# ---- design 1 ----
--- src/rtl/sd_cmd_issue_ctrl.sv ---
// sd_cmd_issue_ctrl: formats SD commands and runs the command/response handshakes with
// sd_cmd_serial_host under a response timeout. Option macro: SD_CMD_BUSY_WAIT_EN (DAT0 busy wait).
module sd_cmd_issue_ctrl #(
   parameter int TIMEOUT_W = 16,
   parameter int RSP_W     = 40
) (
   input  logic                 SD_CLK_IN,
   input  logic                 RST_IN,
   input  logic                 start_i,
   input  logic [5:0]           cmd_idx_i,
   input  logic [31:0]          arg_i,
   input  logic [1:0]           rsp_type_i,
   input  logic                 crc_chk_i,
   input  logic                 idx_chk_i,
   input  logic [TIMEOUT_W-1:0] timeout_i,
   output logic [39:0]          CMD_OUT_o,
   output logic [15:0]          SETTING_OUT,
   output logic                 REQ_OUT,
   input  logic                 ACK_IN,
   input  logic                 RSP_REQ_IN,
   output logic                 RSP_ACK_OUT,
   input  logic [RSP_W-1:0]     RSP_IN,
   input  logic [7:0]           STATUS_IN,
   input  logic                 dat0_i,
   output logic                 busy_o,
   output logic                 done_o,
   output logic [3:0]           err_o,
   output logic [RSP_W-1:0]     rsp_o
);

   typedef enum logic [2:0] {
      S_IDLE,
      S_REQ,
      S_WAIT_RSP,
      S_RSP_ACK,
      S_BUSY,
      S_DONE
   } state_t;

   state_t               state_q, state_d;
   logic [39:0]          cmd_q, cmd_d;
   logic [15:0]          set_q, set_d;
   logic                 req_q, req_d;
   logic                 rack_q, rack_d;
   logic [TIMEOUT_W-1:0] cnt_q, cnt_d;
   logic [3:0]           err_q, err_d;
   logic [RSP_W-1:0]     rsp_q, rsp_d;

   logic                 tmo_en;
   logic                 expired;
   logic [TIMEOUT_W-1:0] cnt_inc;
   logic                 unused_status;

`ifdef SD_CMD_BUSY_WAIT_EN
   logic hi_q, hi_d;
   logic busy_wait;
   assign busy_wait = (set_q[1:0] == 2'b11);
`else
   logic unused_dat0;
   assign unused_dat0 = dat0_i;
`endif

   assign unused_status = ^{STATUS_IN[7:3], STATUS_IN[0]};

   // A zero timeout disables expiry; the counter then simply holds.
   assign tmo_en  = (timeout_i != '0);
   assign expired = tmo_en && (cnt_q == timeout_i - TIMEOUT_W'(1));
   assign cnt_inc = cnt_q + TIMEOUT_W'(1);

   always_ff @(posedge SD_CLK_IN or posedge RST_IN) begin
      if (RST_IN) begin
         state_q <= S_IDLE;
         cmd_q   <= '0;
         set_q   <= '0;
         req_q   <= 1'b0;
         rack_q  <= 1'b0;
         cnt_q   <= '0;
         err_q   <= '0;
         rsp_q   <= '0;
`ifdef SD_CMD_BUSY_WAIT_EN
         hi_q    <= 1'b0;
`endif
      end else begin
         state_q <= state_d;
         cmd_q   <= cmd_d;
         set_q   <= set_d;
         req_q   <= req_d;
         rack_q  <= rack_d;
         cnt_q   <= cnt_d;
         err_q   <= err_d;
         rsp_q   <= rsp_d;
`ifdef SD_CMD_BUSY_WAIT_EN
         hi_q    <= hi_d;
`endif
      end
   end

   always_comb begin
      state_d = state_q;
      cmd_d   = cmd_q;
      set_d   = set_q;
      req_d   = req_q;
      rack_d  = rack_q;
      cnt_d   = cnt_q;
      err_d   = err_q;
      rsp_d   = rsp_q;
`ifdef SD_CMD_BUSY_WAIT_EN
      hi_d    = hi_q;
`endif
      unique case (state_q)
         S_IDLE: begin
            if (start_i) begin
               cmd_d   = {2'b01, cmd_idx_i, arg_i};
               set_d   = {12'h000, idx_chk_i, crc_chk_i, rsp_type_i};
               err_d   = '0;
               req_d   = !ACK_IN;
               state_d = S_REQ;
            end
         end
         S_REQ: begin
            // REQ is only raised once the previous ACK has been released.
            if (req_q && ACK_IN) begin
               req_d   = 1'b0;
               cnt_d   = '0;
               state_d = (set_q[1:0] == 2'b00) ? S_DONE : S_WAIT_RSP;
            end else if (!req_q && !ACK_IN) begin
               req_d = 1'b1;
            end
         end
         S_WAIT_RSP: begin
            if (RSP_REQ_IN) begin
               rsp_d    = RSP_IN;
               err_d[1] = STATUS_IN[1] & set_q[2];
               err_d[2] = STATUS_IN[2] & set_q[3];
               rack_d   = 1'b1;
               state_d  = S_RSP_ACK;
            end else if (expired) begin
               err_d[0] = 1'b1;
               state_d  = S_DONE;
            end else if (tmo_en) begin
               cnt_d = cnt_inc;
            end
         end
         S_RSP_ACK: begin
            if (!RSP_REQ_IN) begin
               rack_d  = 1'b0;
               cnt_d   = '0;
`ifdef SD_CMD_BUSY_WAIT_EN
               hi_d    = 1'b0;
               state_d = busy_wait ? S_BUSY : S_DONE;
`else
               state_d = S_DONE;
`endif
            end
         end
         S_BUSY: begin
`ifdef SD_CMD_BUSY_WAIT_EN
            // Card is released after DAT0 is high on two consecutive samples.
            if (dat0_i && hi_q) begin
               state_d = S_DONE;
            end else if (expired) begin
               err_d[3] = 1'b1;
               state_d  = S_DONE;
            end else begin
               hi_d = dat0_i;
               if (tmo_en) begin
                  cnt_d = cnt_inc;
               end
            end
`else
            state_d = S_DONE;
`endif
         end
         S_DONE: begin
            state_d = S_IDLE;
         end
         default: begin
            state_d = S_IDLE;
         end
      endcase
   end

   always_comb begin
      busy_o = (state_q != S_IDLE);
      done_o = (state_q == S_DONE);
   end

   assign CMD_OUT_o   = cmd_q;
   assign SETTING_OUT = set_q;
   assign REQ_OUT     = req_q;
   assign RSP_ACK_OUT = rack_q;
   assign err_o       = err_q;
   assign rsp_o       = rsp_q;

endmodule

--- config.mk ---
export PLATFORM = sky130hd
export DESIGN_NAME = sd_cmd_issue_ctrl
export DESIGN_NICKNAME = d
export VERILOG_FILES = /design/src/rtl/sd_cmd_issue_ctrl.sv
export SDC_FILE = /design/constraint.sdc
export NUM_CORES = 1
export LEC_CHECK = 0
export ABC_AREA = 1
export CORE_MARGIN = 2
export CORE_UTILIZATION = 30
export CTS_BUF_LIST = sky130_fd_sc_hd__clkbuf_16
export DETAILED_ROUTE_END_ITERATION = 10
export PLACE_DENSITY_LB_ADDON = 0.08
export SLEW_MARGIN = 20
export SYNTH_ARGS = -nofsm -noshare
export SYNTH_HDL_FRONTEND = slang
export SYNTH_SLANG_ARGS = --single-unit
--- constraint.sdc ---
create_clock -name SD_CLK_IN -period 6.6 [get_ports SD_CLK_IN]
set_input_delay 1.32 -clock SD_CLK_IN [delete_from_list [all_inputs] [get_ports SD_CLK_IN]]
set_output_delay 1.32 -clock SD_CLK_IN [all_outputs]
set_load 0.01 [all_outputs]
# ---- design 2 ----
## config.mk

```make
export PLATFORM = sky130hd
export DESIGN_NAME = i2c_slave_ctrl
export DESIGN_NICKNAME = d
export VERILOG_FILES = /design/src/rtl/i2c_slave_pkg.sv /design/src/rtl/i2c_slave_fifo.sv /design/src/rtl/i2c_slave_ctrl.sv
export SDC_FILE = /design/constraint.sdc
export NUM_CORES = 2
export LEC_CHECK = 0
export ABC_CLOCK_PERIOD_IN_PS = 6800
export CORE_MARGIN = 3
export CORE_UTILIZATION = 60
export DETAILED_ROUTE_END_ITERATION = 10
export DONT_BUFFER_PORTS = 1
export PLACE_DENSITY_LB_ADDON = 0.3
export SYNTH_ARGS = -nofsm -noshare
export SYNTH_HDL_FRONTEND = slang
export SYNTH_SLANG_ARGS = --single-unit
```

## constraint.sdc

```tcl
create_clock -name clk -period 6.8 [get_ports clk]
set_clock_uncertainty 0.2 [all_clocks]
set_input_delay 1.02 -clock clk [delete_from_list [all_inputs] [get_ports clk]]
set_output_delay 1.02 -clock clk [all_outputs]
set_load 0.01 [all_outputs]
```

## src/rtl/i2c_slave_pkg.sv

```systemverilog
// Shared types and constants for the I2C slave protocol engine.
package i2c_slave_pkg;

  typedef enum logic [2:0] {
    ST_IDLE,
    ST_ADDR,
    ST_ADDR_ACK,
    ST_WR_DATA,
    ST_WR_ACK,
    ST_RD_DATA,
    ST_RD_ACK,
    ST_WAIT_STOP
  } t_i2c_slv_state;

  localparam logic       C_I2C_ACK       = 1'b0;
  localparam logic       C_I2C_NACK      = 1'b1;
  localparam logic [7:0] C_TX_EMPTY_BYTE = 8'hFF;

endpackage

```

## src/rtl/i2c_slave_fifo.sv

```systemverilog
// Byte FIFO with show-ahead read, occupancy level and full/empty flags.
module i2c_slave_fifo #(
  parameter int G_DEPTH = 256,
  parameter int P       = $clog2(G_DEPTH)
) (
  input  logic         clk,
  input  logic         rst,
  input  logic         wr_en_i,
  input  logic [7:0]   wr_data_i,
  input  logic         rd_en_i,
  output logic [7:0]   rd_data_o,
  output logic         full_o,
  output logic         empty_o,
  output logic [P:0]   level_o
);

  localparam logic [P:0] C_FULL_LEVEL = (P+1)'(G_DEPTH);

  logic [7:0]   mem_q [G_DEPTH];
  logic [P-1:0] wr_ptr_q;
  logic [P-1:0] rd_ptr_q;
  logic [P:0]   level_q;
  logic         do_wr;
  logic         do_rd;

  assign full_o    = (level_q == C_FULL_LEVEL);
  assign empty_o   = (level_q == '0);
  assign level_o   = level_q;
  assign rd_data_o = mem_q[rd_ptr_q];
  assign do_wr     = wr_en_i & ~full_o;
  assign do_rd     = rd_en_i & ~empty_o;

  always_ff @(posedge clk) begin
    if (rst) begin
      wr_ptr_q <= '0;
      rd_ptr_q <= '0;
      level_q  <= '0;
    end else begin
      if (do_wr) wr_ptr_q <= wr_ptr_q + 1'b1;
      if (do_rd) rd_ptr_q <= rd_ptr_q + 1'b1;
      unique case ({do_wr, do_rd})
        2'b10:   level_q <= level_q + (P+1)'(1);
        2'b01:   level_q <= level_q - (P+1)'(1);
        default: ;
      endcase
    end
  end

  // NOTE: storage is deliberately not reset; pointers and level define validity, and a
  // reset-free array maps onto RAM instead of thousands of resettable flops.
  always_ff @(posedge clk) begin
    if (do_wr) mem_q[wr_ptr_q] <= wr_data_i;
  end

endmodule

```

## src/rtl/i2c_slave_ctrl.sv

```systemverilog
// I2C slave protocol engine: bus synchronizer, START/STOP decode, byte shifter and FSM
// sequencing a TX FIFO (read data) and an RX FIFO (write data).
module i2c_slave_ctrl
  import i2c_slave_pkg::*;
#(
  parameter int  G_SLAVE_I2C_FIFO_WIDTH = 256,
  parameter int  G_SYNC_STAGES          = 2,
  localparam int P                      = $clog2(G_SLAVE_I2C_FIFO_WIDTH)
) (
  input  logic         clk,
  input  logic         rst,
  input  logic [6:0]   i2c_slave_addr,
  input  logic         scl_i,
  input  logic         sda_i,
  output logic         sda_oe,
  input  logic         tx_wr_en,
  input  logic [7:0]   tx_wr_data,
  output logic         tx_full,
  input  logic         rx_rd_en,
  output logic [7:0]   rx_rd_data,
  output logic         rx_empty,
  output logic [P:0]   tx_level,
  output logic [P:0]   rx_level,
  output logic         busy,
  output logic         addr_match,
  output logic         stop_det,
  output logic         rx_overflow,
  output logic         tx_underrun
);

  logic [G_SYNC_STAGES-1:0] scl_sync_q, sda_sync_q;
  logic                     scl_prev_q, sda_prev_q;
  logic                     scl_s, sda_s, scl_rise, scl_fall, bus_start, bus_stop;

  t_i2c_slv_state state_q, state_d;
  logic [2:0]     bit_cnt_q, bit_cnt_d;
  logic [7:0]     shift_q, shift_d;
  logic           sda_oe_q, sda_oe_d;
  logic           rw_q, rw_d;
  logic           nack_q, nack_d;
  logic           addr_match_q, addr_match_d, stop_det_q, stop_det_d;
  logic           rx_overflow_q, rx_overflow_d, tx_underrun_q, tx_underrun_d;

  logic           tx_empty, tx_pop, rx_full, rx_push, load_tx;
  logic [7:0]     tx_rd_data, tx_head, rx_byte;

  // Sync flops idle high so a reset never fabricates a START/STOP on an idle bus.
  always_ff @(posedge clk) begin
    if (rst) begin
      scl_sync_q <= '1;
      sda_sync_q <= '1;
      scl_prev_q <= 1'b1;
      sda_prev_q <= 1'b1;
    end else begin
      scl_sync_q <= {scl_sync_q[G_SYNC_STAGES-2:0], scl_i};
      sda_sync_q <= {sda_sync_q[G_SYNC_STAGES-2:0], sda_i};
      scl_prev_q <= scl_s;
      sda_prev_q <= sda_s;
    end
  end

  assign scl_s     = scl_sync_q[G_SYNC_STAGES-1];
  assign sda_s     = sda_sync_q[G_SYNC_STAGES-1];
  assign scl_rise  = scl_s & ~scl_prev_q;
  assign scl_fall  = ~scl_s & scl_prev_q;
  assign bus_start = scl_s & scl_prev_q & sda_prev_q & ~sda_s;
  assign bus_stop  = scl_s & scl_prev_q & ~sda_prev_q & sda_s;

  assign tx_head = tx_empty ? C_TX_EMPTY_BYTE : tx_rd_data;
  assign rx_byte = {shift_q[6:0], sda_s};
  assign tx_pop  = load_tx & ~tx_empty;

  // NOTE: every combinational output gets a default first so no path can infer a latch.
  always_comb begin
    state_d       = state_q;
    bit_cnt_d     = bit_cnt_q;
    shift_d       = shift_q;
    sda_oe_d      = sda_oe_q;
    rw_d          = rw_q;
    nack_d        = nack_q;
    addr_match_d  = 1'b0;
    stop_det_d    = 1'b0;
    rx_overflow_d = 1'b0;
    tx_underrun_d = 1'b0;
    rx_push       = 1'b0;
    load_tx       = 1'b0;
    if (bus_stop) begin
      state_d    = ST_IDLE;
      sda_oe_d   = 1'b0;
      stop_det_d = 1'b1;
    end else if (bus_start) begin
      state_d   = ST_ADDR;
      bit_cnt_d = '0;
      sda_oe_d  = 1'b0;
    end else begin
      unique case (state_q)
        ST_IDLE: ;
        ST_ADDR: if (scl_rise) begin
          shift_d   = rx_byte;
          bit_cnt_d = bit_cnt_q + 3'd1;
          if (bit_cnt_q == 3'd7) begin
            bit_cnt_d = '0;
            if (shift_q[6:0] == i2c_slave_addr) begin
              state_d      = ST_ADDR_ACK;
              rw_d         = sda_s;
              addr_match_d = 1'b1;
            end else begin
              state_d = ST_WAIT_STOP;
            end
          end
        end
        // ACK phases use bit_cnt as a flag: first fall drives the ACK, second ends it.
        ST_ADDR_ACK: if (scl_fall) begin
          if (bit_cnt_q == '0) begin
            sda_oe_d  = 1'b1;
            bit_cnt_d = 3'd1;
          end else begin
            bit_cnt_d = '0;
            if (rw_q) begin
              state_d = ST_RD_DATA;
              load_tx = 1'b1;
            end else begin
              state_d  = ST_WR_DATA;
              sda_oe_d = 1'b0;
            end
          end
        end
        ST_WR_DATA: if (scl_rise) begin
          shift_d   = rx_byte;
          bit_cnt_d = bit_cnt_q + 3'd1;
          if (bit_cnt_q == 3'd7) begin
            state_d       = ST_WR_ACK;
            bit_cnt_d     = '0;
            nack_d        = rx_full;
            rx_overflow_d = rx_full;
            rx_push       = ~rx_full;
          end
        end
        ST_WR_ACK: if (scl_fall) begin
          if (bit_cnt_q == '0) begin
            sda_oe_d  = ~nack_q;
            bit_cnt_d = 3'd1;
          end else begin
            sda_oe_d  = 1'b0;
            bit_cnt_d = '0;
            state_d   = ST_WR_DATA;
          end
        end
        ST_RD_DATA: if (scl_fall) begin
          if (bit_cnt_q == 3'd7) begin
            sda_oe_d = 1'b0;
            state_d  = ST_RD_ACK;
          end else begin
            shift_d   = {shift_q[6:0], 1'b0};
            sda_oe_d  = ~shift_q[6];
            bit_cnt_d = bit_cnt_q + 3'd1;
          end
        end
        ST_RD_ACK: begin
          if (scl_rise && sda_s == C_I2C_NACK) begin
            state_d = ST_WAIT_STOP;
          end else if (scl_fall) begin
            state_d   = ST_RD_DATA;
            bit_cnt_d = '0;
            load_tx   = 1'b1;
          end
        end
        ST_WAIT_STOP: sda_oe_d = 1'b0;
        default: state_d = ST_IDLE;
      endcase
    end
    if (load_tx) begin
      shift_d       = tx_head;
      sda_oe_d      = ~tx_head[7];
      tx_underrun_d = tx_empty;
    end
  end

  always_ff @(posedge clk) begin
    if (rst) begin
      state_q       <= ST_IDLE;
      bit_cnt_q     <= '0;
      shift_q       <= '0;
      sda_oe_q      <= 1'b0;
      rw_q          <= 1'b0;
      nack_q        <= 1'b0;
      addr_match_q  <= 1'b0;
      stop_det_q    <= 1'b0;
      rx_overflow_q <= 1'b0;
      tx_underrun_q <= 1'b0;
    end else begin
      state_q       <= state_d;
      bit_cnt_q     <= bit_cnt_d;
      shift_q       <= shift_d;
      sda_oe_q      <= sda_oe_d;
      rw_q          <= rw_d;
      nack_q        <= nack_d;
      addr_match_q  <= addr_match_d;
      stop_det_q    <= stop_det_d;
      rx_overflow_q <= rx_overflow_d;
      tx_underrun_q <= tx_underrun_d;
    end
  end

  assign sda_oe      = sda_oe_q;
  assign addr_match  = addr_match_q;
  assign stop_det    = stop_det_q;
  assign rx_overflow = rx_overflow_q;
  assign tx_underrun = tx_underrun_q;
  assign busy        = state_q inside {ST_ADDR_ACK, ST_WR_DATA, ST_WR_ACK, ST_RD_DATA, ST_RD_ACK};

  i2c_slave_fifo #(.G_DEPTH(G_SLAVE_I2C_FIFO_WIDTH), .P(P)) u_tx_fifo (
    .clk       (clk),
    .rst       (rst),
    .wr_en_i   (tx_wr_en),
    .wr_data_i (tx_wr_data),
    .rd_en_i   (tx_pop),
    .rd_data_o (tx_rd_data),
    .full_o    (tx_full),
    .empty_o   (tx_empty),
    .level_o   (tx_level)
  );

  i2c_slave_fifo #(.G_DEPTH(G_SLAVE_I2C_FIFO_WIDTH), .P(P)) u_rx_fifo (
    .clk       (clk),
    .rst       (rst),
    .wr_en_i   (rx_push),
    .wr_data_i (rx_byte),
    .rd_en_i   (rx_rd_en),
    .rd_data_o (rx_rd_data),
    .full_o    (rx_full),
    .empty_o   (rx_empty),
    .level_o   (rx_level)
  );

endmodule

```

# ---- design 3 ----
==> src/rtl/vga_timing_gen.sv <==
// VGA raster timing generator (640x480 @ 60 Hz by default).
// A clock divider produces a pixel-rate enable; horizontal and vertical
// counters advance on that enable, and every output is registered from the
// post-update counter values so x/y, syncs, video_on and the strobes stay
// mutually aligned.
module vga_timing_gen #(
  parameter int CLK_DIV   = 2,
  parameter int H_VISIBLE = 640,
  parameter int H_FRONT   = 16,
  parameter int H_SYNC    = 96,
  parameter int H_BACK    = 48,
  parameter int V_VISIBLE = 480,
  parameter int V_FRONT   = 10,
  parameter int V_SYNC    = 2,
  parameter int V_BACK    = 33
) (
  input  logic       clk,
  input  logic       reset_n,
  output logic [9:0] x,
  output logic [9:0] y,
  output logic       video_on,
  output logic       hsync,
  output logic       vsync,
  output logic       pixel_tick,
  output logic       frame_start
);

  localparam int H_TOTAL  = H_VISIBLE + H_FRONT + H_SYNC + H_BACK;
  localparam int V_TOTAL  = V_VISIBLE + V_FRONT + V_SYNC + V_BACK;
  localparam int HS_START = H_VISIBLE + H_FRONT;
  localparam int HS_END   = HS_START + H_SYNC;
  localparam int VS_START = V_VISIBLE + V_FRONT;
  localparam int VS_END   = VS_START + V_SYNC;

  // Counters are 10 bits and the divider is 4 bits; reject geometries that
  // would silently alias.
  if (H_TOTAL - 1 > 1023 || V_TOTAL - 1 > 1023) begin : g_bad_geometry
    $error("vga_timing_gen: H_TOTAL-1 and V_TOTAL-1 must fit in 10 bits");
  end
  if (CLK_DIV < 1 || CLK_DIV > 16) begin : g_bad_div
    $error("vga_timing_gen: CLK_DIV must be in 1..16");
  end

  logic [3:0] div_cnt;
  logic [9:0] h_cnt, v_cnt;
  logic [9:0] h_nxt, v_nxt;
  logic       tick, h_wrap, v_wrap;

  assign tick   = (div_cnt == 4'(CLK_DIV - 1));
  assign h_wrap = (h_cnt == 10'(H_TOTAL - 1));
  assign v_wrap = (v_cnt == 10'(V_TOTAL - 1));

  // Next counter values; v only moves when h wraps on a tick.
  always_comb begin
    h_nxt = h_cnt;
    v_nxt = v_cnt;
    if (tick) begin
      h_nxt = h_wrap ? 10'd0 : h_cnt + 10'd1;
      if (h_wrap) v_nxt = v_wrap ? 10'd0 : v_cnt + 10'd1;
    end
  end

  // Pixel-rate divider: counts 0..CLK_DIV-1 and wraps on the tick.
  always_ff @(posedge clk or negedge reset_n) begin
    if (!reset_n)  div_cnt <= 4'd0;
    else if (tick) div_cnt <= 4'd0;
    else           div_cnt <= div_cnt + 4'd1;
  end

  // Raster position counters.
  always_ff @(posedge clk or negedge reset_n) begin
    if (!reset_n) begin
      h_cnt <= 10'd0;
      v_cnt <= 10'd0;
    end else begin
      h_cnt <= h_nxt;
      v_cnt <= v_nxt;
    end
  end

  // Registered outputs decoded from the post-update position, so the strobes
  // land on the same edge as the x/y change they announce.
  always_ff @(posedge clk or negedge reset_n) begin
    if (!reset_n) begin
      x           <= 10'd0;
      y           <= 10'd0;
      video_on    <= 1'b0;
      hsync       <= 1'b1;
      vsync       <= 1'b1;
      pixel_tick  <= 1'b0;
      frame_start <= 1'b0;
    end else begin
      x           <= h_nxt;
      y           <= v_nxt;
      video_on    <= (h_nxt < 10'(H_VISIBLE)) && (v_nxt < 10'(V_VISIBLE));
      hsync       <= !((h_nxt >= 10'(HS_START)) && (h_nxt < 10'(HS_END)));
      vsync       <= !((v_nxt >= 10'(VS_START)) && (v_nxt < 10'(VS_END)));
      pixel_tick  <= tick;
      frame_start <= tick && h_wrap && v_wrap;
    end
  end

endmodule

==> config.mk <==
export PLATFORM = sky130hd
export DESIGN_NAME = vga_timing_gen
export DESIGN_NICKNAME = d
export VERILOG_FILES = /design/src/rtl/vga_timing_gen.sv
export SDC_FILE = /design/constraint.sdc
export NUM_CORES = 1
export LEC_CHECK = 0
export CAP_MARGIN = 15
export CORE_MARGIN = 10
export CORE_UTILIZATION = 35
export DETAILED_ROUTE_END_ITERATION = 12
export MAX_ROUTING_LAYER = met4
export SLEW_MARGIN = 10
export SYNTH_ARGS = -nofsm -noshare
export SYNTH_HDL_FRONTEND = slang
export SYNTH_SLANG_ARGS = --single-unit
==> constraint.sdc <==
create_clock -name clk -period 3.7 [get_ports clk]
set_input_delay 0.37 -clock clk [delete_from_list [all_inputs] [get_ports clk]]
set_output_delay 0.37 -clock clk [all_outputs]
set_load 0.05 [all_outputs]
# ---- design 4 ----
--- src/rtl/transpad_pkg.sv ---
// Shared types and constants for the transpad arbiter and its picker.
// Build option: TRANSPAD_ARB_TMO_EN enables the WAIT_ACT watchdog in transpad_arb.
package transpad_pkg;

  localparam int CMD_W  = 3;
  localparam int DATA_W = 48;
  localparam logic [CMD_W-1:0] CMD_NOP = 3'b000;

  typedef enum logic [1:0] {
    IDLE,
    ISSUE,
    WAIT_ACT,
    RUN
  } arb_state_t;

endpackage

--- src/rtl/transpad_rr_pick.sv ---
// Combinational round-robin picker: first asserted request at or after the
// pointer, wrapping modulo NREQ.
module transpad_rr_pick #(
  parameter int NREQ  = 2,
  parameter int PTR_W = $clog2(NREQ)
) (
  input  logic [NREQ-1:0]  req_i,
  input  logic [PTR_W-1:0] ptr_i,
  output logic [NREQ-1:0]  gnt_o,
  output logic             any_o
);

  localparam logic [PTR_W:0] NREQ_EXT = (PTR_W+1)'(NREQ);

  logic [PTR_W:0] idx;
  logic           found;

  // One extra bit on idx lets ptr+i exceed NREQ-1 before the wrap subtract.
  always_comb begin
    gnt_o = '0;
    found = 1'b0;
    idx   = '0;
    for (int i = 0; i < NREQ; i++) begin
      idx = {1'b0, ptr_i} + (PTR_W+1)'(i);
      if (idx >= NREQ_EXT) begin
        idx = idx - NREQ_EXT;
      end
      if (!found && req_i[idx[PTR_W-1:0]]) begin
        gnt_o[idx[PTR_W-1:0]] = 1'b1;
        found = 1'b1;
      end
    end
  end

  assign any_o = |req_i;

endmodule

--- src/rtl/transpad_arb.sv ---
// Round-robin arbiter/command sequencer sharing one transpad generator.
// Build option: TRANSPAD_ARB_TMO_EN adds a WAIT_ACT watchdog (TMO_CYC cycles).
module transpad_arb
  import transpad_pkg::*;
#(
  parameter int NREQ    = 2,
  parameter int TMO_CYC = 64
) (
  input  logic                         clk,
  input  logic                         rstn,
  input  logic [NREQ-1:0]              req_valid,
  input  logic [NREQ-1:0][CMD_W-1:0]   req_cmd,
  input  logic [NREQ-1:0][DATA_W-1:0]  req_data,
  input  logic [NREQ-1:0]              req_last,
  output logic [NREQ-1:0]              req_ready,
  output logic [NREQ-1:0]              gnt,
  output logic [NREQ-1:0]              done,
  output logic                         busy,
  output logic                         err,
  output logic [CMD_W-1:0]             tp_cmd,
  output logic [DATA_W-1:0]            tp_data,
  input  logic                         tp_act
);

  localparam int PTR_W = $clog2(NREQ);

  arb_state_t          state_q, state_d;
  logic [NREQ-1:0]     gnt_q, gnt_d;
  logic [NREQ-1:0]     done_q, done_d;
  logic [PTR_W-1:0]    ptr_q, ptr_d;
  logic [CMD_W-1:0]    cmd_q, cmd_d;
  logic [DATA_W-1:0]   data_q, data_d;

  logic [NREQ-1:0]     pick_gnt;
  logic                pick_any;
  logic [CMD_W-1:0]    sel_cmd;
  logic [DATA_W-1:0]   sel_data;
  logic                sel_last;
  logic [PTR_W-1:0]    gidx;
  logic [PTR_W-1:0]    nxt_ptr;
  logic                hs;

  transpad_rr_pick #(
    .NREQ  (NREQ),
    .PTR_W (PTR_W)
  ) u_pick (
    .req_i (req_valid),
    .ptr_i (ptr_q),
    .gnt_o (pick_gnt),
    .any_o (pick_any)
  );

  // Beat mux and binary index of the current owner (gnt_q is one-hot or zero).
  always_comb begin
    sel_cmd  = CMD_NOP;
    sel_data = '0;
    sel_last = 1'b0;
    gidx     = '0;
    for (int i = 0; i < NREQ; i++) begin
      if (gnt_q[i]) begin
        sel_cmd  = req_cmd[i];
        sel_data = req_data[i];
        sel_last = req_last[i];
        gidx     = PTR_W'(i);
      end
    end
  end

  assign nxt_ptr   = (gidx == PTR_W'(NREQ - 1)) ? '0 : gidx + PTR_W'(1);
  assign req_ready = (state_q == ISSUE) ? gnt_q : '0;
  assign hs        = |(req_valid & req_ready);

`ifdef TRANSPAD_ARB_TMO_EN
  localparam int TMO_W = $clog2(TMO_CYC + 1);
  localparam logic [TMO_W-1:0] TMO_MAX = TMO_W'(TMO_CYC - 1);

  logic [TMO_W-1:0] tmo_cnt_q, tmo_cnt_d;
  logic             tmo_hit;
  logic             err_q;

  // Counter is zero whenever we are outside WAIT_ACT, so it restarts on entry.
  assign tmo_hit   = (state_q == WAIT_ACT) && !tp_act && (tmo_cnt_q == TMO_MAX);
  assign tmo_cnt_d = (state_q == WAIT_ACT) ? tmo_cnt_q + TMO_W'(1) : '0;

  always_ff @(posedge clk or negedge rstn) begin
    if (!rstn) begin
      tmo_cnt_q <= '0;
      err_q     <= 1'b0;
    end else begin
      tmo_cnt_q <= tmo_cnt_d;
      err_q     <= tmo_hit;
    end
  end

  assign err = err_q;
`else
  assign err = 1'b0;
`endif

  always_comb begin
    state_d = state_q;
    gnt_d   = gnt_q;
    ptr_d   = ptr_q;
    cmd_d   = CMD_NOP;
    data_d  = data_q;
    done_d  = '0;
    unique case (state_q)
      IDLE: begin
        if (pick_any) begin
          gnt_d   = pick_gnt;
          state_d = ISSUE;
        end
      end
      ISSUE: begin
        if (hs) begin
          cmd_d  = sel_cmd;
          data_d = sel_data;
          if (sel_last) begin
            state_d = WAIT_ACT;
          end
        end
      end
      WAIT_ACT: begin
        if (tp_act) begin
          state_d = RUN;
        end
`ifdef TRANSPAD_ARB_TMO_EN
        else if (tmo_hit) begin
          done_d  = gnt_q;
          gnt_d   = '0;
          ptr_d   = nxt_ptr;
          state_d = IDLE;
        end
`endif
      end
      RUN: begin
        if (!tp_act) begin
          done_d  = gnt_q;
          gnt_d   = '0;
          ptr_d   = nxt_ptr;
          state_d = IDLE;
        end
      end
      default: begin
        state_d = IDLE;
      end
    endcase
  end

  always_ff @(posedge clk or negedge rstn) begin
    if (!rstn) begin
      state_q <= IDLE;
      gnt_q   <= '0;
      done_q  <= '0;
      ptr_q   <= '0;
      cmd_q   <= CMD_NOP;
      data_q  <= '0;
    end else begin
      state_q <= state_d;
      gnt_q   <= gnt_d;
      done_q  <= done_d;
      ptr_q   <= ptr_d;
      cmd_q   <= cmd_d;
      data_q  <= data_d;
    end
  end

  assign gnt     = gnt_q;
  assign done    = done_q;
  assign busy    = (state_q != IDLE);
  assign tp_cmd  = cmd_q;
  assign tp_data = data_q;

endmodule

--- config.mk ---
export PLATFORM = sky130hd
export DESIGN_NAME = transpad_arb
export DESIGN_NICKNAME = d
export VERILOG_FILES = /design/src/rtl/transpad_pkg.sv /design/src/rtl/transpad_rr_pick.sv /design/src/rtl/transpad_arb.sv
export SDC_FILE = /design/constraint.sdc
export NUM_CORES = 1
export LEC_CHECK = 0
export ABC_AREA = 0
export CAP_MARGIN = 40
export CORE_AREA = 2 2 107 109
export DETAILED_ROUTE_END_ITERATION = 12
export DIE_AREA = 0 0 109 111
export PLACE_DENSITY_LB_ADDON = 0.3
export SLEW_MARGIN = 5
export SYNTH_ARGS = -nofsm -noshare
export SYNTH_HDL_FRONTEND = slang
export SYNTH_SLANG_ARGS = --single-unit
--- constraint.sdc ---
create_clock -name clk -period 2.4 [get_ports clk]
set_input_delay 0.6 -clock clk [delete_from_list [all_inputs] [get_ports clk]]
set_output_delay 0.6 -clock clk [all_outputs]
set_load 0.02 [all_outputs]
==> design_4/clock_wires.png <==
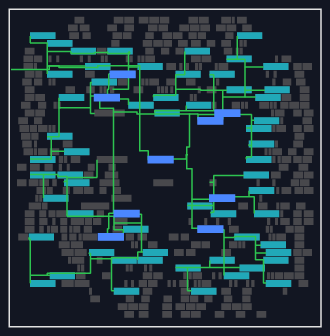
Key: clock-net drivers = blue [count 9]; flip-flops = cyan [count 58]; clock wires = green [length 921 µm]
There are 10 routed clock nets. Position of the flops: widely spread.
skew final: 0.009245 ns
clock network fraction of total power: 0.221
clock network latency to the later pin of the worst-skew pair: 0.32 ns
clock network power: 0.00137 W

==> design notes, design 4 <==
The run finished with clean final reports. Destination of the worst register-to-register timing path: state_q[1]$_DFFE_PN0P_. STA reports the tightest min-delay check as being of type input pin to asynchronous set/reset pin. The run gives 0 as the number of nets still failing antenna checks after routing.

The final cycle utilization of the critical path is 0.9623. The internal portion of the total power is 0.003875 W. In the setup report, the worst path falls into the class flip-flop to output port.

The vias after detailed routing was 2,633; the portion of the layout cell area used by clock cells was 0.06586. The initial core utilization is 0.2403. In this run, CTS created clock tree buffers numbering 9. The arrival time at the worst endpoint is 1.71 ns.

The run gives 177 for the number of ordinary and repair buffers in the finished layout. The first global-routing pass estimated 13.48 mm of wire. Logic depth along the worst register-to-register path is recorded as 7.

With the number of OpenROAD warnings at 30, the number of flops mapped to enable cells by yosys is 0. The area taken by sequential standard cells is reported as 0.001453 mm². The run gives 2,805 as the via count of the first global-routing pass. TritonCTS built the clock tree.
[design 4: state kept, by name (all words and copies together) (netlist names)]
signal and count:
done 2, gnt 2, ptr_q 1, state_q 2, tp_cmd 3, tp_data 48
[design 4: metal layers]
layer / vias to the layer above / part of all wire / GRT usage
li1: 1290 / - / -
met1: 1236 / 0.42 / 0.1660
met2: 97 / 0.48 / 0.2356
met3: 10 / 0.087 / 0.04762
met4: 0 / 0.016 / 0.05214
met5: - / 0 / 0
[design 4: cell families (layout without fill, tap and decap cells)]
logic type,count (synthesis),in the layout
buf+inv,32,200
simple gates,111,111
flops,58,58
other cells,1,1
fa+ha+maj,5,5
mux,5,5
compound gates,60,60
[design 4: power groups by stage]
stage | Clock, W | Combinational, W | Sequential, W
2_1_floorplan | 0 | 0.00111 | 0.00226
3_3_place_gp | 0 | 0.00306 | 0.00173
3_5_place_dp | 0 | 0.00313 | 0.00175
4_1_cts | 0.00141 | 0.00313 | 0.00174
5_1_grt | 0.00145 | 0.00333 | 0.00179
6_report | 0.00137 | 0.00309 | 0.00173
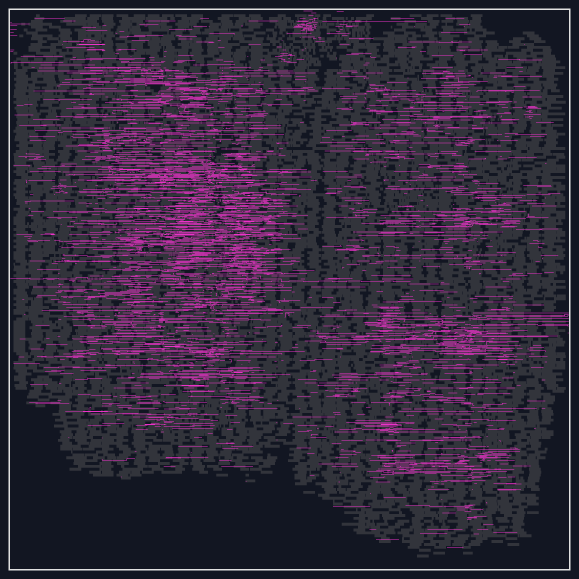
(design_2/m3.png)
Cells faint in the background.
The layer holds 12% of the routed length. The longest straight run is 177 µm. 1,385 nets have wire on it. The wires run mostly horizontal.
GRT met3 Usage: 0.07220
Total Routed Length: 411.7 mm
vias: 82,997

==> design notes, design 2 <==
The number of OpenROAD warnings is 89. The run gives 55 for the top-level port count. In the final layout, the multi-input gates occupy 0.03508 mm².

The non-filler instance count after layout was 11,856. Counting distinct cell types in the post-synthesis netlist gives 83. Category of cells accounting for the largest share of critical-path delay: simple AND/OR/NAND/NOR gates. In the finished design the tool counted flip-flops and latches totalling 4,188. The first global-routing pass estimated 594.3 mm of wire. The launch point of the worst reg-to-reg path is state_q[1]$_SDFFE_PP0P_. The first TritonRoute pass finished after 8 iterations. The script logs the ratio of routed vias to standard cells as 7.000. The count of buffer and inverter cells on the critical path works out to 1. The run gives 526.2 µm for the die extent in x. Fraction of cell area in non-clock buffers: 0.01023. The placement summary gives the final routability congestion estimate as 0.9257. For this floorplan the total number of well-tap instances is 3,552.

Slowest cell on the critical path: sky130_fd_sc_hd__nor4_1. Detailed-route iteration 0 reported a violation count of 12,325. At floorplan, the net count of the design was reported as 7,886. The run gives 0.5236 ns for the smallest setup slack after layout.

The layout has 504 clock buffers. The clock passes through at most 4 buffers. The fraction of area in multi-input gates works out to 0.1955. The run finished with clean final reports.
design 2: synthesized netlist by cell type, drive strengths merged (7+ instances only):
cell,n,area share
nand4,32,0.0012
nand2b,20,0.00077
and3,14,0.00054
nor3b,7,0.00039
o21ai,57,0.0018
edfxtp,4096,0.76
mux2i,104,0.0064
inv,19,0.00044
nand3,53,0.0016
or2,18,0.00069
and2,13,0.00050
mux4,998,0.14
buf,228,0.0092
a21oi,203,0.0063
o211ai,12,0.00055
ha,20,0.0015
a31oi,25,0.00096
xnor2,20,0.0011
xor2,34,0.0018
or3,22,0.00085
nor3,39,0.0012
a2111oi,14,0.00076
dfxtp,92,0.011
mux2,17,0.0012
clkbuf,239,0.0056
o22ai,59,0.0023
a22oi,333,0.015
nor2,646,0.015
a211oi,16,0.00074
a221oi,14,0.00079
nor2b,39,0.0015
nor4,54,0.0021
a311oi,8,0.00043
nand2,197,0.0046
design 2: cells by family after synthesis:
logic type | share of synthesized area
adders and majority gates | 0.001541
muxes | 0.1462
buffers and inverters | 0.01534
xor gates and xnor gates | 0.002913
and+or+nand+nor | 0.03178
AOI/OAI and AO/OA | 0.03327
DFF | 0.7690
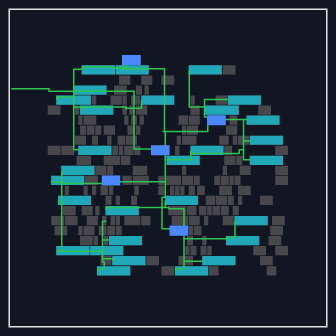
(design_3/clock_wires.png)
Key: flip-flops = cyan [count 29]; clock wires = green [length 434 µm]; clock-net drivers = blue [count 5]
There are 6 routed clock nets.
clock network fraction of total power: 0.453
clock network power: 0.000269 W

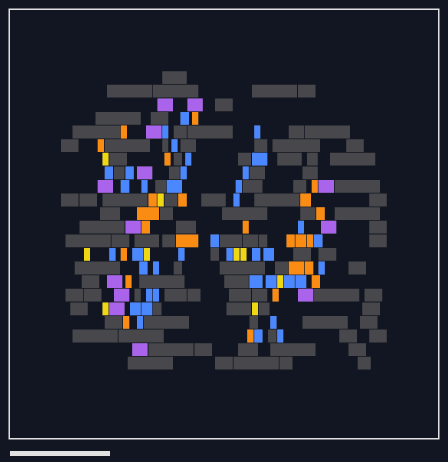
(design_3/gates.png)
Scale bar: 20 µm.
Key: nand cells = blue [cells 39]; xor and xnor cells = purple [cells 13]; inv cells = yellow [cells 9]; nor cells = orange [cells 24, where center]
fraction of area in multi-input gates: 0.3753
most instantiated logic cell after routing: sky130_fd_sc_hd__dfrtp_1
non-filler cells in the finished layout: 237

==> design notes, design 3 <==
The internal power of the cells totals 0.0004703 W. Launch point of the worst reg-to-reg path: div_cnt[1]$_DFF_PN0_. The vias after detailed routing was 1,281. Per STA, the worst path is made up of or4b_1 -> or4_4 -> or4_1 -> a2bb2oi_1 -> a211oi_1.

Per the synthesis report, the dominant area consumer among library cells is sky130_fd_sc_hd__dfrtp_1. Measured in cells, the most critical reg-to-reg path has a length of 5. The number of OpenROAD warnings came out at 27. The flow ran to the end, and the final reports show no timing, DRC or antenna violations. The number of pins with negative max-slew slack in the final report was 0. The run gives 3.767 mm for the total wirelength of the detailed-routed design. The tools report the total clock sinks as 29. Sorting the synthesized cells by how often they occur yields sky130_fd_sc_hd__dfrtp_1, sky130_fd_sc_hd__nand2_1, sky130_fd_sc_hd__nor2_1. The buffer count from post-CTS setup fixing is 0, and the arrival time at the worst endpoint is 2.95 ns. The tools report the reported net switching power as 0.0001239 W. The sequential power share came out at 0.534. The tools report the count of different cell masters after synthesis as 38. The fraction of registers with async set/reset was 1.000; the sequential-to-total area share from yosys stat was 0.4834. The synthesized area divided by synthesized cell count is 9.657 µm². The area growth from synthesis to layout works out to 27.24%. Worst setup path startpoint: div_cnt[1]$_DFF_PN0_.

The post-synthesis cell count came out at 156. The largest individual stage delay along the critical path comes from the cell sky130_fd_sc_hd__or4b_1.
## design 3: through the flow
stage	worst slack (ns)	hold WS, ns	utilization	cell area [µm²]
after global routing	0.7565	0.5094	0.4691	1917
after CTS	0.8993	0.4989	0.4691	1917
after global placement	0.9814	0.4680	0.4470	1827
final	0.9022	0.4900	0.4691	1917
after floorplan	1.058	0.07441	-	1506
after detailed placement	0.9274	0.4872	0.4470	1827
## design 3: routing by layer
layer,global-route usage,wire length (µm),up-vias
li1,-,-,618
met1,0.1246,1687,609
met2,0.1683,1756,48
met3,0.04068,265,6
met4,0.05090,57,0
met5,-,0,-
## design 3: cell type report
cell class                      instances  area (µm²)  share of cell area
Tap cell                               50       62.56             0.03264
Timing Repair Buffer                   29       282.8              0.1475
Multi-Input combinational cell        112       719.4              0.3753
Clock buffer                            8       90.09             0.04700
Inverter                                9       33.78             0.01762
Sequential cell                        29       728.2              0.3799
## design 3: worst max-delay path, delay by kind of cell, from the launching register on
kind / cells / cell delay [ns]
compound gates: 2 / 0.28
simple gates: 3 / 1.96
flops: 1 / 0.42
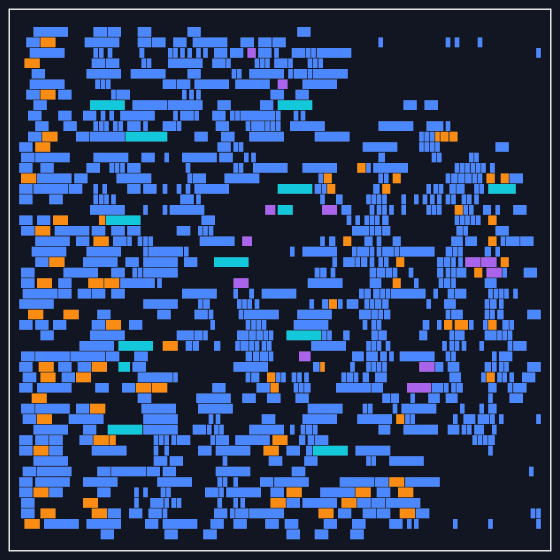
(design_1/sizing.png)
Key: x2 = orange [cells 72]; x1 and smaller = blue [cells 760]; x3 and x4 = purple [cells 12]; x6 and larger = cyan [cells 13]
non-clock buffer count in the final layout: 196
Area Growth Syn to Fin: 43.45%
final instance area: 0.007998 mm²
post-route setup slack: 2.807 ns

==> design notes, design 1 <==
Summing every instance area after synthesis gives 0.005575 mm². The count of buffer and inverter cells on the critical path is 4. The cell family contributing the most delay on the critical path is buffers and inverters. With the initial core utilization at 0.3083, the switching share of total power is 0.3461.

In this run, distinct cell masters in the synthesized netlist total 37. The main area contributors are sky130_fd_sc_hd__dfrtp_1, sky130_fd_sc_hd__nand2_1, sky130_fd_sc_hd__mux2_2. The worst-margin pin slew is 1.035 ns, and the fraction of area in multi-input gates is 0.3265.

The post-synth count of flops with an enable pin is 0. The flow ran to the end, and the final reports show no timing, DRC or antenna violations. Traced cell by cell, the critical path runs through clkdlybuf4s50_1 -> inv_1 -> nor2_4 -> clkinv_1 -> buf_4 -> nand2_1 -> nand2_1.

Overall die height: 140.3 µm. The worst setup path is captured at a flip-flop. The number of OpenROAD warnings is 33, and the arrival time at the worst endpoint is 4.04 ns.

After detailed routing, the number of vias per cell comes to 4.513. The design received a total of 229 well taps at floorplan. With the fraction of area in registers at 0.3348, the final cycle utilization of the critical path is 0.5746. The number of port buffers was 194. The run gives 0.1132 for the share of cells above drive strength 1.

The slowest cell on the critical path was sky130_fd_sc_hd__clkinv_1. The run gives 0 as the count of endpoints failing hold in the final timing report. For this run, the slowest stage of the critical path takes 0.76 ns. For the net count reported at finish, the log shows 967.
-- design 1: logic make-up (layout without fill, tap and decap cells) --
kind of cell	Yosys count	in the layout	share of synthesized area
compound gates	13	13	0.01279
xor+xnor	25	25	0.03927
fa+ha+maj	3	3	0.006733
buf+inv	73	255	0.06194
flops	107	107	0.4803
mux	43	43	0.08685
other cells	1	14	0.0006726
simple gates	397	397	0.3115
-- design 1: metrics by stage --
stage | hold slack [ns] | util | setup slack [ns] | instances | total power, W
after floorplan | 0.4934 | - | 2.463 | 675 | 0.001725
final | 0.4729 | 0.4422 | 2.807 | 1086 | 0.002997
after global placement | 0.4533 | 0.4255 | 2.368 | 1070 | 0.002438
after global routing | 0.4935 | 0.4422 | 2.475 | 1086 | 0.003213
after detailed placement | 0.4582 | 0.4255 | 2.282 | 1070 | 0.002464
after CTS | 0.4755 | 0.4422 | 2.690 | 1086 | 0.003044
-- design 1: metal layers --
metal | up-vias | global-route usage | part of all wire
li1 | 2452 | - | -
met1 | 2273 | 0.1921 | 0.40
met2 | 163 | 0.2797 | 0.49
met3 | 13 | 0.06701 | 0.097
met4 | 0 | 0.05954 | 0.014
met5 | - | 0 | 0

# ---- design 5 ----
==> design_5/clock_wires.png <==
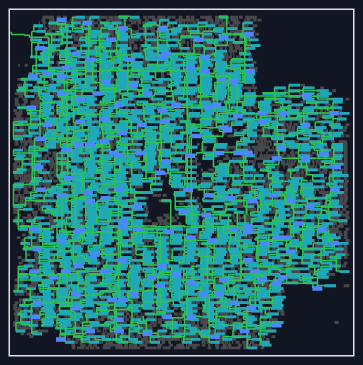

[config.mk]
export PLATFORM = sky130hd
export DESIGN_NAME = dcache_controller
export DESIGN_NICKNAME = d
export VERILOG_FILES = /design/src/rtl/dcache_pkg.sv /design/src/rtl/dcache_line_array.sv /design/src/rtl/dcache_controller.sv
export SDC_FILE = /design/constraint.sdc
export NUM_CORES = 2
export LEC_CHECK = 0
export CAP_MARGIN = 20
export CORE_AREA = 3 3 327 329
export DETAILED_ROUTE_END_ITERATION = 7
export DIE_AREA = 0 0 330 332
export PLACE_DENSITY = 0.79
export REMOVE_ABC_BUFFERS = 1
export SYNTH_ARGS = -nofsm -noshare
export SYNTH_HDL_FRONTEND = slang
export SYNTH_SLANG_ARGS = --single-unit
[constraint.sdc]
create_clock -name clock -period 17.65 [get_ports clock]
set_clock_uncertainty 0.05 [all_clocks]
set_input_delay 4.4125 -clock clock [delete_from_list [all_inputs] [get_ports clock]]
set_output_delay 4.4125 -clock clock [all_outputs]
set_load 0.1 [all_outputs]
[src/rtl/dcache_pkg.sv]
// Shared widths, FSM encoding and word helpers for the direct-mapped data cache.
package dcache_pkg;

    localparam int NUM_SETS    = 8;
    localparam int ADDR_WIDTH  = 32;
    localparam int WORD_WIDTH  = 32;
    localparam int BLOCK_WIDTH = 128;

    localparam int OFFSET_W   = 4;
    localparam int IDX_W      = $clog2(NUM_SETS);
    localparam int TAG_W      = ADDR_WIDTH - OFFSET_W - IDX_W;
    localparam int BLK_ADDR_W = ADDR_WIDTH - OFFSET_W;
    localparam int SEL_W      = 2;
    localparam int SEL_LSB    = 2;

    typedef logic [IDX_W-1:0]       idx_t;
    typedef logic [TAG_W-1:0]       tag_t;
    typedef logic [SEL_W-1:0]       sel_t;
    typedef logic [WORD_WIDTH-1:0]  word_t;
    typedef logic [BLOCK_WIDTH-1:0] block_t;
    typedef logic [BLK_ADDR_W-1:0]  blk_addr_t;

    typedef enum logic [1:0] {
        S_IDLE,
        S_WRITEBACK,
        S_ALLOCATE,
        S_UPDATE
    } state_e;

    function automatic word_t word_sel(input block_t b, input sel_t s);
        return b[int'(s)*WORD_WIDTH +: WORD_WIDTH];
    endfunction

    function automatic block_t word_merge(input block_t b, input sel_t s,
                                          input word_t w);
        block_t r;
        r = b;
        r[int'(s)*WORD_WIDTH +: WORD_WIDTH] = w;
        return r;
    endfunction

endpackage

[src/rtl/dcache_line_array.sv]
// Valid/dirty/tag/data storage: async read, sync word-write or line-fill,
// valid and dirty bits cleared asynchronously on reset.
module dcache_line_array
    import dcache_pkg::*;
(
    input  logic   clock,
    input  logic   reset,
    input  idx_t   rd_idx,
    output logic   rd_valid,
    output logic   rd_dirty,
    output tag_t   rd_tag,
    output block_t rd_line,
    input  logic   wr_word_en,
    input  logic   wr_fill_en,
    input  idx_t   wr_idx,
    input  sel_t   wr_sel,
    input  word_t  wr_word,
    input  tag_t   wr_tag,
    input  block_t wr_line
);

    logic [NUM_SETS-1:0] valid_q;
    logic [NUM_SETS-1:0] dirty_q;
    tag_t                tag_q  [NUM_SETS];
    block_t              data_q [NUM_SETS];

    assign rd_valid = valid_q[rd_idx];
    assign rd_dirty = dirty_q[rd_idx];
    assign rd_tag   = tag_q[rd_idx];
    assign rd_line  = data_q[rd_idx];

    always_ff @(posedge clock or posedge reset) begin
        if (reset) begin
            valid_q <= '0;
            dirty_q <= '0;
        end else if (wr_fill_en) begin
            valid_q[wr_idx] <= 1'b1;
            dirty_q[wr_idx] <= 1'b0;
        end else if (wr_word_en) begin
            dirty_q[wr_idx] <= 1'b1;
        end
    end

    // Payload needs no reset: it is only observed through a set valid bit.
    always_ff @(posedge clock) begin
        if (wr_fill_en) begin
            tag_q[wr_idx]  <= wr_tag;
            data_q[wr_idx] <= wr_line;
        end else if (wr_word_en) begin
            data_q[wr_idx] <= word_merge(data_q[wr_idx], wr_sel, wr_word);
        end
    end

endmodule

[src/rtl/dcache_controller.sv]
// Direct-mapped write-back, write-allocate data cache controller.
// Hits complete combinationally; misses run the WRITEBACK/ALLOCATE/UPDATE FSM.
module dcache_controller
    import dcache_pkg::*;
(
    input  logic                   clock,
    input  logic                   reset,
    input  logic                   cpu_read,
    input  logic                   cpu_write,
    input  logic [ADDR_WIDTH-1:0]  cpu_address,
    input  logic [WORD_WIDTH-1:0]  cpu_writedata,
    output logic [WORD_WIDTH-1:0]  cpu_readdata,
    output logic                   cpu_busywait,
    output logic                   mem_read,
    output logic                   mem_write,
    output logic [BLK_ADDR_W-1:0]  mem_address,
    output logic [BLOCK_WIDTH-1:0] mem_writedata,
    input  logic [BLOCK_WIDTH-1:0] mem_readdata,
    input  logic                   mem_busywait
);

    state_e    state_q;
    logic      mem_read_q;
    logic      mem_write_q;
    blk_addr_t mem_addr_q;
    block_t    mem_wdata_q;
    block_t    fill_q;

    idx_t      idx;
    tag_t      tag;
    sel_t      sel;
    blk_addr_t blk;
    logic      unused_addr_bits;

    logic      line_valid;
    logic      line_dirty;
    tag_t      line_tag;
    block_t    line_data;

    logic      req;
    logic      hit;
    logic      in_idle;
    logic      rd_hit;
    logic      wr_hit;
    logic      fill_en;

    assign idx = cpu_address[OFFSET_W +: IDX_W];
    assign tag = cpu_address[ADDR_WIDTH-1 -: TAG_W];
    assign sel = cpu_address[SEL_LSB +: SEL_W];
    assign blk = cpu_address[ADDR_WIDTH-1 -: BLK_ADDR_W];
    assign unused_addr_bits = ^cpu_address[SEL_LSB-1:0];

    assign req     = cpu_read ^ cpu_write;
    assign hit     = line_valid && (line_tag == tag);
    assign in_idle = (state_q == S_IDLE);
    assign rd_hit  = in_idle && cpu_read && !cpu_write && hit;
    assign wr_hit  = in_idle && cpu_write && !cpu_read && hit;
    assign fill_en = (state_q == S_UPDATE);

    dcache_line_array u_lines (
        .clock      (clock),
        .reset      (reset),
        .rd_idx     (idx),
        .rd_valid   (line_valid),
        .rd_dirty   (line_dirty),
        .rd_tag     (line_tag),
        .rd_line    (line_data),
        .wr_word_en (wr_hit),
        .wr_fill_en (fill_en),
        .wr_idx     (idx),
        .wr_sel     (sel),
        .wr_word    (cpu_writedata),
        .wr_tag     (tag),
        .wr_line    (fill_q)
    );

    // Reset forces the CPU-facing outputs quiet even if a request is held.
    assign cpu_busywait = !reset && (!in_idle || (req && !hit));
    assign cpu_readdata = (!reset && rd_hit) ? word_sel(line_data, sel) : '0;

    assign mem_read      = mem_read_q;
    assign mem_write     = mem_write_q;
    assign mem_address   = mem_addr_q;
    assign mem_writedata = mem_wdata_q;

    always_ff @(posedge clock or posedge reset) begin
        if (reset) begin
            state_q     <= S_IDLE;
            mem_read_q  <= 1'b0;
            mem_write_q <= 1'b0;
            mem_addr_q  <= '0;
            mem_wdata_q <= '0;
            fill_q      <= '0;
        end else begin
            unique case (state_q)
                S_IDLE: begin
                    if (req && !hit) begin
                        if (line_valid && line_dirty) begin
                            state_q     <= S_WRITEBACK;
                            mem_write_q <= 1'b1;
                            mem_addr_q  <= {line_tag, idx};
                            mem_wdata_q <= line_data;
                        end else begin
                            state_q    <= S_ALLOCATE;
                            mem_read_q <= 1'b1;
                            mem_addr_q <= blk;
                        end
                    end
                end
                S_WRITEBACK: begin
                    if (!mem_busywait) begin
                        state_q     <= S_ALLOCATE;
                        mem_write_q <= 1'b0;
                    end
                end
                S_ALLOCATE: begin
                    // After a write-back the read is raised one cycle late
                    // so memory sees a fresh request edge.
                    if (!mem_read_q) begin
                        mem_read_q <= 1'b1;
                        mem_addr_q <= blk;
                    end else if (!mem_busywait) begin
                        state_q    <= S_UPDATE;
                        mem_read_q <= 1'b0;
                        fill_q     <= mem_readdata;
                    end
                end
                S_UPDATE: begin
                    state_q <= S_IDLE;
                end
                default: begin
                    state_q <= S_IDLE;
                end
            endcase
        end
    end

endmodule
# ---- design 6 ----
### src/rtl/sram_pkg.sv
// Shared SRAM request definitions used by the arbiter, the read clients and the pixel writer.
package sram_pkg;
  localparam int SRAM_ADDR_W    = 18;
  localparam int SRAM_DATA_W    = 32;
  localparam int SRAM_MASK_W    = 4;
  localparam int SRAM_WREQ_W    = 54;
  localparam int WREQ_DATA_LSB  = 0;
  localparam int WREQ_ADDR_LSB  = 32;
  localparam int WREQ_MASK_LSB  = 50;

  typedef enum logic {WR_IDLE = 1'b0, WR_FILL = 1'b1} wr_state_e;

  function automatic logic [SRAM_WREQ_W-1:0] pack_wreq(input logic [SRAM_MASK_W-1:0] mask,
                                                      input logic [SRAM_ADDR_W-1:0] addr,
                                                      input logic [SRAM_DATA_W-1:0] data);
    logic [SRAM_WREQ_W-1:0] w;
    w = '0;
    w[WREQ_MASK_LSB +: SRAM_MASK_W] = mask;
    w[WREQ_ADDR_LSB +: SRAM_ADDR_W] = addr;
    w[WREQ_DATA_LSB +: SRAM_DATA_W] = data;
    return w;
  endfunction
endpackage

### src/rtl/sram_byte_packer.sv
// Gathers pixels into little-endian byte lanes; presents the finished word (including the
// completing pixel) combinationally so the caller can load it in the same cycle.
module sram_byte_packer
  import sram_pkg::*;
(
  input  logic                   clock,
  input  logic                   reset_n,
  input  logic                   pix_fire,
  input  logic [7:0]             pix_data,
  input  logic                   pix_last,
  output logic                   word_done,
  output logic                   word_last,
  output logic [SRAM_DATA_W-1:0] word_data,
  output logic [SRAM_MASK_W-1:0] word_mask
);
  logic [1:0]             byte_cnt_q, byte_cnt_d;
  logic [SRAM_DATA_W-1:0] pack_q, pack_d;

  always_comb begin
    word_done  = pix_fire & ((byte_cnt_q == 2'd3) | pix_last);
    word_last  = pix_fire & pix_last;
    word_data  = pack_q | (SRAM_DATA_W'(pix_data) << {byte_cnt_q, 3'b000});
    // lanes 0..byte_cnt are filled: 1->0001, 2->0011, 3->0111, 4->1111
    word_mask  = SRAM_MASK_W'((5'd2 << byte_cnt_q) - 5'd1);
    pack_d     = pack_q;
    byte_cnt_d = byte_cnt_q;
    if (word_done) begin
      pack_d     = '0;
      byte_cnt_d = 2'd0;
    end else if (pix_fire) begin
      pack_d     = word_data;
      byte_cnt_d = byte_cnt_q + 2'd1;
    end
  end

  always_ff @(posedge clock or negedge reset_n) begin
    if (!reset_n) begin
      pack_q     <= '0;
      byte_cnt_q <= 2'd0;
    end else begin
      pack_q     <= pack_d;
      byte_cnt_q <= byte_cnt_d;
    end
  end
endmodule

### src/rtl/sram_pixel_writer.sv
// Pixel stream -> SRAM write requests: output register, frame address/word counters and
// frame status flags around the byte packer.
module sram_pixel_writer
  import sram_pkg::*;
#(
  parameter logic [SRAM_ADDR_W-1:0] BASE_ADDR   = 18'h00000,
  parameter int                     FRAME_WORDS = 76800
)(
  input  logic                   clock,
  input  logic                   reset_n,
  input  logic                   pix_valid,
  output logic                   pix_ready,
  input  logic [7:0]             pix_data,
  input  logic                   pix_last,
  output logic                   w_din_valid,
  input  logic                   w_din_ready,
  output logic [SRAM_WREQ_W-1:0] w_din,
  output logic                   frame_done,
  output logic                   frame_overrun
);
  localparam logic [SRAM_ADDR_W-1:0] LAST_WORD = SRAM_ADDR_W'(FRAME_WORDS - 1);

  wr_state_e              state_q, state_d;
  logic                   rdy_en_q, rdy_en_d, vld_q, vld_d, last_q, last_d;
  logic                   done_q, done_d, ovr_q, ovr_d;
  logic [SRAM_WREQ_W-1:0] wreq_q, wreq_d;
  logic [SRAM_ADDR_W-1:0] addr_q, addr_d, wcnt_q, wcnt_d, load_addr;
  logic                   pix_fire, out_fire, word_done, word_last;
  logic [SRAM_DATA_W-1:0] word_data;
  logic [SRAM_MASK_W-1:0] word_mask;

  // rdy_en_q keeps pix_ready low while reset is held and for the release cycle
  assign pix_ready = rdy_en_q & (~vld_q | w_din_ready);
  assign pix_fire  = pix_valid & pix_ready;
  assign out_fire  = vld_q & w_din_ready;

  sram_byte_packer u_packer (
    .clock     (clock),
    .reset_n   (reset_n),
    .pix_fire  (pix_fire),
    .pix_data  (pix_data),
    .pix_last  (pix_last),
    .word_done (word_done),
    .word_last (word_last),
    .word_data (word_data),
    .word_mask (word_mask)
  );

  always_ff @(posedge clock or negedge reset_n) begin
    if (!reset_n) state_q <= WR_IDLE;
    else          state_q <= state_d;
  end

  always_comb begin
    state_d = state_q;
    case (state_q)
      WR_IDLE: if (pix_fire && !word_last) state_d = WR_FILL;
      WR_FILL: if (word_last)              state_d = WR_IDLE;
    endcase
  end

  // A frame's first word always lands on BASE_ADDR
  always_comb load_addr = (state_q == WR_IDLE) ? BASE_ADDR : addr_q;

  always_comb begin
    rdy_en_d = 1'b1;
    vld_d    = vld_q & ~out_fire;
    wreq_d   = wreq_q;
    last_d   = last_q;
    addr_d   = addr_q;
    wcnt_d   = wcnt_q;
    ovr_d    = ovr_q;
    done_d   = out_fire & last_q;
    if (word_done) begin
      vld_d  = 1'b1;
      wreq_d = pack_wreq(word_mask, load_addr, word_data);
      last_d = word_last;
      if (word_last) begin
        addr_d = BASE_ADDR;
        wcnt_d = '0;
      end else if (wcnt_q == LAST_WORD) begin
        addr_d = BASE_ADDR;
        wcnt_d = '0;
        ovr_d  = 1'b1;
      end else begin
        addr_d = load_addr + 18'd1;
        wcnt_d = wcnt_q + 18'd1;
      end
    end
  end

  always_ff @(posedge clock or negedge reset_n) begin
    if (!reset_n) begin
      rdy_en_q <= 1'b0;
      vld_q    <= 1'b0;
      wreq_q   <= '0;
      last_q   <= 1'b0;
      addr_q   <= BASE_ADDR;
      wcnt_q   <= '0;
      ovr_q    <= 1'b0;
      done_q   <= 1'b0;
    end else begin
      rdy_en_q <= rdy_en_d;
      vld_q    <= vld_d;
      wreq_q   <= wreq_d;
      last_q   <= last_d;
      addr_q   <= addr_d;
      wcnt_q   <= wcnt_d;
      ovr_q    <= ovr_d;
      done_q   <= done_d;
    end
  end

  assign w_din_valid   = vld_q;
  assign w_din         = wreq_q;
  assign frame_done    = done_q;
  assign frame_overrun = ovr_q;
endmodule

### config.mk
export PLATFORM = sky130hd
export DESIGN_NAME = sram_pixel_writer
export DESIGN_NICKNAME = d
export VERILOG_FILES = /design/src/rtl/sram_pkg.sv /design/src/rtl/sram_byte_packer.sv /design/src/rtl/sram_pixel_writer.sv
export SDC_FILE = /design/constraint.sdc
export NUM_CORES = 1
export LEC_CHECK = 0
export CORE_UTILIZATION = 42
export DETAILED_ROUTE_END_ITERATION = 10
export PLACE_DENSITY = 0.71
export SYNTH_ARGS = -nofsm -noshare
export SYNTH_HDL_FRONTEND = slang
export SYNTH_SLANG_ARGS = --single-unit
### constraint.sdc
create_clock -name clock -period 3.9 [get_ports clock]
set_input_delay 1.17 -clock clock [delete_from_list [all_inputs] [get_ports clock]]
set_output_delay 1.17 -clock clock [all_outputs]
set_load 0.02 [all_outputs]
# ---- design 7 ----
`src/rtl/bank_pkg.sv`:
```
// Shared grant encoding and default geometry for the register-bank arbiter.
package bank_pkg;

  localparam int DEF_ADDR_W     = 4;
  localparam int DEF_DATA_W     = 3;
  localparam int DEF_STARVE_MAX = 15;

  typedef enum logic [1:0] {
    GNT_NONE = 2'd0,
    GNT_VGA  = 2'd1,
    GNT_WR   = 2'd2,
    GNT_DSP  = 2'd3
  } grant_e;

endpackage

```
`src/rtl/bank_wbuf.sv`:
```
// One-entry keypad write buffer with the starvation counter that lets a
// long-denied write preempt the VGA reader.
module bank_wbuf
  import bank_pkg::*;
#(
  parameter int ADDR_W     = DEF_ADDR_W,
  parameter int DATA_W     = DEF_DATA_W,
  parameter int STARVE_MAX = DEF_STARVE_MAX
) (
  input  logic              clk,
  input  logic              rst,
  input  logic              kb_req,
  input  logic [ADDR_W-1:0] kb_addr,
  input  logic [DATA_W-1:0] kb_data,
  input  logic              wr_gnt,
  output logic              wb_full,
  output logic [ADDR_W-1:0] wb_addr,
  output logic [DATA_W-1:0] wb_data,
  output logic              kb_ack,
  output logic              starve_hit
);

  localparam int CNT_W = (STARVE_MAX < 1) ? 1 : $clog2(STARVE_MAX + 1);
  localparam logic [CNT_W-1:0] CNT_MAX = CNT_W'(STARVE_MAX);

  logic              wb_full_q, wb_full_d;
  logic [ADDR_W-1:0] wb_addr_q, wb_addr_d;
  logic [DATA_W-1:0] wb_data_q, wb_data_d;
  logic              kb_ack_q, kb_ack_d;
  logic [CNT_W-1:0]  cnt_q, cnt_d;

  always_comb begin
    wb_full_d = wb_full_q;
    wb_addr_d = wb_addr_q;
    wb_data_d = wb_data_q;
    kb_ack_d  = 1'b0;
    cnt_d     = cnt_q;

    // Capture only into an empty buffer; a grant always finds it full, so
    // a request alongside a grant waits for the next cycle.
    if (kb_req && !wb_full_q) begin
      wb_full_d = 1'b1;
      wb_addr_d = kb_addr;
      wb_data_d = kb_data;
      kb_ack_d  = 1'b1;
    end else if (wr_gnt) begin
      wb_full_d = 1'b0;
    end

    if (!wb_full_q || wr_gnt) begin
      cnt_d = '0;
    end else if (cnt_q != CNT_MAX) begin
      cnt_d = cnt_q + 1'b1;
    end
  end

  always_ff @(posedge clk or negedge rst) begin
    if (!rst) begin
      wb_full_q <= 1'b0;
      kb_ack_q  <= 1'b0;
      cnt_q     <= '0;
    end else begin
      wb_full_q <= wb_full_d;
      kb_ack_q  <= kb_ack_d;
      cnt_q     <= cnt_d;
    end
  end

  // Payload is qualified by wb_full, so it carries no reset.
  always_ff @(posedge clk) begin
    wb_addr_q <= wb_addr_d;
    wb_data_q <= wb_data_d;
  end

  assign wb_full    = wb_full_q;
  assign wb_addr    = wb_addr_q;
  assign wb_data    = wb_data_q;
  assign kb_ack     = kb_ack_q;
  assign starve_hit = wb_full_q && (cnt_q == CNT_MAX);

endmodule

```
`src/rtl/bank_arbiter.sv`:
```
// Single-port register-bank arbiter: VGA read first, keypad write and
// 7-segment read round-robin, with write starvation preemption and forwarding.
module bank_arbiter
  import bank_pkg::*;
#(
  parameter int ADDR_W     = DEF_ADDR_W,
  parameter int DATA_W     = DEF_DATA_W,
  parameter int STARVE_MAX = DEF_STARVE_MAX
) (
  input  logic              clk,
  input  logic              rst,
  input  logic              vga_req,
  input  logic [ADDR_W-1:0] vga_addr,
  output logic [DATA_W-1:0] vga_data,
  output logic              vga_valid,
  input  logic              kb_req,
  input  logic [ADDR_W-1:0] kb_addr,
  input  logic [DATA_W-1:0] kb_data,
  output logic              kb_ack,
  output logic              kb_busy,
  input  logic              dsp_req,
  input  logic [ADDR_W-1:0] dsp_addr,
  output logic [DATA_W-1:0] dsp_data,
  output logic              dsp_valid,
  output logic [ADDR_W-1:0] mem_addr,
  output logic              mem_we,
  output logic [DATA_W-1:0] mem_wdata,
  input  logic [DATA_W-1:0] mem_rdata
);

  grant_e            gnt;
  logic              wb_full;
  logic [ADDR_W-1:0] wb_addr;
  logic [DATA_W-1:0] wb_data;
  logic              starve_hit;
  logic [DATA_W-1:0] rd_val;

  logic              rr_ptr_q, rr_ptr_d;
  logic              vga_valid_q, vga_valid_d;
  logic [DATA_W-1:0] vga_data_q, vga_data_d;
  logic              dsp_valid_q, dsp_valid_d;
  logic [DATA_W-1:0] dsp_data_q, dsp_data_d;

  bank_wbuf #(
    .ADDR_W    (ADDR_W),
    .DATA_W    (DATA_W),
    .STARVE_MAX(STARVE_MAX)
  ) u_wbuf (
    .clk       (clk),
    .rst       (rst),
    .kb_req    (kb_req),
    .kb_addr   (kb_addr),
    .kb_data   (kb_data),
    .wr_gnt    (gnt == GNT_WR),
    .wb_full   (wb_full),
    .wb_addr   (wb_addr),
    .wb_data   (wb_data),
    .kb_ack    (kb_ack),
    .starve_hit(starve_hit)
  );

  // rr_ptr_q = 0 favours the write, 1 favours the display.
  always_comb begin
    gnt = GNT_NONE;
    if (starve_hit) begin
      gnt = GNT_WR;
    end else if (vga_req) begin
      gnt = GNT_VGA;
    end else if (wb_full && dsp_req) begin
      gnt = rr_ptr_q ? GNT_DSP : GNT_WR;
    end else if (wb_full) begin
      gnt = GNT_WR;
    end else if (dsp_req) begin
      gnt = GNT_DSP;
    end
  end

  always_comb begin
    mem_addr  = '0;
    mem_we    = 1'b0;
    mem_wdata = '0;
    case (gnt)
      GNT_VGA: mem_addr = vga_addr;
      GNT_DSP: mem_addr = dsp_addr;
      GNT_WR: begin
        mem_addr  = wb_addr;
        mem_we    = 1'b1;
        mem_wdata = wb_data;
      end
      default: ;
    endcase
  end

  // A read of the address still sitting in the buffer must see the new value.
  assign rd_val = (wb_full && (mem_addr == wb_addr)) ? wb_data : mem_rdata;

  always_comb begin
    rr_ptr_d    = rr_ptr_q ^ ((gnt == GNT_WR) || (gnt == GNT_DSP));
    vga_valid_d = (gnt == GNT_VGA);
    vga_data_d  = (gnt == GNT_VGA) ? rd_val : vga_data_q;
    dsp_valid_d = (gnt == GNT_DSP);
    dsp_data_d  = (gnt == GNT_DSP) ? rd_val : dsp_data_q;
  end

  always_ff @(posedge clk or negedge rst) begin
    if (!rst) begin
      rr_ptr_q    <= 1'b0;
      vga_valid_q <= 1'b0;
      vga_data_q  <= '0;
      dsp_valid_q <= 1'b0;
      dsp_data_q  <= '0;
    end else begin
      rr_ptr_q    <= rr_ptr_d;
      vga_valid_q <= vga_valid_d;
      vga_data_q  <= vga_data_d;
      dsp_valid_q <= dsp_valid_d;
      dsp_data_q  <= dsp_data_d;
    end
  end

  assign vga_valid = vga_valid_q;
  assign vga_data  = vga_data_q;
  assign dsp_valid = dsp_valid_q;
  assign dsp_data  = dsp_data_q;
  assign kb_busy   = wb_full;

endmodule
```
`config.mk`:
```
export PLATFORM = sky130hd
export DESIGN_NAME = bank_arbiter
export DESIGN_NICKNAME = d
export VERILOG_FILES = /design/src/rtl/bank_pkg.sv /design/src/rtl/bank_wbuf.sv /design/src/rtl/bank_arbiter.sv
export SDC_FILE = /design/constraint.sdc
export NUM_CORES = 1
export LEC_CHECK = 0
export ABC_AREA = 1
export CORE_MARGIN = 1.5
export CORE_UTILIZATION = 40
export DETAILED_ROUTE_END_ITERATION = 8
export PLACE_DENSITY = 0.75
export SYNTH_ARGS = -nofsm -noshare
export SYNTH_HDL_FRONTEND = slang
export SYNTH_HIERARCHICAL = 1
export SYNTH_SLANG_ARGS = --single-unit
export TNS_END_PERCENT = 5
```
`constraint.sdc`:
```
create_clock -name clk -period 1.93 [get_ports clk]
set_input_delay 0.386 -clock clk [delete_from_list [all_inputs] [get_ports clk]]
set_output_delay 0.386 -clock clk [all_outputs]
set_load 0.02 [all_outputs]
```
# ---- design 8 ----
$ cat config.mk
export PLATFORM = sky130hd
export DESIGN_NAME = cmac_reg_group_ctrl_flat
export DESIGN_NICKNAME = d
export VERILOG_FILES = /design/src/rtl/cmac_reg_group_ctrl_if.sv /design/src/rtl/cmac_reg_group_ctrl.sv /design/src/flat_wrapper.sv
export SDC_FILE = /design/constraint.sdc
export NUM_CORES = 1
export LEC_CHECK = 0
export CAP_MARGIN = 20
export CELL_PAD_IN_SITES_DETAIL_PLACEMENT = 2
export CELL_PAD_IN_SITES_GLOBAL_PLACEMENT = 2
export CORE_MARGIN = 4
export CORE_UTILIZATION = 24
export DETAILED_ROUTE_END_ITERATION = 10
export PLACE_DENSITY = 0.77
export SETUP_SLACK_MARGIN = 0.4
export SYNTH_ARGS = -nofsm -noshare
export SYNTH_HDL_FRONTEND = slang
export SYNTH_SLANG_ARGS = --single-unit
$ cat constraint.sdc
create_clock -name nvdla_core_clk -period 3.67 [get_ports nvdla_core_clk]
set_clock_uncertainty 0.1 [all_clocks]
set_input_delay 0.734 -clock nvdla_core_clk [delete_from_list [all_inputs] [get_ports nvdla_core_clk]]
set_output_delay 0.734 -clock nvdla_core_clk [all_outputs]
set_load 0.01 [all_outputs]
$ cat src/rtl/cmac_reg_group_ctrl_if.sv
// Bus bundle between the CMAC single register block / software side and the
// ping-pong register-group scheduler.
// Build option: CMAC_GRP_PERF_EN adds the perf_cycles readback field.
interface cmac_reg_group_ctrl_if;

  logic        producer;
  logic        op_en_wr;
  logic        op_en_wdata;
  logic        dp_done;

  logic        dp_op_start;
  logic        dp_busy;
  logic        consumer;
  logic [1:0]  status_0;
  logic [1:0]  status_1;
  logic        op_en_0;
  logic        op_en_1;
  logic [1:0]  done_intr;
  logic        err;
`ifdef CMAC_GRP_PERF_EN
  logic [31:0] perf_cycles;
`endif

`ifdef CMAC_GRP_PERF_EN
  modport master (
    output producer, op_en_wr, op_en_wdata, dp_done,
    input  dp_op_start, dp_busy, consumer, status_0, status_1,
    input  op_en_0, op_en_1, done_intr, err, perf_cycles
  );

  modport slave (
    input  producer, op_en_wr, op_en_wdata, dp_done,
    output dp_op_start, dp_busy, consumer, status_0, status_1,
    output op_en_0, op_en_1, done_intr, err, perf_cycles
  );
`else
  modport master (
    output producer, op_en_wr, op_en_wdata, dp_done,
    input  dp_op_start, dp_busy, consumer, status_0, status_1,
    input  op_en_0, op_en_1, done_intr, err
  );

  modport slave (
    input  producer, op_en_wr, op_en_wdata, dp_done,
    output dp_op_start, dp_busy, consumer, status_0, status_1,
    output op_en_0, op_en_1, done_intr, err
  );
`endif

endinterface

$ cat src/rtl/cmac_reg_group_ctrl.sv
// Ping-pong register-group scheduler for the CMAC layer configuration.
// Owns the consumer pointer and the per-group op_en flops, derives the
// per-group status readback, launches the datapath on the enabled consumer
// group and retires it when the datapath reports done.
// Build option: CMAC_GRP_PERF_EN adds a saturating per-layer cycle counter
// and the perf_cycles output.
module cmac_reg_group_ctrl (
  input  logic                  nvdla_core_clk,
  input  logic                  nvdla_core_rstn,
  cmac_reg_group_ctrl_if.slave  grp
);

  localparam logic [1:0] ST_IDLE   = 2'd0;
  localparam logic [1:0] ST_LAUNCH = 2'd1;
  localparam logic [1:0] ST_BUSY   = 2'd2;
  localparam logic [1:0] ST_DONE   = 2'd3;

  localparam logic [1:0] STAT_IDLE    = 2'd0;
  localparam logic [1:0] STAT_RUNNING = 2'd1;
  localparam logic [1:0] STAT_PENDING = 2'd2;

  logic [1:0] state;
  logic [1:0] state_nxt;
  logic       consumer;
  logic       op_en_0;
  logic       op_en_1;
  logic       err_q;

  logic       cur_op_en;
  logic       prod_op_en;
  logic       prod_running;
  logic       wr_legal;
  logic       wr_illegal;
  logic       done_illegal;
  logic       retire;

  // A group counts as RUNNING whenever it is enabled and the consumer points
  // at it, so writes to it are refused from the moment it is armed until
  // the retire edge, including the DONE cycle itself.
  always_comb begin
    cur_op_en    = consumer ? op_en_1 : op_en_0;
    prod_op_en   = grp.producer ? op_en_1 : op_en_0;
    prod_running = prod_op_en && (grp.producer == consumer);
    wr_legal     = grp.op_en_wr && !prod_running;
    wr_illegal   = grp.op_en_wr && prod_running;
    done_illegal = grp.dp_done && (state != ST_BUSY);
    retire       = (state == ST_DONE);
  end

  // Layer sequencing: wait for the consumer group to be enabled, pulse the
  // launch, wait for the datapath, then spend one cycle retiring.
  always_comb begin
    state_nxt = state;
    case (state)
      ST_IDLE:   if (cur_op_en) state_nxt = ST_LAUNCH;
      ST_LAUNCH: state_nxt = ST_BUSY;
      ST_BUSY:   if (grp.dp_done) state_nxt = ST_DONE;
      ST_DONE:   state_nxt = ST_IDLE;
      default:   state_nxt = ST_IDLE;
    endcase
  end

  // State register; reset abandons any in-flight layer without a done_intr.
  always_ff @(posedge nvdla_core_clk or negedge nvdla_core_rstn) begin
    if (!nvdla_core_rstn) begin
      state <= ST_IDLE;
    end else begin
      state <= state_nxt;
    end
  end

  // The consumer pointer flips to the other group on the retire edge.
  always_ff @(posedge nvdla_core_clk or negedge nvdla_core_rstn) begin
    if (!nvdla_core_rstn) begin
      consumer <= 1'b0;
    end else if (retire) begin
      consumer <= ~consumer;
    end
  end

  // Group 0 enable: cleared on its own retirement, otherwise follows legal
  // software writes. A legal write can never target the retiring group.
  always_ff @(posedge nvdla_core_clk or negedge nvdla_core_rstn) begin
    if (!nvdla_core_rstn) begin
      op_en_0 <= 1'b0;
    end else if (retire && !consumer) begin
      op_en_0 <= 1'b0;
    end else if (wr_legal && !grp.producer) begin
      op_en_0 <= grp.op_en_wdata;
    end
  end

  // Group 1 enable: same rules as group 0.
  always_ff @(posedge nvdla_core_clk or negedge nvdla_core_rstn) begin
    if (!nvdla_core_rstn) begin
      op_en_1 <= 1'b0;
    end else if (retire && consumer) begin
      op_en_1 <= 1'b0;
    end else if (wr_legal && grp.producer) begin
      op_en_1 <= grp.op_en_wdata;
    end
  end

  // Illegal writes and stray dp_done pulses share one registered error
  // pulse, so coincident events report once.
  always_ff @(posedge nvdla_core_clk or negedge nvdla_core_rstn) begin
    if (!nvdla_core_rstn) begin
      err_q <= 1'b0;
    end else begin
      err_q <= wr_illegal | done_illegal;
    end
  end

`ifdef CMAC_GRP_PERF_EN
  logic [31:0] perf_cnt;
  logic [31:0] perf_cycles_q;

  // Count LAUNCH and BUSY cycles with saturation; the DONE cycle itself is
  // included by latching count+1, after which the counter restarts.
  always_ff @(posedge nvdla_core_clk or negedge nvdla_core_rstn) begin
    if (!nvdla_core_rstn) begin
      perf_cnt      <= 32'd0;
      perf_cycles_q <= 32'd0;
    end else if (state == ST_DONE) begin
      perf_cycles_q <= (perf_cnt == 32'hFFFF_FFFF) ? 32'hFFFF_FFFF : perf_cnt + 32'd1;
      perf_cnt      <= 32'd0;
    end else if ((state == ST_LAUNCH || state == ST_BUSY) && (perf_cnt != 32'hFFFF_FFFF)) begin
      perf_cnt <= perf_cnt + 32'd1;
    end
  end

  assign grp.perf_cycles = perf_cycles_q;
`endif

  // Outputs decode straight from flops; nothing flows combinationally from
  // the inputs to the outputs.
  always_comb begin
    grp.dp_op_start = (state == ST_LAUNCH);
    grp.dp_busy     = (state != ST_IDLE);
    grp.consumer    = consumer;
    grp.op_en_0     = op_en_0;
    grp.op_en_1     = op_en_1;
    grp.err         = err_q;
    grp.done_intr   = {retire && consumer, retire && !consumer};
    grp.status_0    = !op_en_0 ? STAT_IDLE : (!consumer ? STAT_RUNNING : STAT_PENDING);
    grp.status_1    = !op_en_1 ? STAT_IDLE : (consumer ? STAT_RUNNING : STAT_PENDING);
  end

endmodule

$ cat src/flat_wrapper.sv
// flat-port wrapper written by rule: the top's interface ports become plain ports
module cmac_reg_group_ctrl_flat 
  (nvdla_core_clk, nvdla_core_rstn, grp_producer, grp_op_en_wr, grp_op_en_wdata, grp_dp_done, grp_dp_op_start, grp_dp_busy, grp_consumer, grp_status_0, grp_status_1, grp_op_en_0, grp_op_en_1, grp_done_intr, grp_err);
  cmac_reg_group_ctrl_if grp_i ();
  input  logic nvdla_core_clk;
  input  logic nvdla_core_rstn;
  input wire logic [$bits(grp_i.producer)-1:0] grp_producer;
  input wire logic [$bits(grp_i.op_en_wr)-1:0] grp_op_en_wr;
  input wire logic [$bits(grp_i.op_en_wdata)-1:0] grp_op_en_wdata;
  input wire logic [$bits(grp_i.dp_done)-1:0] grp_dp_done;
  output wire logic [$bits(grp_i.dp_op_start)-1:0] grp_dp_op_start;
  output wire logic [$bits(grp_i.dp_busy)-1:0] grp_dp_busy;
  output wire logic [$bits(grp_i.consumer)-1:0] grp_consumer;
  output wire logic [$bits(grp_i.status_0)-1:0] grp_status_0;
  output wire logic [$bits(grp_i.status_1)-1:0] grp_status_1;
  output wire logic [$bits(grp_i.op_en_0)-1:0] grp_op_en_0;
  output wire logic [$bits(grp_i.op_en_1)-1:0] grp_op_en_1;
  output wire logic [$bits(grp_i.done_intr)-1:0] grp_done_intr;
  output wire logic [$bits(grp_i.err)-1:0] grp_err;
  assign grp_i.producer = grp_producer;
  assign grp_i.op_en_wr = grp_op_en_wr;
  assign grp_i.op_en_wdata = grp_op_en_wdata;
  assign grp_i.dp_done = grp_dp_done;
  assign grp_dp_op_start = grp_i.dp_op_start;
  assign grp_dp_busy = grp_i.dp_busy;
  assign grp_consumer = grp_i.consumer;
  assign grp_status_0 = grp_i.status_0;
  assign grp_status_1 = grp_i.status_1;
  assign grp_op_en_0 = grp_i.op_en_0;
  assign grp_op_en_1 = grp_i.op_en_1;
  assign grp_done_intr = grp_i.done_intr;
  assign grp_err = grp_i.err;
  cmac_reg_group_ctrl u_core (.nvdla_core_clk(nvdla_core_clk), .nvdla_core_rstn(nvdla_core_rstn), .grp(grp_i));
endmodule
==> design_6/m3.png <==
Cells faint in the background.
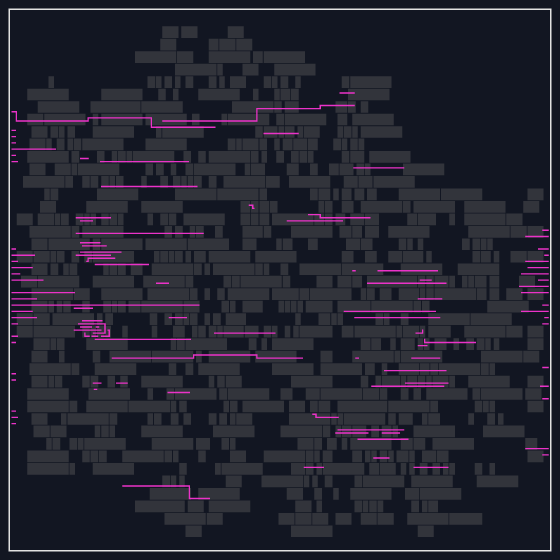
84 nets have wire on it. The wires run mostly horizontal. The layer carries 768 µm of wire.
Total Routed Length: 12.91 mm
vias: 4,588
GRT met3 Usage: 0.05620

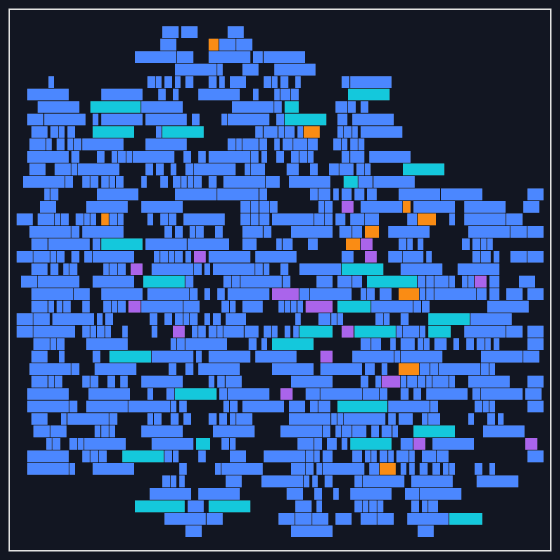
(design_6/sizing.png)
Key: x6 and larger = cyan [cells 28]; x1 and smaller = blue [cells 618]; x3 and x4 = purple [cells 16]; x2 = orange [cells 10]
post-route setup slack: 0.2239 ns
final instance area: 0.007163 mm²
non-clock buffer count in the final layout: 82
Area Growth Syn to Fin: 27.39%

==> design notes, design 6 <==
The run finished with clean final reports. With the clock insertion delay at the later pin of the skew report at 0.42 ns, the largest fanout of any net on the critical path is 3. The net count after synthesis is 612.

For the pin with the worst max-slew slack, the measured transition is 0.8621 ns. The report lists the power per cell area as 590.7 mW/mm². The synthesized netlist has a Yosys-reported chip area of 0.005623 mm². The run gives 0.4208 for the worst slew margin relative to its limit.

Number of cells on the critical path: 4. The clock passes through at most 2 buffers. The cell sitting at the root of the clock tree is a sky130_fd_sc_hd__clkbuf_16. During synthesis, Yosys emitted a total of 0 warnings.

In the log, the iteration count for the first detailed-route pass is 7. Most numerous cell on the critical path: sky130_fd_sc_hd__clkdlybuf4s50_1. The run gives 0.01282 mm² as the placeable core area. Post-CTS repair ended up resizing 0 cells. The number of flops mapped to enable cells by yosys works out to 0.

The synthesized design contains 130 register bits. The tools report the launch point of the worst hold path as w_din[50]$_DFFE_PN0P_. Summed over all layers, the global routing overflow is 0. The count of buffer and inverter cells on the critical path is 2, and the yosys stat cell total is 594.

After clock tree synthesis, the flow added hold-fix buffers numbering 0.
design 6: cell type report:
class / instances / area, µm² / area share
Tap cell: 172 / 215.2 / 0.03004
Clock buffer: 19 / 442.9 / 0.06183
Inverter: 12 / 45.04 / 0.006288
Sequential cell: 130 / 3253 / 0.4541
Multi-Input combinational cell: 417 / 2202 / 0.3074
Clock inverter: 12 / 178.9 / 0.02498
Timing Repair Buffer: 82 / 825.8 / 0.1153
design 6: metal layers:
metal,up-vias,GRT usage,routed length [µm]
met5,-,0,0
met4,0,0.07772,267
met3,23,0.05620,768
met2,158,0.3081,6081
met1,2182,0.2658,5792
li1,2225,-,-
design 6: kinds of logic after synthesis:
family                   share of synthesized area
flip-flops                                  0.5785
other                                    0.0006669
AND-OR/OR-AND                               0.1818
XOR/XNOR                                  0.009348
buffers and inverters                      0.03360
adder cells (fa/ha/maj)                    0.01113
multiplexers                              0.003783
AND/OR/NAND/NOR                             0.1811
design 6: report_power, final:
group / internal, W / switching, W
combinational: 0.000370 / 0.000476
clock: 0.00109 / 0.000596
sequential: 0.00156 / 0.000145
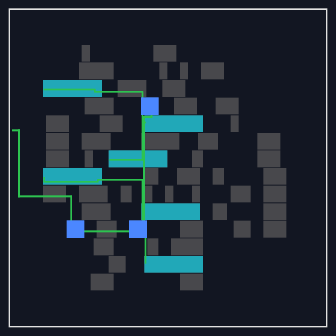
(design_8/clock_wires.png)
Key: clock wires = green [length 119 µm]; flip-flops = cyan [count 6]; clock-net drivers = blue [count 3]
There are 4 routed clock nets.
clock network latency to the later pin of the worst-skew pair: 0.25 ns
clock network power: 0.0000635 W
clock network fraction of total power: 0.112

==> design notes, design 8 <==
The run finished with clean final reports. With the area growth from synthesis to layout at 53.12%, the number of nets still failing antenna checks after routing is 0. In the setup report, the worst path falls into the class flip-flop to output port.

The timing report shows that the slowest cell on the worst path is sky130_fd_sc_hd__clkdlybuf4s50_1. The run gives 0 as the buffer count from post-CTS setup fixing. The script logs the mean routed wire length per placed instance as 13.62 µm.

The final timing report counts setup violations totalling 0. For this block, the routed nets add up to 994 µm of wire. The cell area that synthesis handed to floorplanning was 400.4 µm². Heaviest power group: combinational logic.

In the placement report, post-DP HPWL is listed as 816.9 µm. The count of buffer and inverter cells on the critical path was 3. The first global-routing pass estimated 1.780 mm of wire. The leakage power in the latest report is 0.2957 nW. The overall die height was 48.85 µm; the initial core utilization was 0.2597.

Per the post-place timing report, worst setup slack is 1.501 ns. The cell sitting at the root of the clock tree is a sky130_fd_sc_hd__clkbuf_4. The worst min-delay path category was flip-flop to flip-flop.

With the fraction of registers with async set/reset at 1.000, the adder and majority cell fraction of the synthesized area is 0.1563. With the number of gates resized after CTS at 0, the final sum of negative setup slack is 0 ns. The timing report shows the most common cell along the critical path to be sky130_fd_sc_hd__inv_1. The met2 routed wirelength is 476 µm. The overall routing resource usage was 0.09836. The met2 track utilization from global routing was 0.1457.
==> design 8: final timing paths <==
check / from / slack (ns) / to / depth (start not counted)
worst max-delay path: u_core.state[0]$_DFFE_PN0P_ / 1.25 / grp_dp_busy / 4
max in group asynchronous: nvdla_core_rstn / 2.61 / u_core.grp.op_en_0$_DFFE_PN0P_ / 1
worst max register to register: u_core.state[0]$_DFFE_PN0P_ / 2.17 / u_core.state[1]$_DFFE_PN0P_ / 4
min in group asynchronous: nvdla_core_rstn / 0.63 / u_core.state[1]$_DFFE_PN0P_ / 1
worst min register to register: u_core.state[0]$_DFFE_PN0P_ / 0.48 / u_core.state[0]$_DFFE_PN0P_ / 1
worst min-delay path: u_core.state[0]$_DFFE_PN0P_ / 0.48 / u_core.state[0]$_DFFE_PN0P_ / 1
==> design 8: final cells by class <==
cell class	count	area, µm²
clock buffers	3	22.52
fillers	170	928.4
inverters	6	22.52
multi-input cells	25	227.7
flip-flops and latches	6	150.1
well taps	16	20.02
repair buffers	17	170.2
==> design 8: state kept, by name, indices dropped and copies added (netlist names) <==
register             cells
u_core.state             2
u_core.grp.consumer      1
u_core.grp.op_en_1       1
u_core.grp.op_en_0       1
u_core.grp.err           1
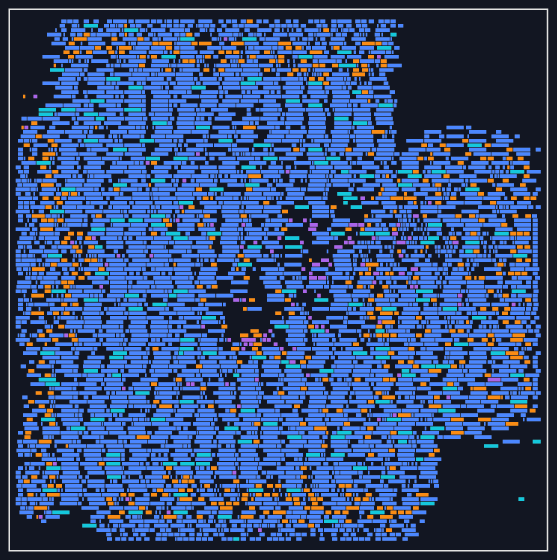
(design_5/sizing.png)
Key: x2 = orange [cells 506]; x3 and x4 = purple [cells 103]; x1 and smaller = blue [cells 3,485]; x6 and larger = cyan [cells 189]
post-route setup slack: 2.526 ns
Area Growth Syn to Fin: 16.46%
non-clock buffer count in the final layout: 460
final instance area: 0.07157 mm²

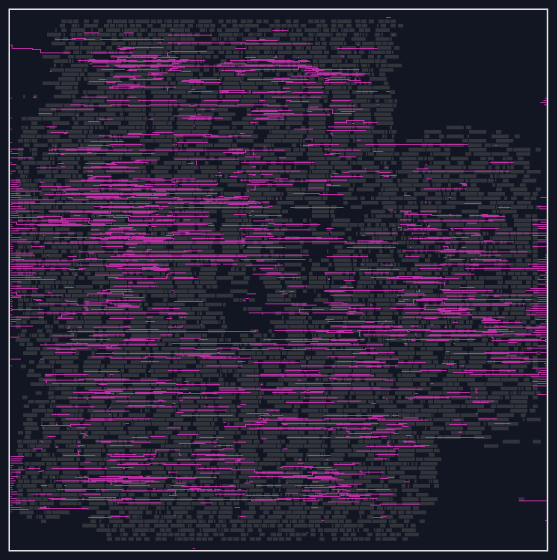
(design_5/m3.png)
Cells faint in the background.
The layer carries 18,600 µm of wire. 557 nets have wire on it. The layer holds 11% of the routed length. The longest straight run is 170 µm.
vias: 37,229
Total Routed Length: 166.2 mm
GRT met3 Usage: 0.07144

## Picture notes: design_5/clock_wires.png
Key: clock wires = green [length 15,900 µm]; flip-flops = cyan [count 1,528]; clock-net drivers = blue [count 151]
Position of the flops: widely spread.
clock network power: 0.00315 W
clock network fraction of total power: 0.276
clock network latency to the later pin of the worst-skew pair: 0.75 ns

==> design notes, design 5 <==
The tool flagged a number of max-cap violations equal to 0. The fraction of registers with async set/reset came out at 0.1990. Global routing finished with a remaining overflow of 0. The count of warnings emitted by yosys is 0. Largest fanout of any net on the critical path: 48. The final report lists a non-filler cell total of 5,666.

After detailed placement, the design holds a cell count of 5,387. The worst setup path is of the input pin to output port kind. The worst VDD IR drop from the latest analysis is 0.1942 mV.

Hold timing on the final database bottoms out at a slack of 0.4173 ns. For the worst setup path, the data arrival time is 10.66 ns. The run gives 0.8569 for the final cycle utilization of the critical path.

The run gives 5 as the iteration count of the initial detailed-routing pass. The net count reported at finish is 4,367. Counting every instance in the synthesized netlist gives 3,784.

TritonCTS built the clock tree. Post-synthesis share of cell area spent on and, or, nand and nor gates: 0.03811. Via count of the first global-routing pass: 37,672. The top cell type's share of synthesized area is 0.5981. The routed wire length per instance works out to 29.34 µm. The flow ran to the end, and the final reports show no timing, DRC or antenna violations. The die covers 0.1096 mm².
-- design 5: layout make-up --
type | count | area, µm²
fillers | 6591 | 32220
multi-input cells | 1874 | 15620
inverters | 146 | 555.5
repair buffers | 460 | 4443
flip-flops and latches | 1528 | 44360
clock buffers | 214 | 4234
diodes | 3 | 7.507
clock inverters | 61 | 618.1
well taps | 1380 | 1727
-- design 5: worst register-to-register path, cell delays in order (launching register included) --
cell and delay (ns):
sky130_fd_sc_hd__edfxtp_1 0.39, sky130_fd_sc_hd__mux4_1 0.58, sky130_fd_sc_hd__mux2i_4 0.18, sky130_fd_sc_hd__xnor2_1 0.16
sky130_fd_sc_hd__or3_1 0.38, sky130_fd_sc_hd__or4_1 0.55, sky130_fd_sc_hd__or4_4 0.46, sky130_fd_sc_hd__nor3_1 0.18
sky130_fd_sc_hd__buf_4 0.24, sky130_fd_sc_hd__o21a_4 0.75, sky130_fd_sc_hd__buf_4 0.73, sky130_fd_sc_hd__buf_4 0.82
-- design 5: per-layer routing --
layer / wire length, µm / part of all wire / GRT usage
met4: 6992 / 0.042 / 0.1308
met5: 0 / 0 / 0
met2: 79010 / 0.48 / 0.4727
met1: 61590 / 0.37 / 0.4043
met3: 18650 / 0.11 / 0.07144
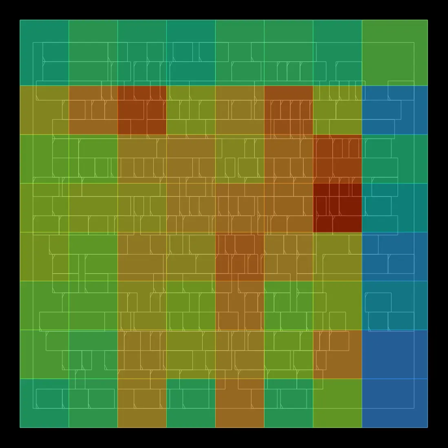
(design_7/congestion_map.png)
layer carrying the most global-route usage: met2
Avg WL per Cell: 13.11 µm

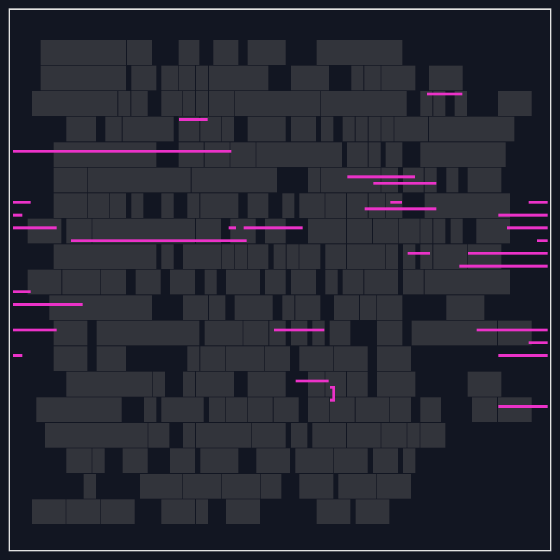
(design_7/m3.png)
Cells faint in the background.
The layer carries 156 µm of wire. 28 nets have wire on it. The wires run mostly horizontal.
Total Routed Length: 3.213 mm
GRT met3 Usage: 0.05215
vias: 1,224

==> design notes, design 7 <==
The number of multi-input combinational cells in the layout is 92. The switching share of total power came out at 0.3993. From the final report, the count of setup violators was given as 14.

With the fraction of cell area in non-clock buffers at 0.3379, the number of signal-net inverters in the final layout is 21. The pre-antenna-repair detailed-routing pass consisted of 5 iterations. Launch point of the worst reg-to-reg path: u_wbuf/cnt_q[0]$_DFFE_PN0P_. The final cycle utilization of the critical path came out at 1.080. On the critical path the largest part of the delay comes from simple AND/OR/NAND/NOR gates.

The number of nets handed over by synthesis was 159. The final reports fail on negative setup slack. After layout, the buffer instance count without clock buffers stands at 75. The run gives -0.1553 ns as the smallest setup slack after layout. The power report lists the clock group at 0.000200 W.

The worst setup path is of the flip-flop to flip-flop kind. Power attributed to combinational cells is 0.00124 W. No sink is reached through more buffers than the 2 on the longest clock path. Entering global routing, the biggest net connects 16 pins. The synthesized-area fraction occupied by xor and xnor cells works out to 0.007353. Post-synth the commonest register cell is sky130_fd_sc_hd__dfrtp_1. The flow ran to the end, but the final reports show violations. The critical path endpoint has a required time of 2.13 ns.
==> design 7: state kept, by name, summed over array words and instances (netlist names) <==
signal          cells
u_wbuf/cnt_q        4
u_wbuf/kb_ack       1
dsp_valid           1
u_wbuf/wb_addr      4
u_wbuf/wb_data      3
u_wbuf/wb_full      1
vga_data            3
dsp_data            3
rr_ptr_q            1
vga_valid           1
==> design 7: timing repair <==
action / in CTS / in global routing
buffers inserted: 5 / 1
setup endpoints to repair: 14 / 15
resized: 59 / 14
hold buffers: 0 / 0
pin swaps: 7 / 13
==> design 7: per-layer routing <==
layer / track usage / vias up / wire length [µm]
met5: 0 / - / 0
li1: - / 606 / -
met2: 0.3912 / 40 / 1779
met1: 0.2300 / 574 / 1253
met3: 0.05215 / 4 / 155
met4: 0.04319 / 0 / 25
==> design 7: per-stage QoR <==
| stage | setup slack [ns] | hold WS [ns] | utilization |
|---|---|---|---|
| after global routing | -0.2569 | 0.3977 | 0.7296 |
| after floorplan | 0.0006884 | 0.09041 | - |
| final | -0.1553 | 0.3898 | 0.7296 |
| after detailed placement | -0.5512 | 0.4685 | 0.6716 |
| after global placement | -0.5353 | 0.4643 | 0.6716 |
| after CTS | -0.1578 | 0.3963 | 0.7117 |

==> notes/layouts.md <==
Pictures saved along the way, in no particular order.

Selected gate families.
picture 1
Scale bar: 10 µm.
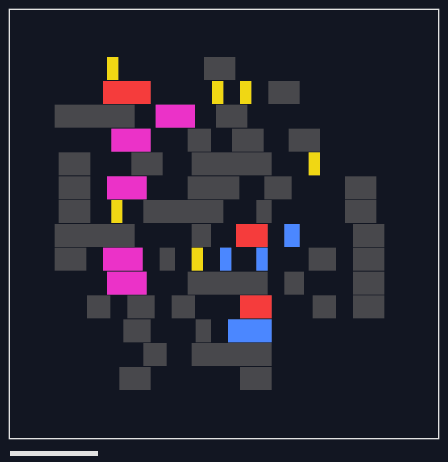
picture 2
Scale bar: 20 µm.
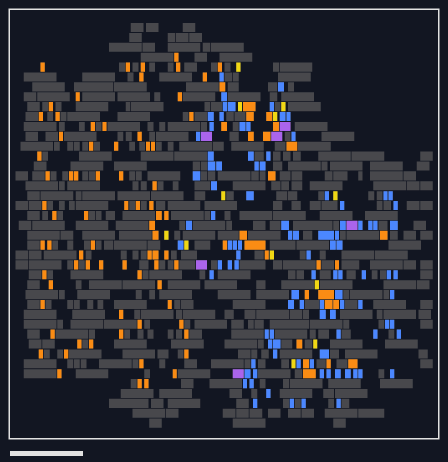
picture 3
Scale bar: 20 µm.
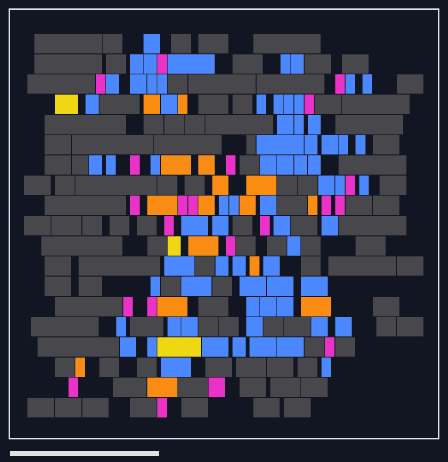
The one with the fewest cells is picture 1.
The one with the smallest die is picture 1.
picture 1 -> design 8
picture 3 -> design 7
picture 2 -> design 6

Key to picture 3:
Key: inv cells = magenta [cells 21]; aoi and oai cells = yellow [cells 3]; nor cells = orange [cells 16]; nand cells = blue [cells 70]


# ---- design 9 ----
==> design_9/clock_wires.png <==
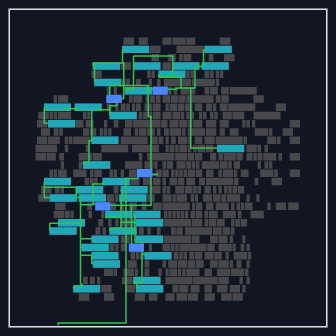

<file path="src/rtl/popcount_accum.sv">
// popcount_accum: accumulates BEATS signed popcount beats into one signed sum plus a thresholded activation bit.
// Define POPCOUNT_ACCUM_SAT_EN to clamp every addition instead of wrapping.
module popcount_accum #(
  parameter int BEATS = 8,
  parameter int ACC_W = 16
) (
  input  logic                    clk,
  input  logic                    rst_n,
  input  logic                    in_valid,
  output logic                    in_ready,
  input  logic signed [15:0]      in_data,
  input  logic                    acc_clr,
  input  logic signed [ACC_W-1:0] threshold,
  output logic                    out_valid,
  input  logic                    out_ready,
  output logic signed [ACC_W-1:0] out_sum,
  output logic                    out_bit
);
  localparam int CW = BEATS > 1 ? $clog2(BEATS) : 1;
  typedef enum logic {ACC, OUT} state_t;
  state_t state;
  logic [CW-1:0] cnt;
  logic signed [ACC_W-1:0] acc, din, nxt;
  logic last;
  assign din = ACC_W'(in_data);
`ifdef POPCOUNT_ACCUM_SAT_EN
  logic signed [ACC_W:0] ext;
  assign ext = {acc[ACC_W-1], acc} + {din[ACC_W-1], din};
  // sign-bit disagreement in the widened sum marks overflow; pick the rail by the true sign
  assign nxt = (ext[ACC_W] != ext[ACC_W-1]) ? {ext[ACC_W], {(ACC_W-1){~ext[ACC_W]}}} : ext[ACC_W-1:0];
`else
  assign nxt = acc + din;
`endif
  assign last = cnt == CW'(BEATS - 1);
  assign in_ready = (state == ACC) && !acc_clr;
  always_ff @(posedge clk or negedge rst_n) begin
    if (!rst_n) begin
      state     <= ACC;
      acc       <= '0;
      cnt       <= '0;
      out_valid <= 1'b0;
      out_sum   <= '0;
      out_bit   <= 1'b0;
    end else if (state == ACC) begin
      if (acc_clr) begin
        acc <= '0;
        cnt <= '0;
      end else if (in_valid && last) begin
        out_sum   <= nxt;
        out_bit   <= nxt >= threshold;
        out_valid <= 1'b1;
        acc       <= '0;
        cnt       <= '0;
        state     <= OUT;
      end else if (in_valid) begin
        acc <= nxt;
        cnt <= cnt + 1'b1;
      end
    end else if (out_ready) begin
      out_valid <= 1'b0;
      acc       <= '0;
      cnt       <= '0;
      state     <= ACC;
    end
  end
endmodule

</file>
<file path="config.mk">
export PLATFORM = sky130hd
export DESIGN_NAME = popcount_accum
export DESIGN_NICKNAME = d
export VERILOG_FILES = /design/src/rtl/popcount_accum.sv
export SDC_FILE = /design/constraint.sdc
export NUM_CORES = 1
export LEC_CHECK = 0
export ABC_AREA = 1
export CAP_MARGIN = 15
export CORE_MARGIN = 8
export CORE_UTILIZATION = 35
export CTS_BUF_LIST = sky130_fd_sc_hd__clkbuf_8
export DETAILED_ROUTE_END_ITERATION = 6
export HOLD_SLACK_MARGIN = 0.03
export PLACE_DENSITY = 0.72
export SLEW_MARGIN = 20
export SYNTH_ARGS = -nofsm -noshare
export SYNTH_HDL_FRONTEND = slang
export SYNTH_SLANG_ARGS = --single-unit
</file>
<file path="constraint.sdc">
create_clock -name clk -period 2.5 [get_ports clk]
set_clock_uncertainty 0.2 [all_clocks]
set_input_delay 0.5 -clock clk [delete_from_list [all_inputs] [get_ports clk]]
set_output_delay 0.5 -clock clk [all_outputs]
set_load 0.05 [all_outputs]
</file>
# ---- design 10 ----
$ cat src/rtl/gray_counter.sv
`default_nettype none
// ============================================================================
// Module      : gray_counter
// Description : Up/down binary counter with a registered Gray-code twin,
//               parallel load and a one-cycle wrap pulse.
// Revision    : 1.0 - initial release
// ============================================================================
module gray_counter #(
    parameter int               WIDTH = 4,
    parameter logic [WIDTH-1:0] INIT  = '0
) (
    input  logic             clk,
    input  logic             rst,
    input  logic             en,
    input  logic             up,
    input  logic             load,
    input  logic [WIDTH-1:0] load_bin,
    output logic [WIDTH-1:0] bin,
    output logic [WIDTH-1:0] gray,
    output logic             wrap
);

    localparam logic [WIDTH-1:0] c_ones      = '1;
    localparam logic [WIDTH-1:0] c_zero      = '0;
    localparam logic [WIDTH-1:0] c_one       = WIDTH'(1);
    localparam logic [WIDTH-1:0] c_init_gray = INIT ^ (INIT >> 1);

    logic [WIDTH-1:0] r_bin;
    logic [WIDTH-1:0] r_gray;
    logic             r_wrap;

    logic [WIDTH-1:0] w_next_bin;
    logic [WIDTH-1:0] w_next_gray;
    logic             w_next_wrap;

    always_comb begin
        w_next_bin  = r_bin;
        w_next_wrap = 1'b0;
        if (load) begin
            w_next_bin = load_bin;
        end else if (en) begin
            if (up) begin
                w_next_bin  = r_bin + c_one;
                w_next_wrap = (r_bin == c_ones);
            end else begin
                w_next_bin  = r_bin - c_one;
                w_next_wrap = (r_bin == c_zero);
            end
        end
    end

    // Gray is derived from the same next-state value so it never lags bin.
    assign w_next_gray = w_next_bin ^ (w_next_bin >> 1);

    always_ff @(posedge clk) begin
        if (rst) begin
            r_bin  <= INIT;
            r_gray <= c_init_gray;
            r_wrap <= 1'b0;
        end else begin
            r_bin  <= w_next_bin;
            r_gray <= w_next_gray;
            r_wrap <= w_next_wrap;
        end
    end

    assign bin  = r_bin;
    assign gray = r_gray;
    assign wrap = r_wrap;

endmodule
`default_nettype wire

$ cat config.mk
export PLATFORM = sky130hd
export DESIGN_NAME = gray_counter
export DESIGN_NICKNAME = d
export VERILOG_FILES = /design/src/rtl/gray_counter.sv
export SDC_FILE = /design/constraint.sdc
export NUM_CORES = 1
export LEC_CHECK = 0
export CAP_MARGIN = 20
export CORE_AREA = 8 8 45 47
export DETAILED_ROUTE_END_ITERATION = 8
export DIE_AREA = 0 0 53 55
export PLACE_DENSITY = 0.75
export SYNTH_ARGS = -nofsm -noshare
export SYNTH_HDL_FRONTEND = slang
export SYNTH_SLANG_ARGS = --single-unit
$ cat constraint.sdc
create_clock -name clk -period 4.35 [get_ports clk]
set_clock_uncertainty 0.1 [all_clocks]
set_input_delay 1.305 -clock clk [delete_from_list [all_inputs] [get_ports clk]]
set_output_delay 1.305 -clock clk [all_outputs]
set_load 0.02 [all_outputs]
==> design_9/m3.png <==
Cells faint in the background.
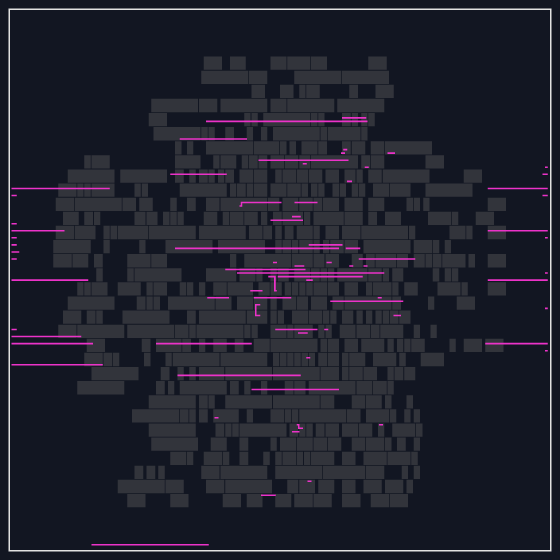
The layer carries 486 µm of wire. The layer holds 5.6% of the routed length. The longest straight run is 31.3 µm. 56 nets have wire on it.
GRT met3 Usage: 0.02602
vias: 2,865
Total Routed Length: 8.693 mm

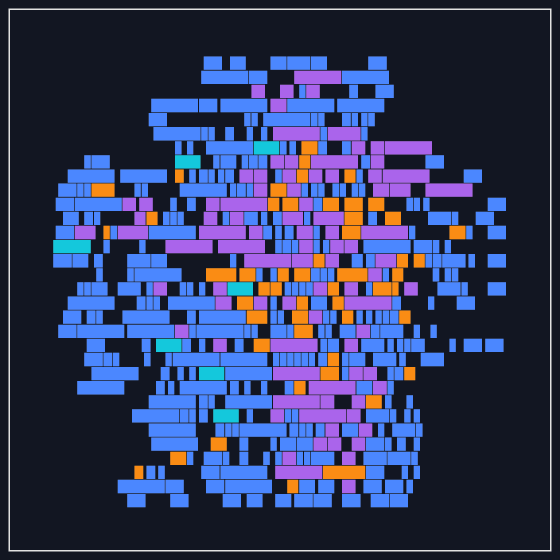
(design_9/sizing.png)
Key: x2 = orange [cells 51]; x6 and larger = cyan [cells 7]; x1 and smaller = blue [cells 333]; x3 and x4 = purple [cells 88]
non-clock buffer count in the final layout: 111
post-route setup slack: -0.3396 ns
Area Growth Syn to Fin: 59.00%

About design_9/clock_wires.png:
Key: clock wires = green [length 530 µm]; clock-net drivers = blue [count 5]; flip-flops = cyan [count 38]
There are 6 routed clock nets.
clock network latency to the later pin of the worst-skew pair: 0.30 ns
clock network power: 0.000449 W
clock network fraction of total power: 0.172

==> design notes, design 9 <==
Number of buffers created by CTS: 5. Entering global routing, the biggest net connects 29 pins. The number of pins with negative max-slew slack in the final report came out at 0. The largest individual stage delay along the critical path comes from the cell sky130_fd_sc_hd__ha_4. The final reports fail on negative setup slack. Per STA, the library cell used most along the worst path is sky130_fd_sc_hd__nand2_2.

The flow ran to the end, but the final reports show violations. Per the timing report, the achievable frequency comes out to 352.2 MHz. With the global routing usage on met1 at 0.1857, the smallest setup slack after layout is -0.3396 ns. The run gives 1 for the total of endpoints with negative setup slack in the final report. The run gives 0.6592 as the worst slew margin relative to its limit. The routed design shows a via density per instance of 4.931. The run gives 363 for the post-synthesis cell count. Looking at the reg2reg group, the worst path starts from acc[1]$_DFFE_PN0P_. In this design, the stage delay of the slowest critical-path cell is 0.28 ns.

The run gives -0.3396 ns as the final sum of negative setup slack. The run gives 0.2777 for the met2 track utilization from global routing. Summed over all sequential cells, the power is 0.000716 W. The registers of the reported paths see a clock transition of 0.08 ns.
-- design 9: sequential cells by signal (all words and copies together), names as in the netlist --
signal and count:
out_bit 1, out_valid 1, acc 16, state 1
cnt 3, out_sum 16
-- design 9: synth_stat cells, drive strengths merged --
cell type and n:
nand2 121, inv 52, dfrtp 38, ha 33, nand3 27, o21ai 23, nor2 21, a21oi 20
xor2 9, and2 5, buf 3, nor3 3, o21bai 2, a21o 1, a22o 1, fa 1
nand4 1, o22ai 1, xnor2 1
-- design 9: what timing repair did --
item                                    4_1_cts  5_1_grt
endpoints found under the setup margin        1        1
setup buffers                                 4        2
gates cloned                                  0        0
pin swaps                                    29       17
endpoints found under the hold margin        17        0
resized                                      49       40
hold buffers                                  1        0
-- design 9: cell type report --
class / count / area [µm²] / share of cell area
clock inverters: 2 / 12.51 / 0.002897
flip-flops and latches: 38 / 950.9 / 0.2202
well taps: 102 / 127.6 / 0.02955
clock buffers: 6 / 82.58 / 0.01912
repair buffers: 111 / 967.2 / 0.2239
inverters: 52 / 197.7 / 0.04577
multi-input cells: 270 / 1981 / 0.4586
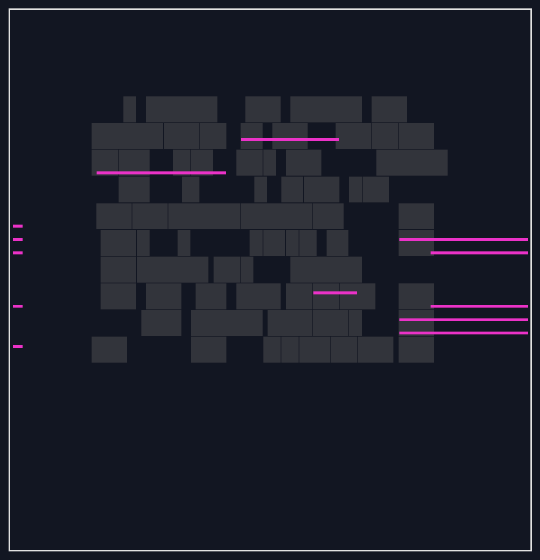
(design_10/m3.png)
Cells faint in the background.
The layer holds 7.2% of the routed length. The wires run mostly horizontal. 13 nets have wire on it. The layer carries 87.7 µm of wire.
GRT met3 Usage: 0.04813
Total Routed Length: 1.216 mm
vias: 444

==> design notes, design 10 <==
The report shows a maximum critical-path fanout of 5. 18 I/O pins were placed. Counting flops with a built-in enable in the synthesized netlist gives 0. On the worst setup and hold paths after CTS, the clock-pin slew comes to 0.05 ns.

Fill cells in the final layout number 139. The fraction of area in registers works out to 0.2349. The floorplan step set the die height to 55 µm.

For the met2 track utilization from global routing, the log shows 0.1563. The tools report the worst hold endpoint as wrap$_SDFF_PP0_. For reference, the placement row count at floorplan is 14. The total of clock buffers placed in the layout came out at 3. After layout, the buffer instance count without clock buffers stands at 17.

Most used routing layer in global routing: met2. In the final report, the number of pins over their slew limit comes to 0. The capture point of the worst register-to-register path is recorded as gray[1]$_SDFF_PP0_. The area growth from synthesis to layout came out at 39.39%. Clock tree synthesis found a total of 8 sinks. With the number of gates resized after CTS at 0, the arrival time at the worst endpoint is 3.30 ns. The tools report the initial core utilization as 0.3535.

Main flop type after synthesis: sky130_fd_sc_hd__dfxtp_1. The run gives 0.3274 for the top cell type's share of synthesized area. The total of max-cap violations was 0; the wire length of the first global-routing pass was 2.090 mm.

The share of cells above drive strength 1 works out to 0.07143. The flow ran to the end, and the final reports show no timing, DRC or antenna violations.
-- design 10: where the power goes --
| group | switching [W] | internal, W |
|---|---|---|
| Clock | 0.0000243 | 0.0000315 |
| Sequential | 0.00000777 | 0.0000808 |
| Combinational | 0.0000346 | 0.0000377 |
| Total | 0.0000667 | 0.000150 |
-- design 10: per-stage QoR --
| stage | cell area (µm²) | hold slack, ns | instances | power [W] |
|---|---|---|---|---|
| after floorplan | 489.2 | 0.6164 | 53 | 0.0001324 |
| after global placement | 659.4 | 0.5751 | 83 | 0.0001599 |
| after detailed placement | 659.4 | 0.5800 | 83 | 0.0001619 |
| after CTS | 681.9 | 0.5853 | 86 | 0.0002204 |
| after global routing | 681.9 | 0.6311 | 86 | 0.0002326 |
| final | 681.9 | 0.5883 | 86 | 0.0002167 |
-- design 10: logic make-up (layout without fill, tap and decap cells) --
kind of cell,after synthesis,after routing,synth area share
AND/OR/NAND/NOR,18,18,0.2251
multiplexers,4,4,0.08440
XOR/XNOR,3,3,0.05372
flip-flops,8,8,0.3274
adder cells (fa/ha/maj),3,3,0.09207
buffers and inverters,6,23,0.06392
AND-OR/OR-AND,11,11,0.1535

==> gallery <==
Selected gate families.
Scale bar: 20 µm.
(a)
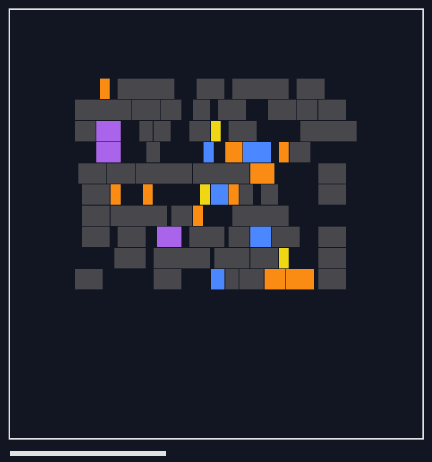
(b)
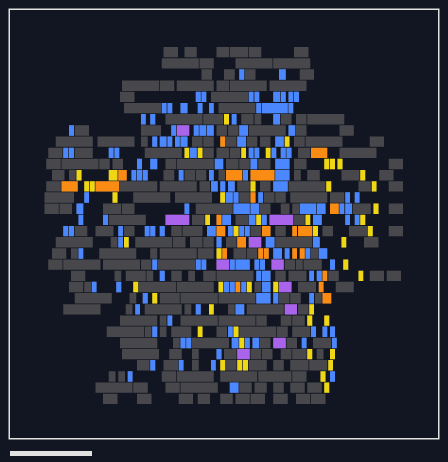
| from | picture |
|---|---|
| design 10 | (a) |
| design 9 | (b) |
Of these, largest die: (b)
Of these, most cells: (b)

Key to (b):
Key: inv cells = yellow [cells 52]; xor and xnor cells = purple [cells 10]; nand cells = blue [cells 149]; nor cells = orange [cells 24]


# ---- design 11 ----
==> design_11/m3.png <==
Cells faint in the background.
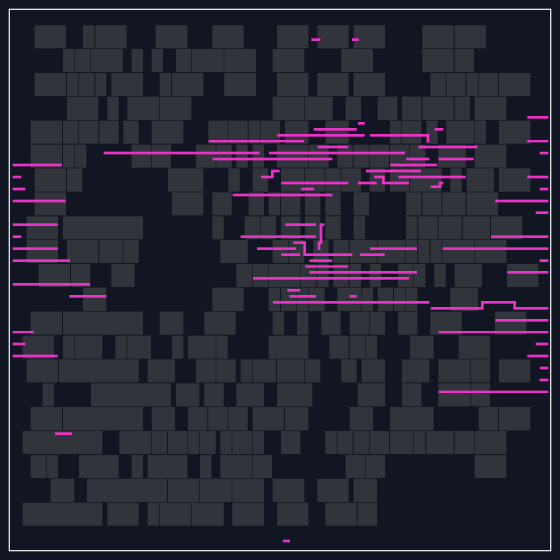
File: src/rtl/ctrl_sequencer.sv
// Hardwired control sequencer: fetch (T0-T2) and execute (T3-T6) strobes for the
// register datapath, decoded from the current state and the datapath IR.
module ctrl_sequencer #(
    parameter int NUM_REGS     = 16,
    parameter int MEM_WAIT_MAX = 8
) (
    input  logic                clk,
    input  logic                clr,
    input  logic                run,
    input  logic                mem_ready,
    input  logic [31:0]         ir,
    output logic                pc_out,
    output logic                mar_enable,
    output logic                pc_increment,
    output logic                read,
    output logic                mdr_enable,
    output logic                mdr_out,
    output logic                ir_enable,
    output logic                y_enable,
    output logic                z_enable,
    output logic                zlo_out,
    output logic                zhi_out,
    output logic                lo_enable,
    output logic                hi_enable,
    output logic [NUM_REGS-1:0] r_out,
    output logic [NUM_REGS-1:0] r_enable,
    output logic [4:0]          op_code,
    output logic                instr_done,
    output logic                illegal,
    output logic                bus_error
);

    localparam int CNT_W = (MEM_WAIT_MAX > 1) ? $clog2(MEM_WAIT_MAX) : 1;
    localparam logic [CNT_W-1:0] WAIT_LAST = CNT_W'(MEM_WAIT_MAX - 1);

    typedef enum logic [2:0] {
        S_IDLE, S_T0, S_T1, S_T2, S_T3, S_T4, S_T5, S_T6
    } state_t;

    typedef enum logic [1:0] {
        C_ALU3, C_MULDIV, C_UNARY, C_BAD
    } iclass_t;

    state_t           state;
    logic [CNT_W-1:0] wait_cnt;
    iclass_t          iclass;
    logic             is_end;

    logic [4:0] opcode;
    logic [3:0] ra, rb, rc;
    logic       unused_ir_bits;

    assign opcode = ir[31:27];
    assign ra     = ir[26:23];
    assign rb     = ir[22:19];
    assign rc     = ir[18:15];
    assign unused_ir_bits = ^ir[14:0];

    // Indices beyond the implemented register file select nothing.
    function automatic logic [NUM_REGS-1:0] reg_sel(input logic [3:0] idx);
        logic [NUM_REGS-1:0] sel;
        sel = '0;
        for (int i = 0; i < NUM_REGS; i++) begin
            if (int'(idx) == i) sel[i] = 1'b1;
        end
        return sel;
    endfunction

    always_comb begin
        if (opcode >= 5'd3 && opcode <= 5'd11)
            iclass = C_ALU3;
        else if (opcode == 5'd15 || opcode == 5'd16)
            iclass = C_MULDIV;
        else if (opcode == 5'd17 || opcode == 5'd18)
            iclass = C_UNARY;
        else
            iclass = C_BAD;
    end

    always_comb begin
        is_end = 1'b0;
        case (state)
            S_T4:    is_end = (iclass == C_UNARY);
            S_T5:    is_end = (iclass == C_ALU3);
            S_T6:    is_end = (iclass == C_MULDIV);
            default: is_end = 1'b0;
        endcase
    end

    always_ff @(posedge clk or posedge clr) begin
        if (clr) begin
            state     <= S_IDLE;
            wait_cnt  <= '0;
            illegal   <= 1'b0;
            bus_error <= 1'b0;
        end else begin
            case (state)
                S_IDLE: begin
                    if (run && !illegal && !bus_error) state <= S_T0;
                end
                S_T0: begin
                    wait_cnt <= '0;
                    state    <= S_T1;
                end
                S_T1: begin
                    if (mem_ready) begin
                        wait_cnt <= '0;
                        state    <= S_T2;
                    end else if (wait_cnt == WAIT_LAST) begin
                        wait_cnt  <= '0;
                        bus_error <= 1'b1;
                        state     <= S_IDLE;
                    end else begin
                        wait_cnt <= wait_cnt + CNT_W'(1);
                    end
                end
                S_T2: state <= S_T3;
                S_T3: begin
                    if (iclass == C_BAD) begin
                        illegal <= 1'b1;
                        state   <= S_IDLE;
                    end else begin
                        state <= S_T4;
                    end
                end
                S_T4, S_T5, S_T6: begin
                    // run is only consulted here, so an instruction always runs to completion.
                    if (is_end)
                        state <= run ? S_T0 : S_IDLE;
                    else if (state == S_T4)
                        state <= S_T5;
                    else if (state == S_T5)
                        state <= S_T6;
                    else
                        state <= S_IDLE;
                end
                default: state <= S_IDLE;
            endcase
        end
    end

    always_comb begin
        pc_out       = 1'b0;
        mar_enable   = 1'b0;
        pc_increment = 1'b0;
        read         = 1'b0;
        mdr_enable   = 1'b0;
        mdr_out      = 1'b0;
        ir_enable    = 1'b0;
        y_enable     = 1'b0;
        z_enable     = 1'b0;
        zlo_out      = 1'b0;
        zhi_out      = 1'b0;
        lo_enable    = 1'b0;
        hi_enable    = 1'b0;
        r_out        = '0;
        r_enable     = '0;
        op_code      = 5'd0;
        instr_done   = 1'b0;
        case (state)
            S_T0: begin
                pc_out       = 1'b1;
                mar_enable   = 1'b1;
                pc_increment = 1'b1;
            end
            S_T1: begin
                read       = 1'b1;
                mdr_enable = 1'b1;
            end
            S_T2: begin
                mdr_out   = 1'b1;
                ir_enable = 1'b1;
            end
            S_T3: begin
                case (iclass)
                    C_ALU3: begin
                        r_out    = reg_sel(rb);
                        y_enable = 1'b1;
                    end
                    C_MULDIV: begin
                        r_out    = reg_sel(ra);
                        y_enable = 1'b1;
                    end
                    C_UNARY: begin
                        r_out    = reg_sel(rb);
                        z_enable = 1'b1;
                        op_code  = opcode;
                    end
                    default: ;
                endcase
            end
            S_T4: begin
                case (iclass)
                    C_ALU3: begin
                        r_out    = reg_sel(rc);
                        z_enable = 1'b1;
                        op_code  = opcode;
                    end
                    C_MULDIV: begin
                        r_out    = reg_sel(rb);
                        z_enable = 1'b1;
                        op_code  = opcode;
                    end
                    C_UNARY: begin
                        zlo_out    = 1'b1;
                        r_enable   = reg_sel(ra);
                        instr_done = 1'b1;
                    end
                    default: ;
                endcase
            end
            S_T5: begin
                case (iclass)
                    C_ALU3: begin
                        zlo_out    = 1'b1;
                        r_enable   = reg_sel(ra);
                        instr_done = 1'b1;
                    end
                    C_MULDIV: begin
                        zlo_out   = 1'b1;
                        lo_enable = 1'b1;
                    end
                    default: ;
                endcase
            end
            S_T6: begin
                if (iclass == C_MULDIV) begin
                    zhi_out    = 1'b1;
                    hi_enable  = 1'b1;
                    instr_done = 1'b1;
                end
            end
            default: ;
        endcase
    end

endmodule
File: config.mk
export PLATFORM = sky130hd
export DESIGN_NAME = ctrl_sequencer
export DESIGN_NICKNAME = d
export VERILOG_FILES = /design/src/rtl/ctrl_sequencer.sv
export SDC_FILE = /design/constraint.sdc
export NUM_CORES = 1
export LEC_CHECK = 0
export CORE_MARGIN = 1
export CORE_UTILIZATION = 41
export DETAILED_ROUTE_END_ITERATION = 10
export PLACE_DENSITY = 0.95
export SYNTH_ARGS = -nofsm -noshare
export SYNTH_HDL_FRONTEND = slang
export SYNTH_SLANG_ARGS = --single-unit
File: constraint.sdc
create_clock -name clk -period 4.2 [get_ports clk]
set_input_delay 0.42 -clock clk [delete_from_list [all_inputs] [get_ports clk]]
set_output_delay 0.42 -clock clk [all_outputs]
set_load 0.05 [all_outputs]
==> design notes <==
Per the synth stats, the flop cell with the highest instance count is sky130_fd_sc_hd__dfrtp_1. The power report puts the leakage power at 0.7241 nW. For this run, the final setup violation count is recorded as 0. The met2 track utilization from global routing is 0.3932, and the worst-margin pin slew is 0.5902 ns. The report lists the number of standard-cell rows as 21.

The worst-case reg-to-reg setup slack stands at 2.57 ns. The final antenna diode tally reported by the flow is 0. The flow ran to the end, and the final reports show no timing, DRC or antenna violations.

The power report lists the sequential group at 0.000149 W. For the number of nets still failing antenna checks after routing, the log shows 0. The top cell type in the final layout, fill and taps aside, is sky130_fd_sc_hd__clkdlybuf4s50_1. According to the CTS report, the clock sink count is 8.

Between the synthesized netlist and the finished layout, the area growth was recorded as 50.22%. The run gives 0.085 as the fraction of power consumed by the clock network.
About design_11/m3.png:
The wires run mostly horizontal. The longest straight run is 17.5 µm. The layer carries 376 µm of wire. 63 nets have wire on it.
GRT met3 Usage: 0.02941
Total Routed Length: 4.811 mm
vias: 1,951

[area by class of cell]
class	instances	area [µm²]	area share
well taps	46	57.56	0.02638
multi-input cells	193	1149	0.5264
flip-flops and latches	8	200.2	0.09174
clock buffers	3	22.52	0.01032
inverters	4	15.01	0.006881
repair buffers	74	738.2	0.3383
[worst max-delay path, cell delays in order]
cell                              delay (ns)
sky130_fd_sc_hd__clkdlybuf4s50_1        0.53
sky130_fd_sc_hd__or4b_4                 0.60
sky130_fd_sc_hd__o22a_1                 0.37
sky130_fd_sc_hd__or3_4                  0.47
sky130_fd_sc_hd__o32a_1                 0.20
sky130_fd_sc_hd__o21ai_2                0.06
sky130_fd_sc_hd__clkdlybuf4s50_1        0.80
[state kept, by name, indices dropped and copies added (netlist names)]
register	count
state	3
wait_cnt	3
bus_error	1
illegal	1
[kinds of logic (layout without fill, tap and decap cells)]
family	count (synthesis)	count (layout)
simple gates	130	130
compound gates	59	59
buf+inv	22	81
flops	8	8
fa+ha+maj	2	2
xor+xnor	1	1
mux	1	1


==> notes/layouts.md <==
Pictures saved along the way, in no particular order.

Selected gate families.
panel A
Scale bar: 20 µm.
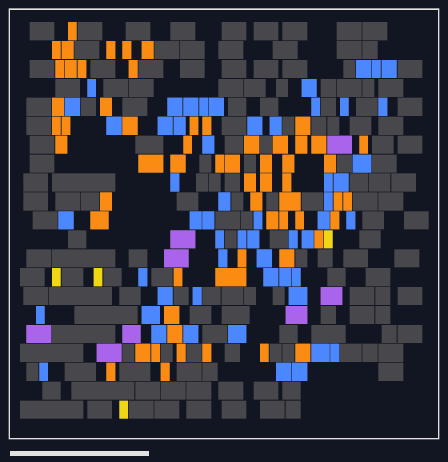
panel B
Scale bar: 20 µm.
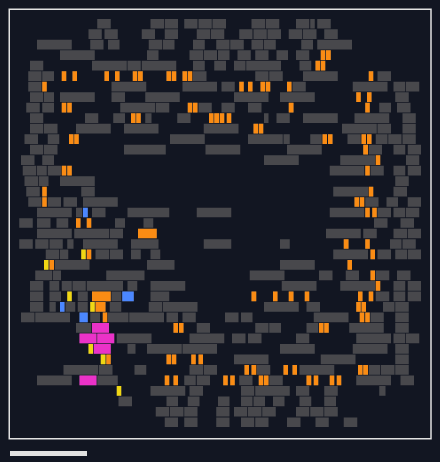
panel C
Scale bar: 50 µm.
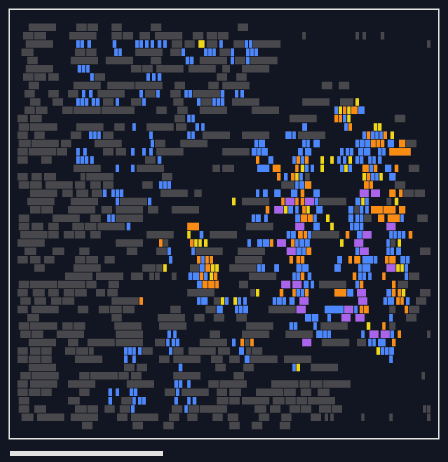
Design 11 is panel A.
Design 4 is panel B.
Design 1 is panel C.
Of these, fewest cells: panel A

Key to panel C:
Key: nor cells = orange [cells 89]; nand cells = blue [cells 303, where widely spread]; xor and xnor cells = purple [cells 25]; inv cells = yellow [cells 43]


## Gallery

Routing congestion.
Plate I
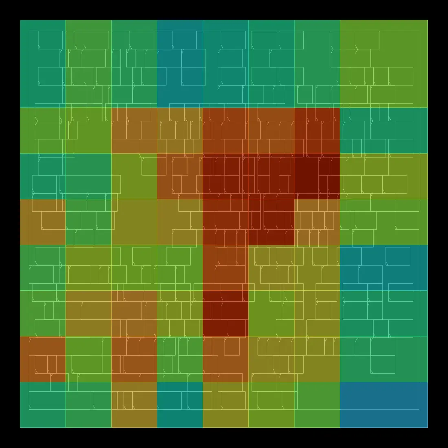
Plate II
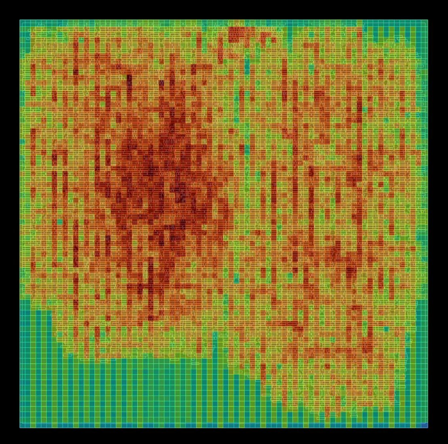
Plate III
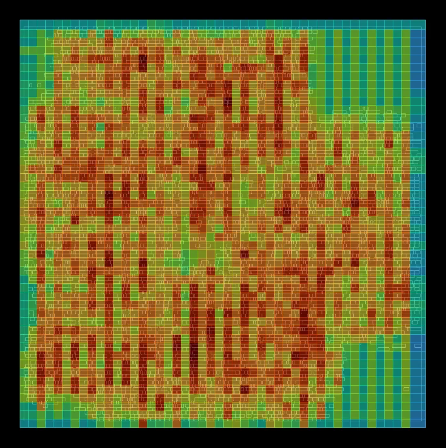
Plate IV
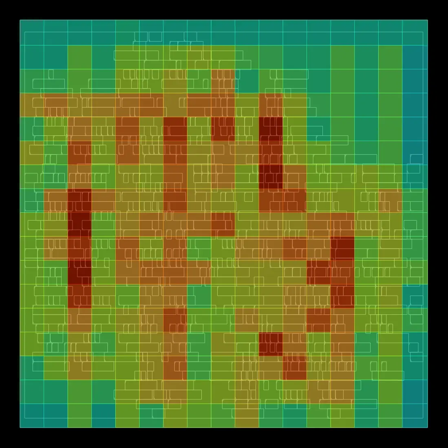
Plate V
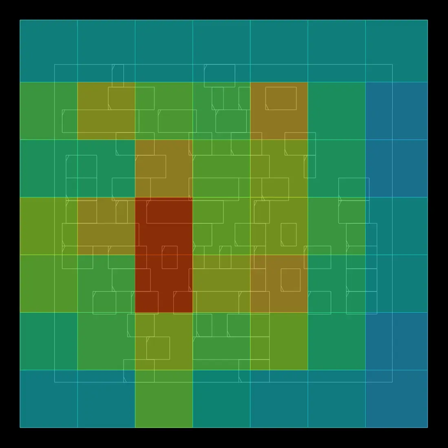
Plate VI
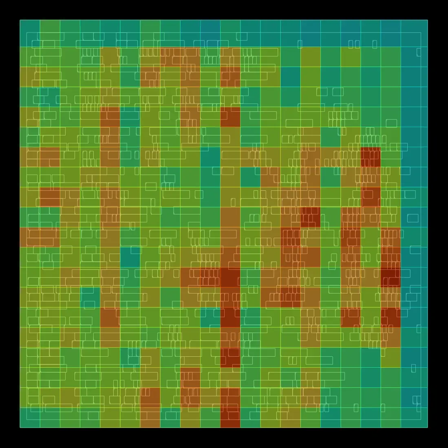
Design 1 is Plate VI.
Design 6 is Plate IV.
Design 8 is Plate V.
Design 5 is Plate III.
Design 2 is Plate II.
Design 11 is Plate I.
Of these, most wire per cell: Plate II
Of these, lowest track usage: Plate V

No activity file was given, so power comes from the tool's default toggle rates.
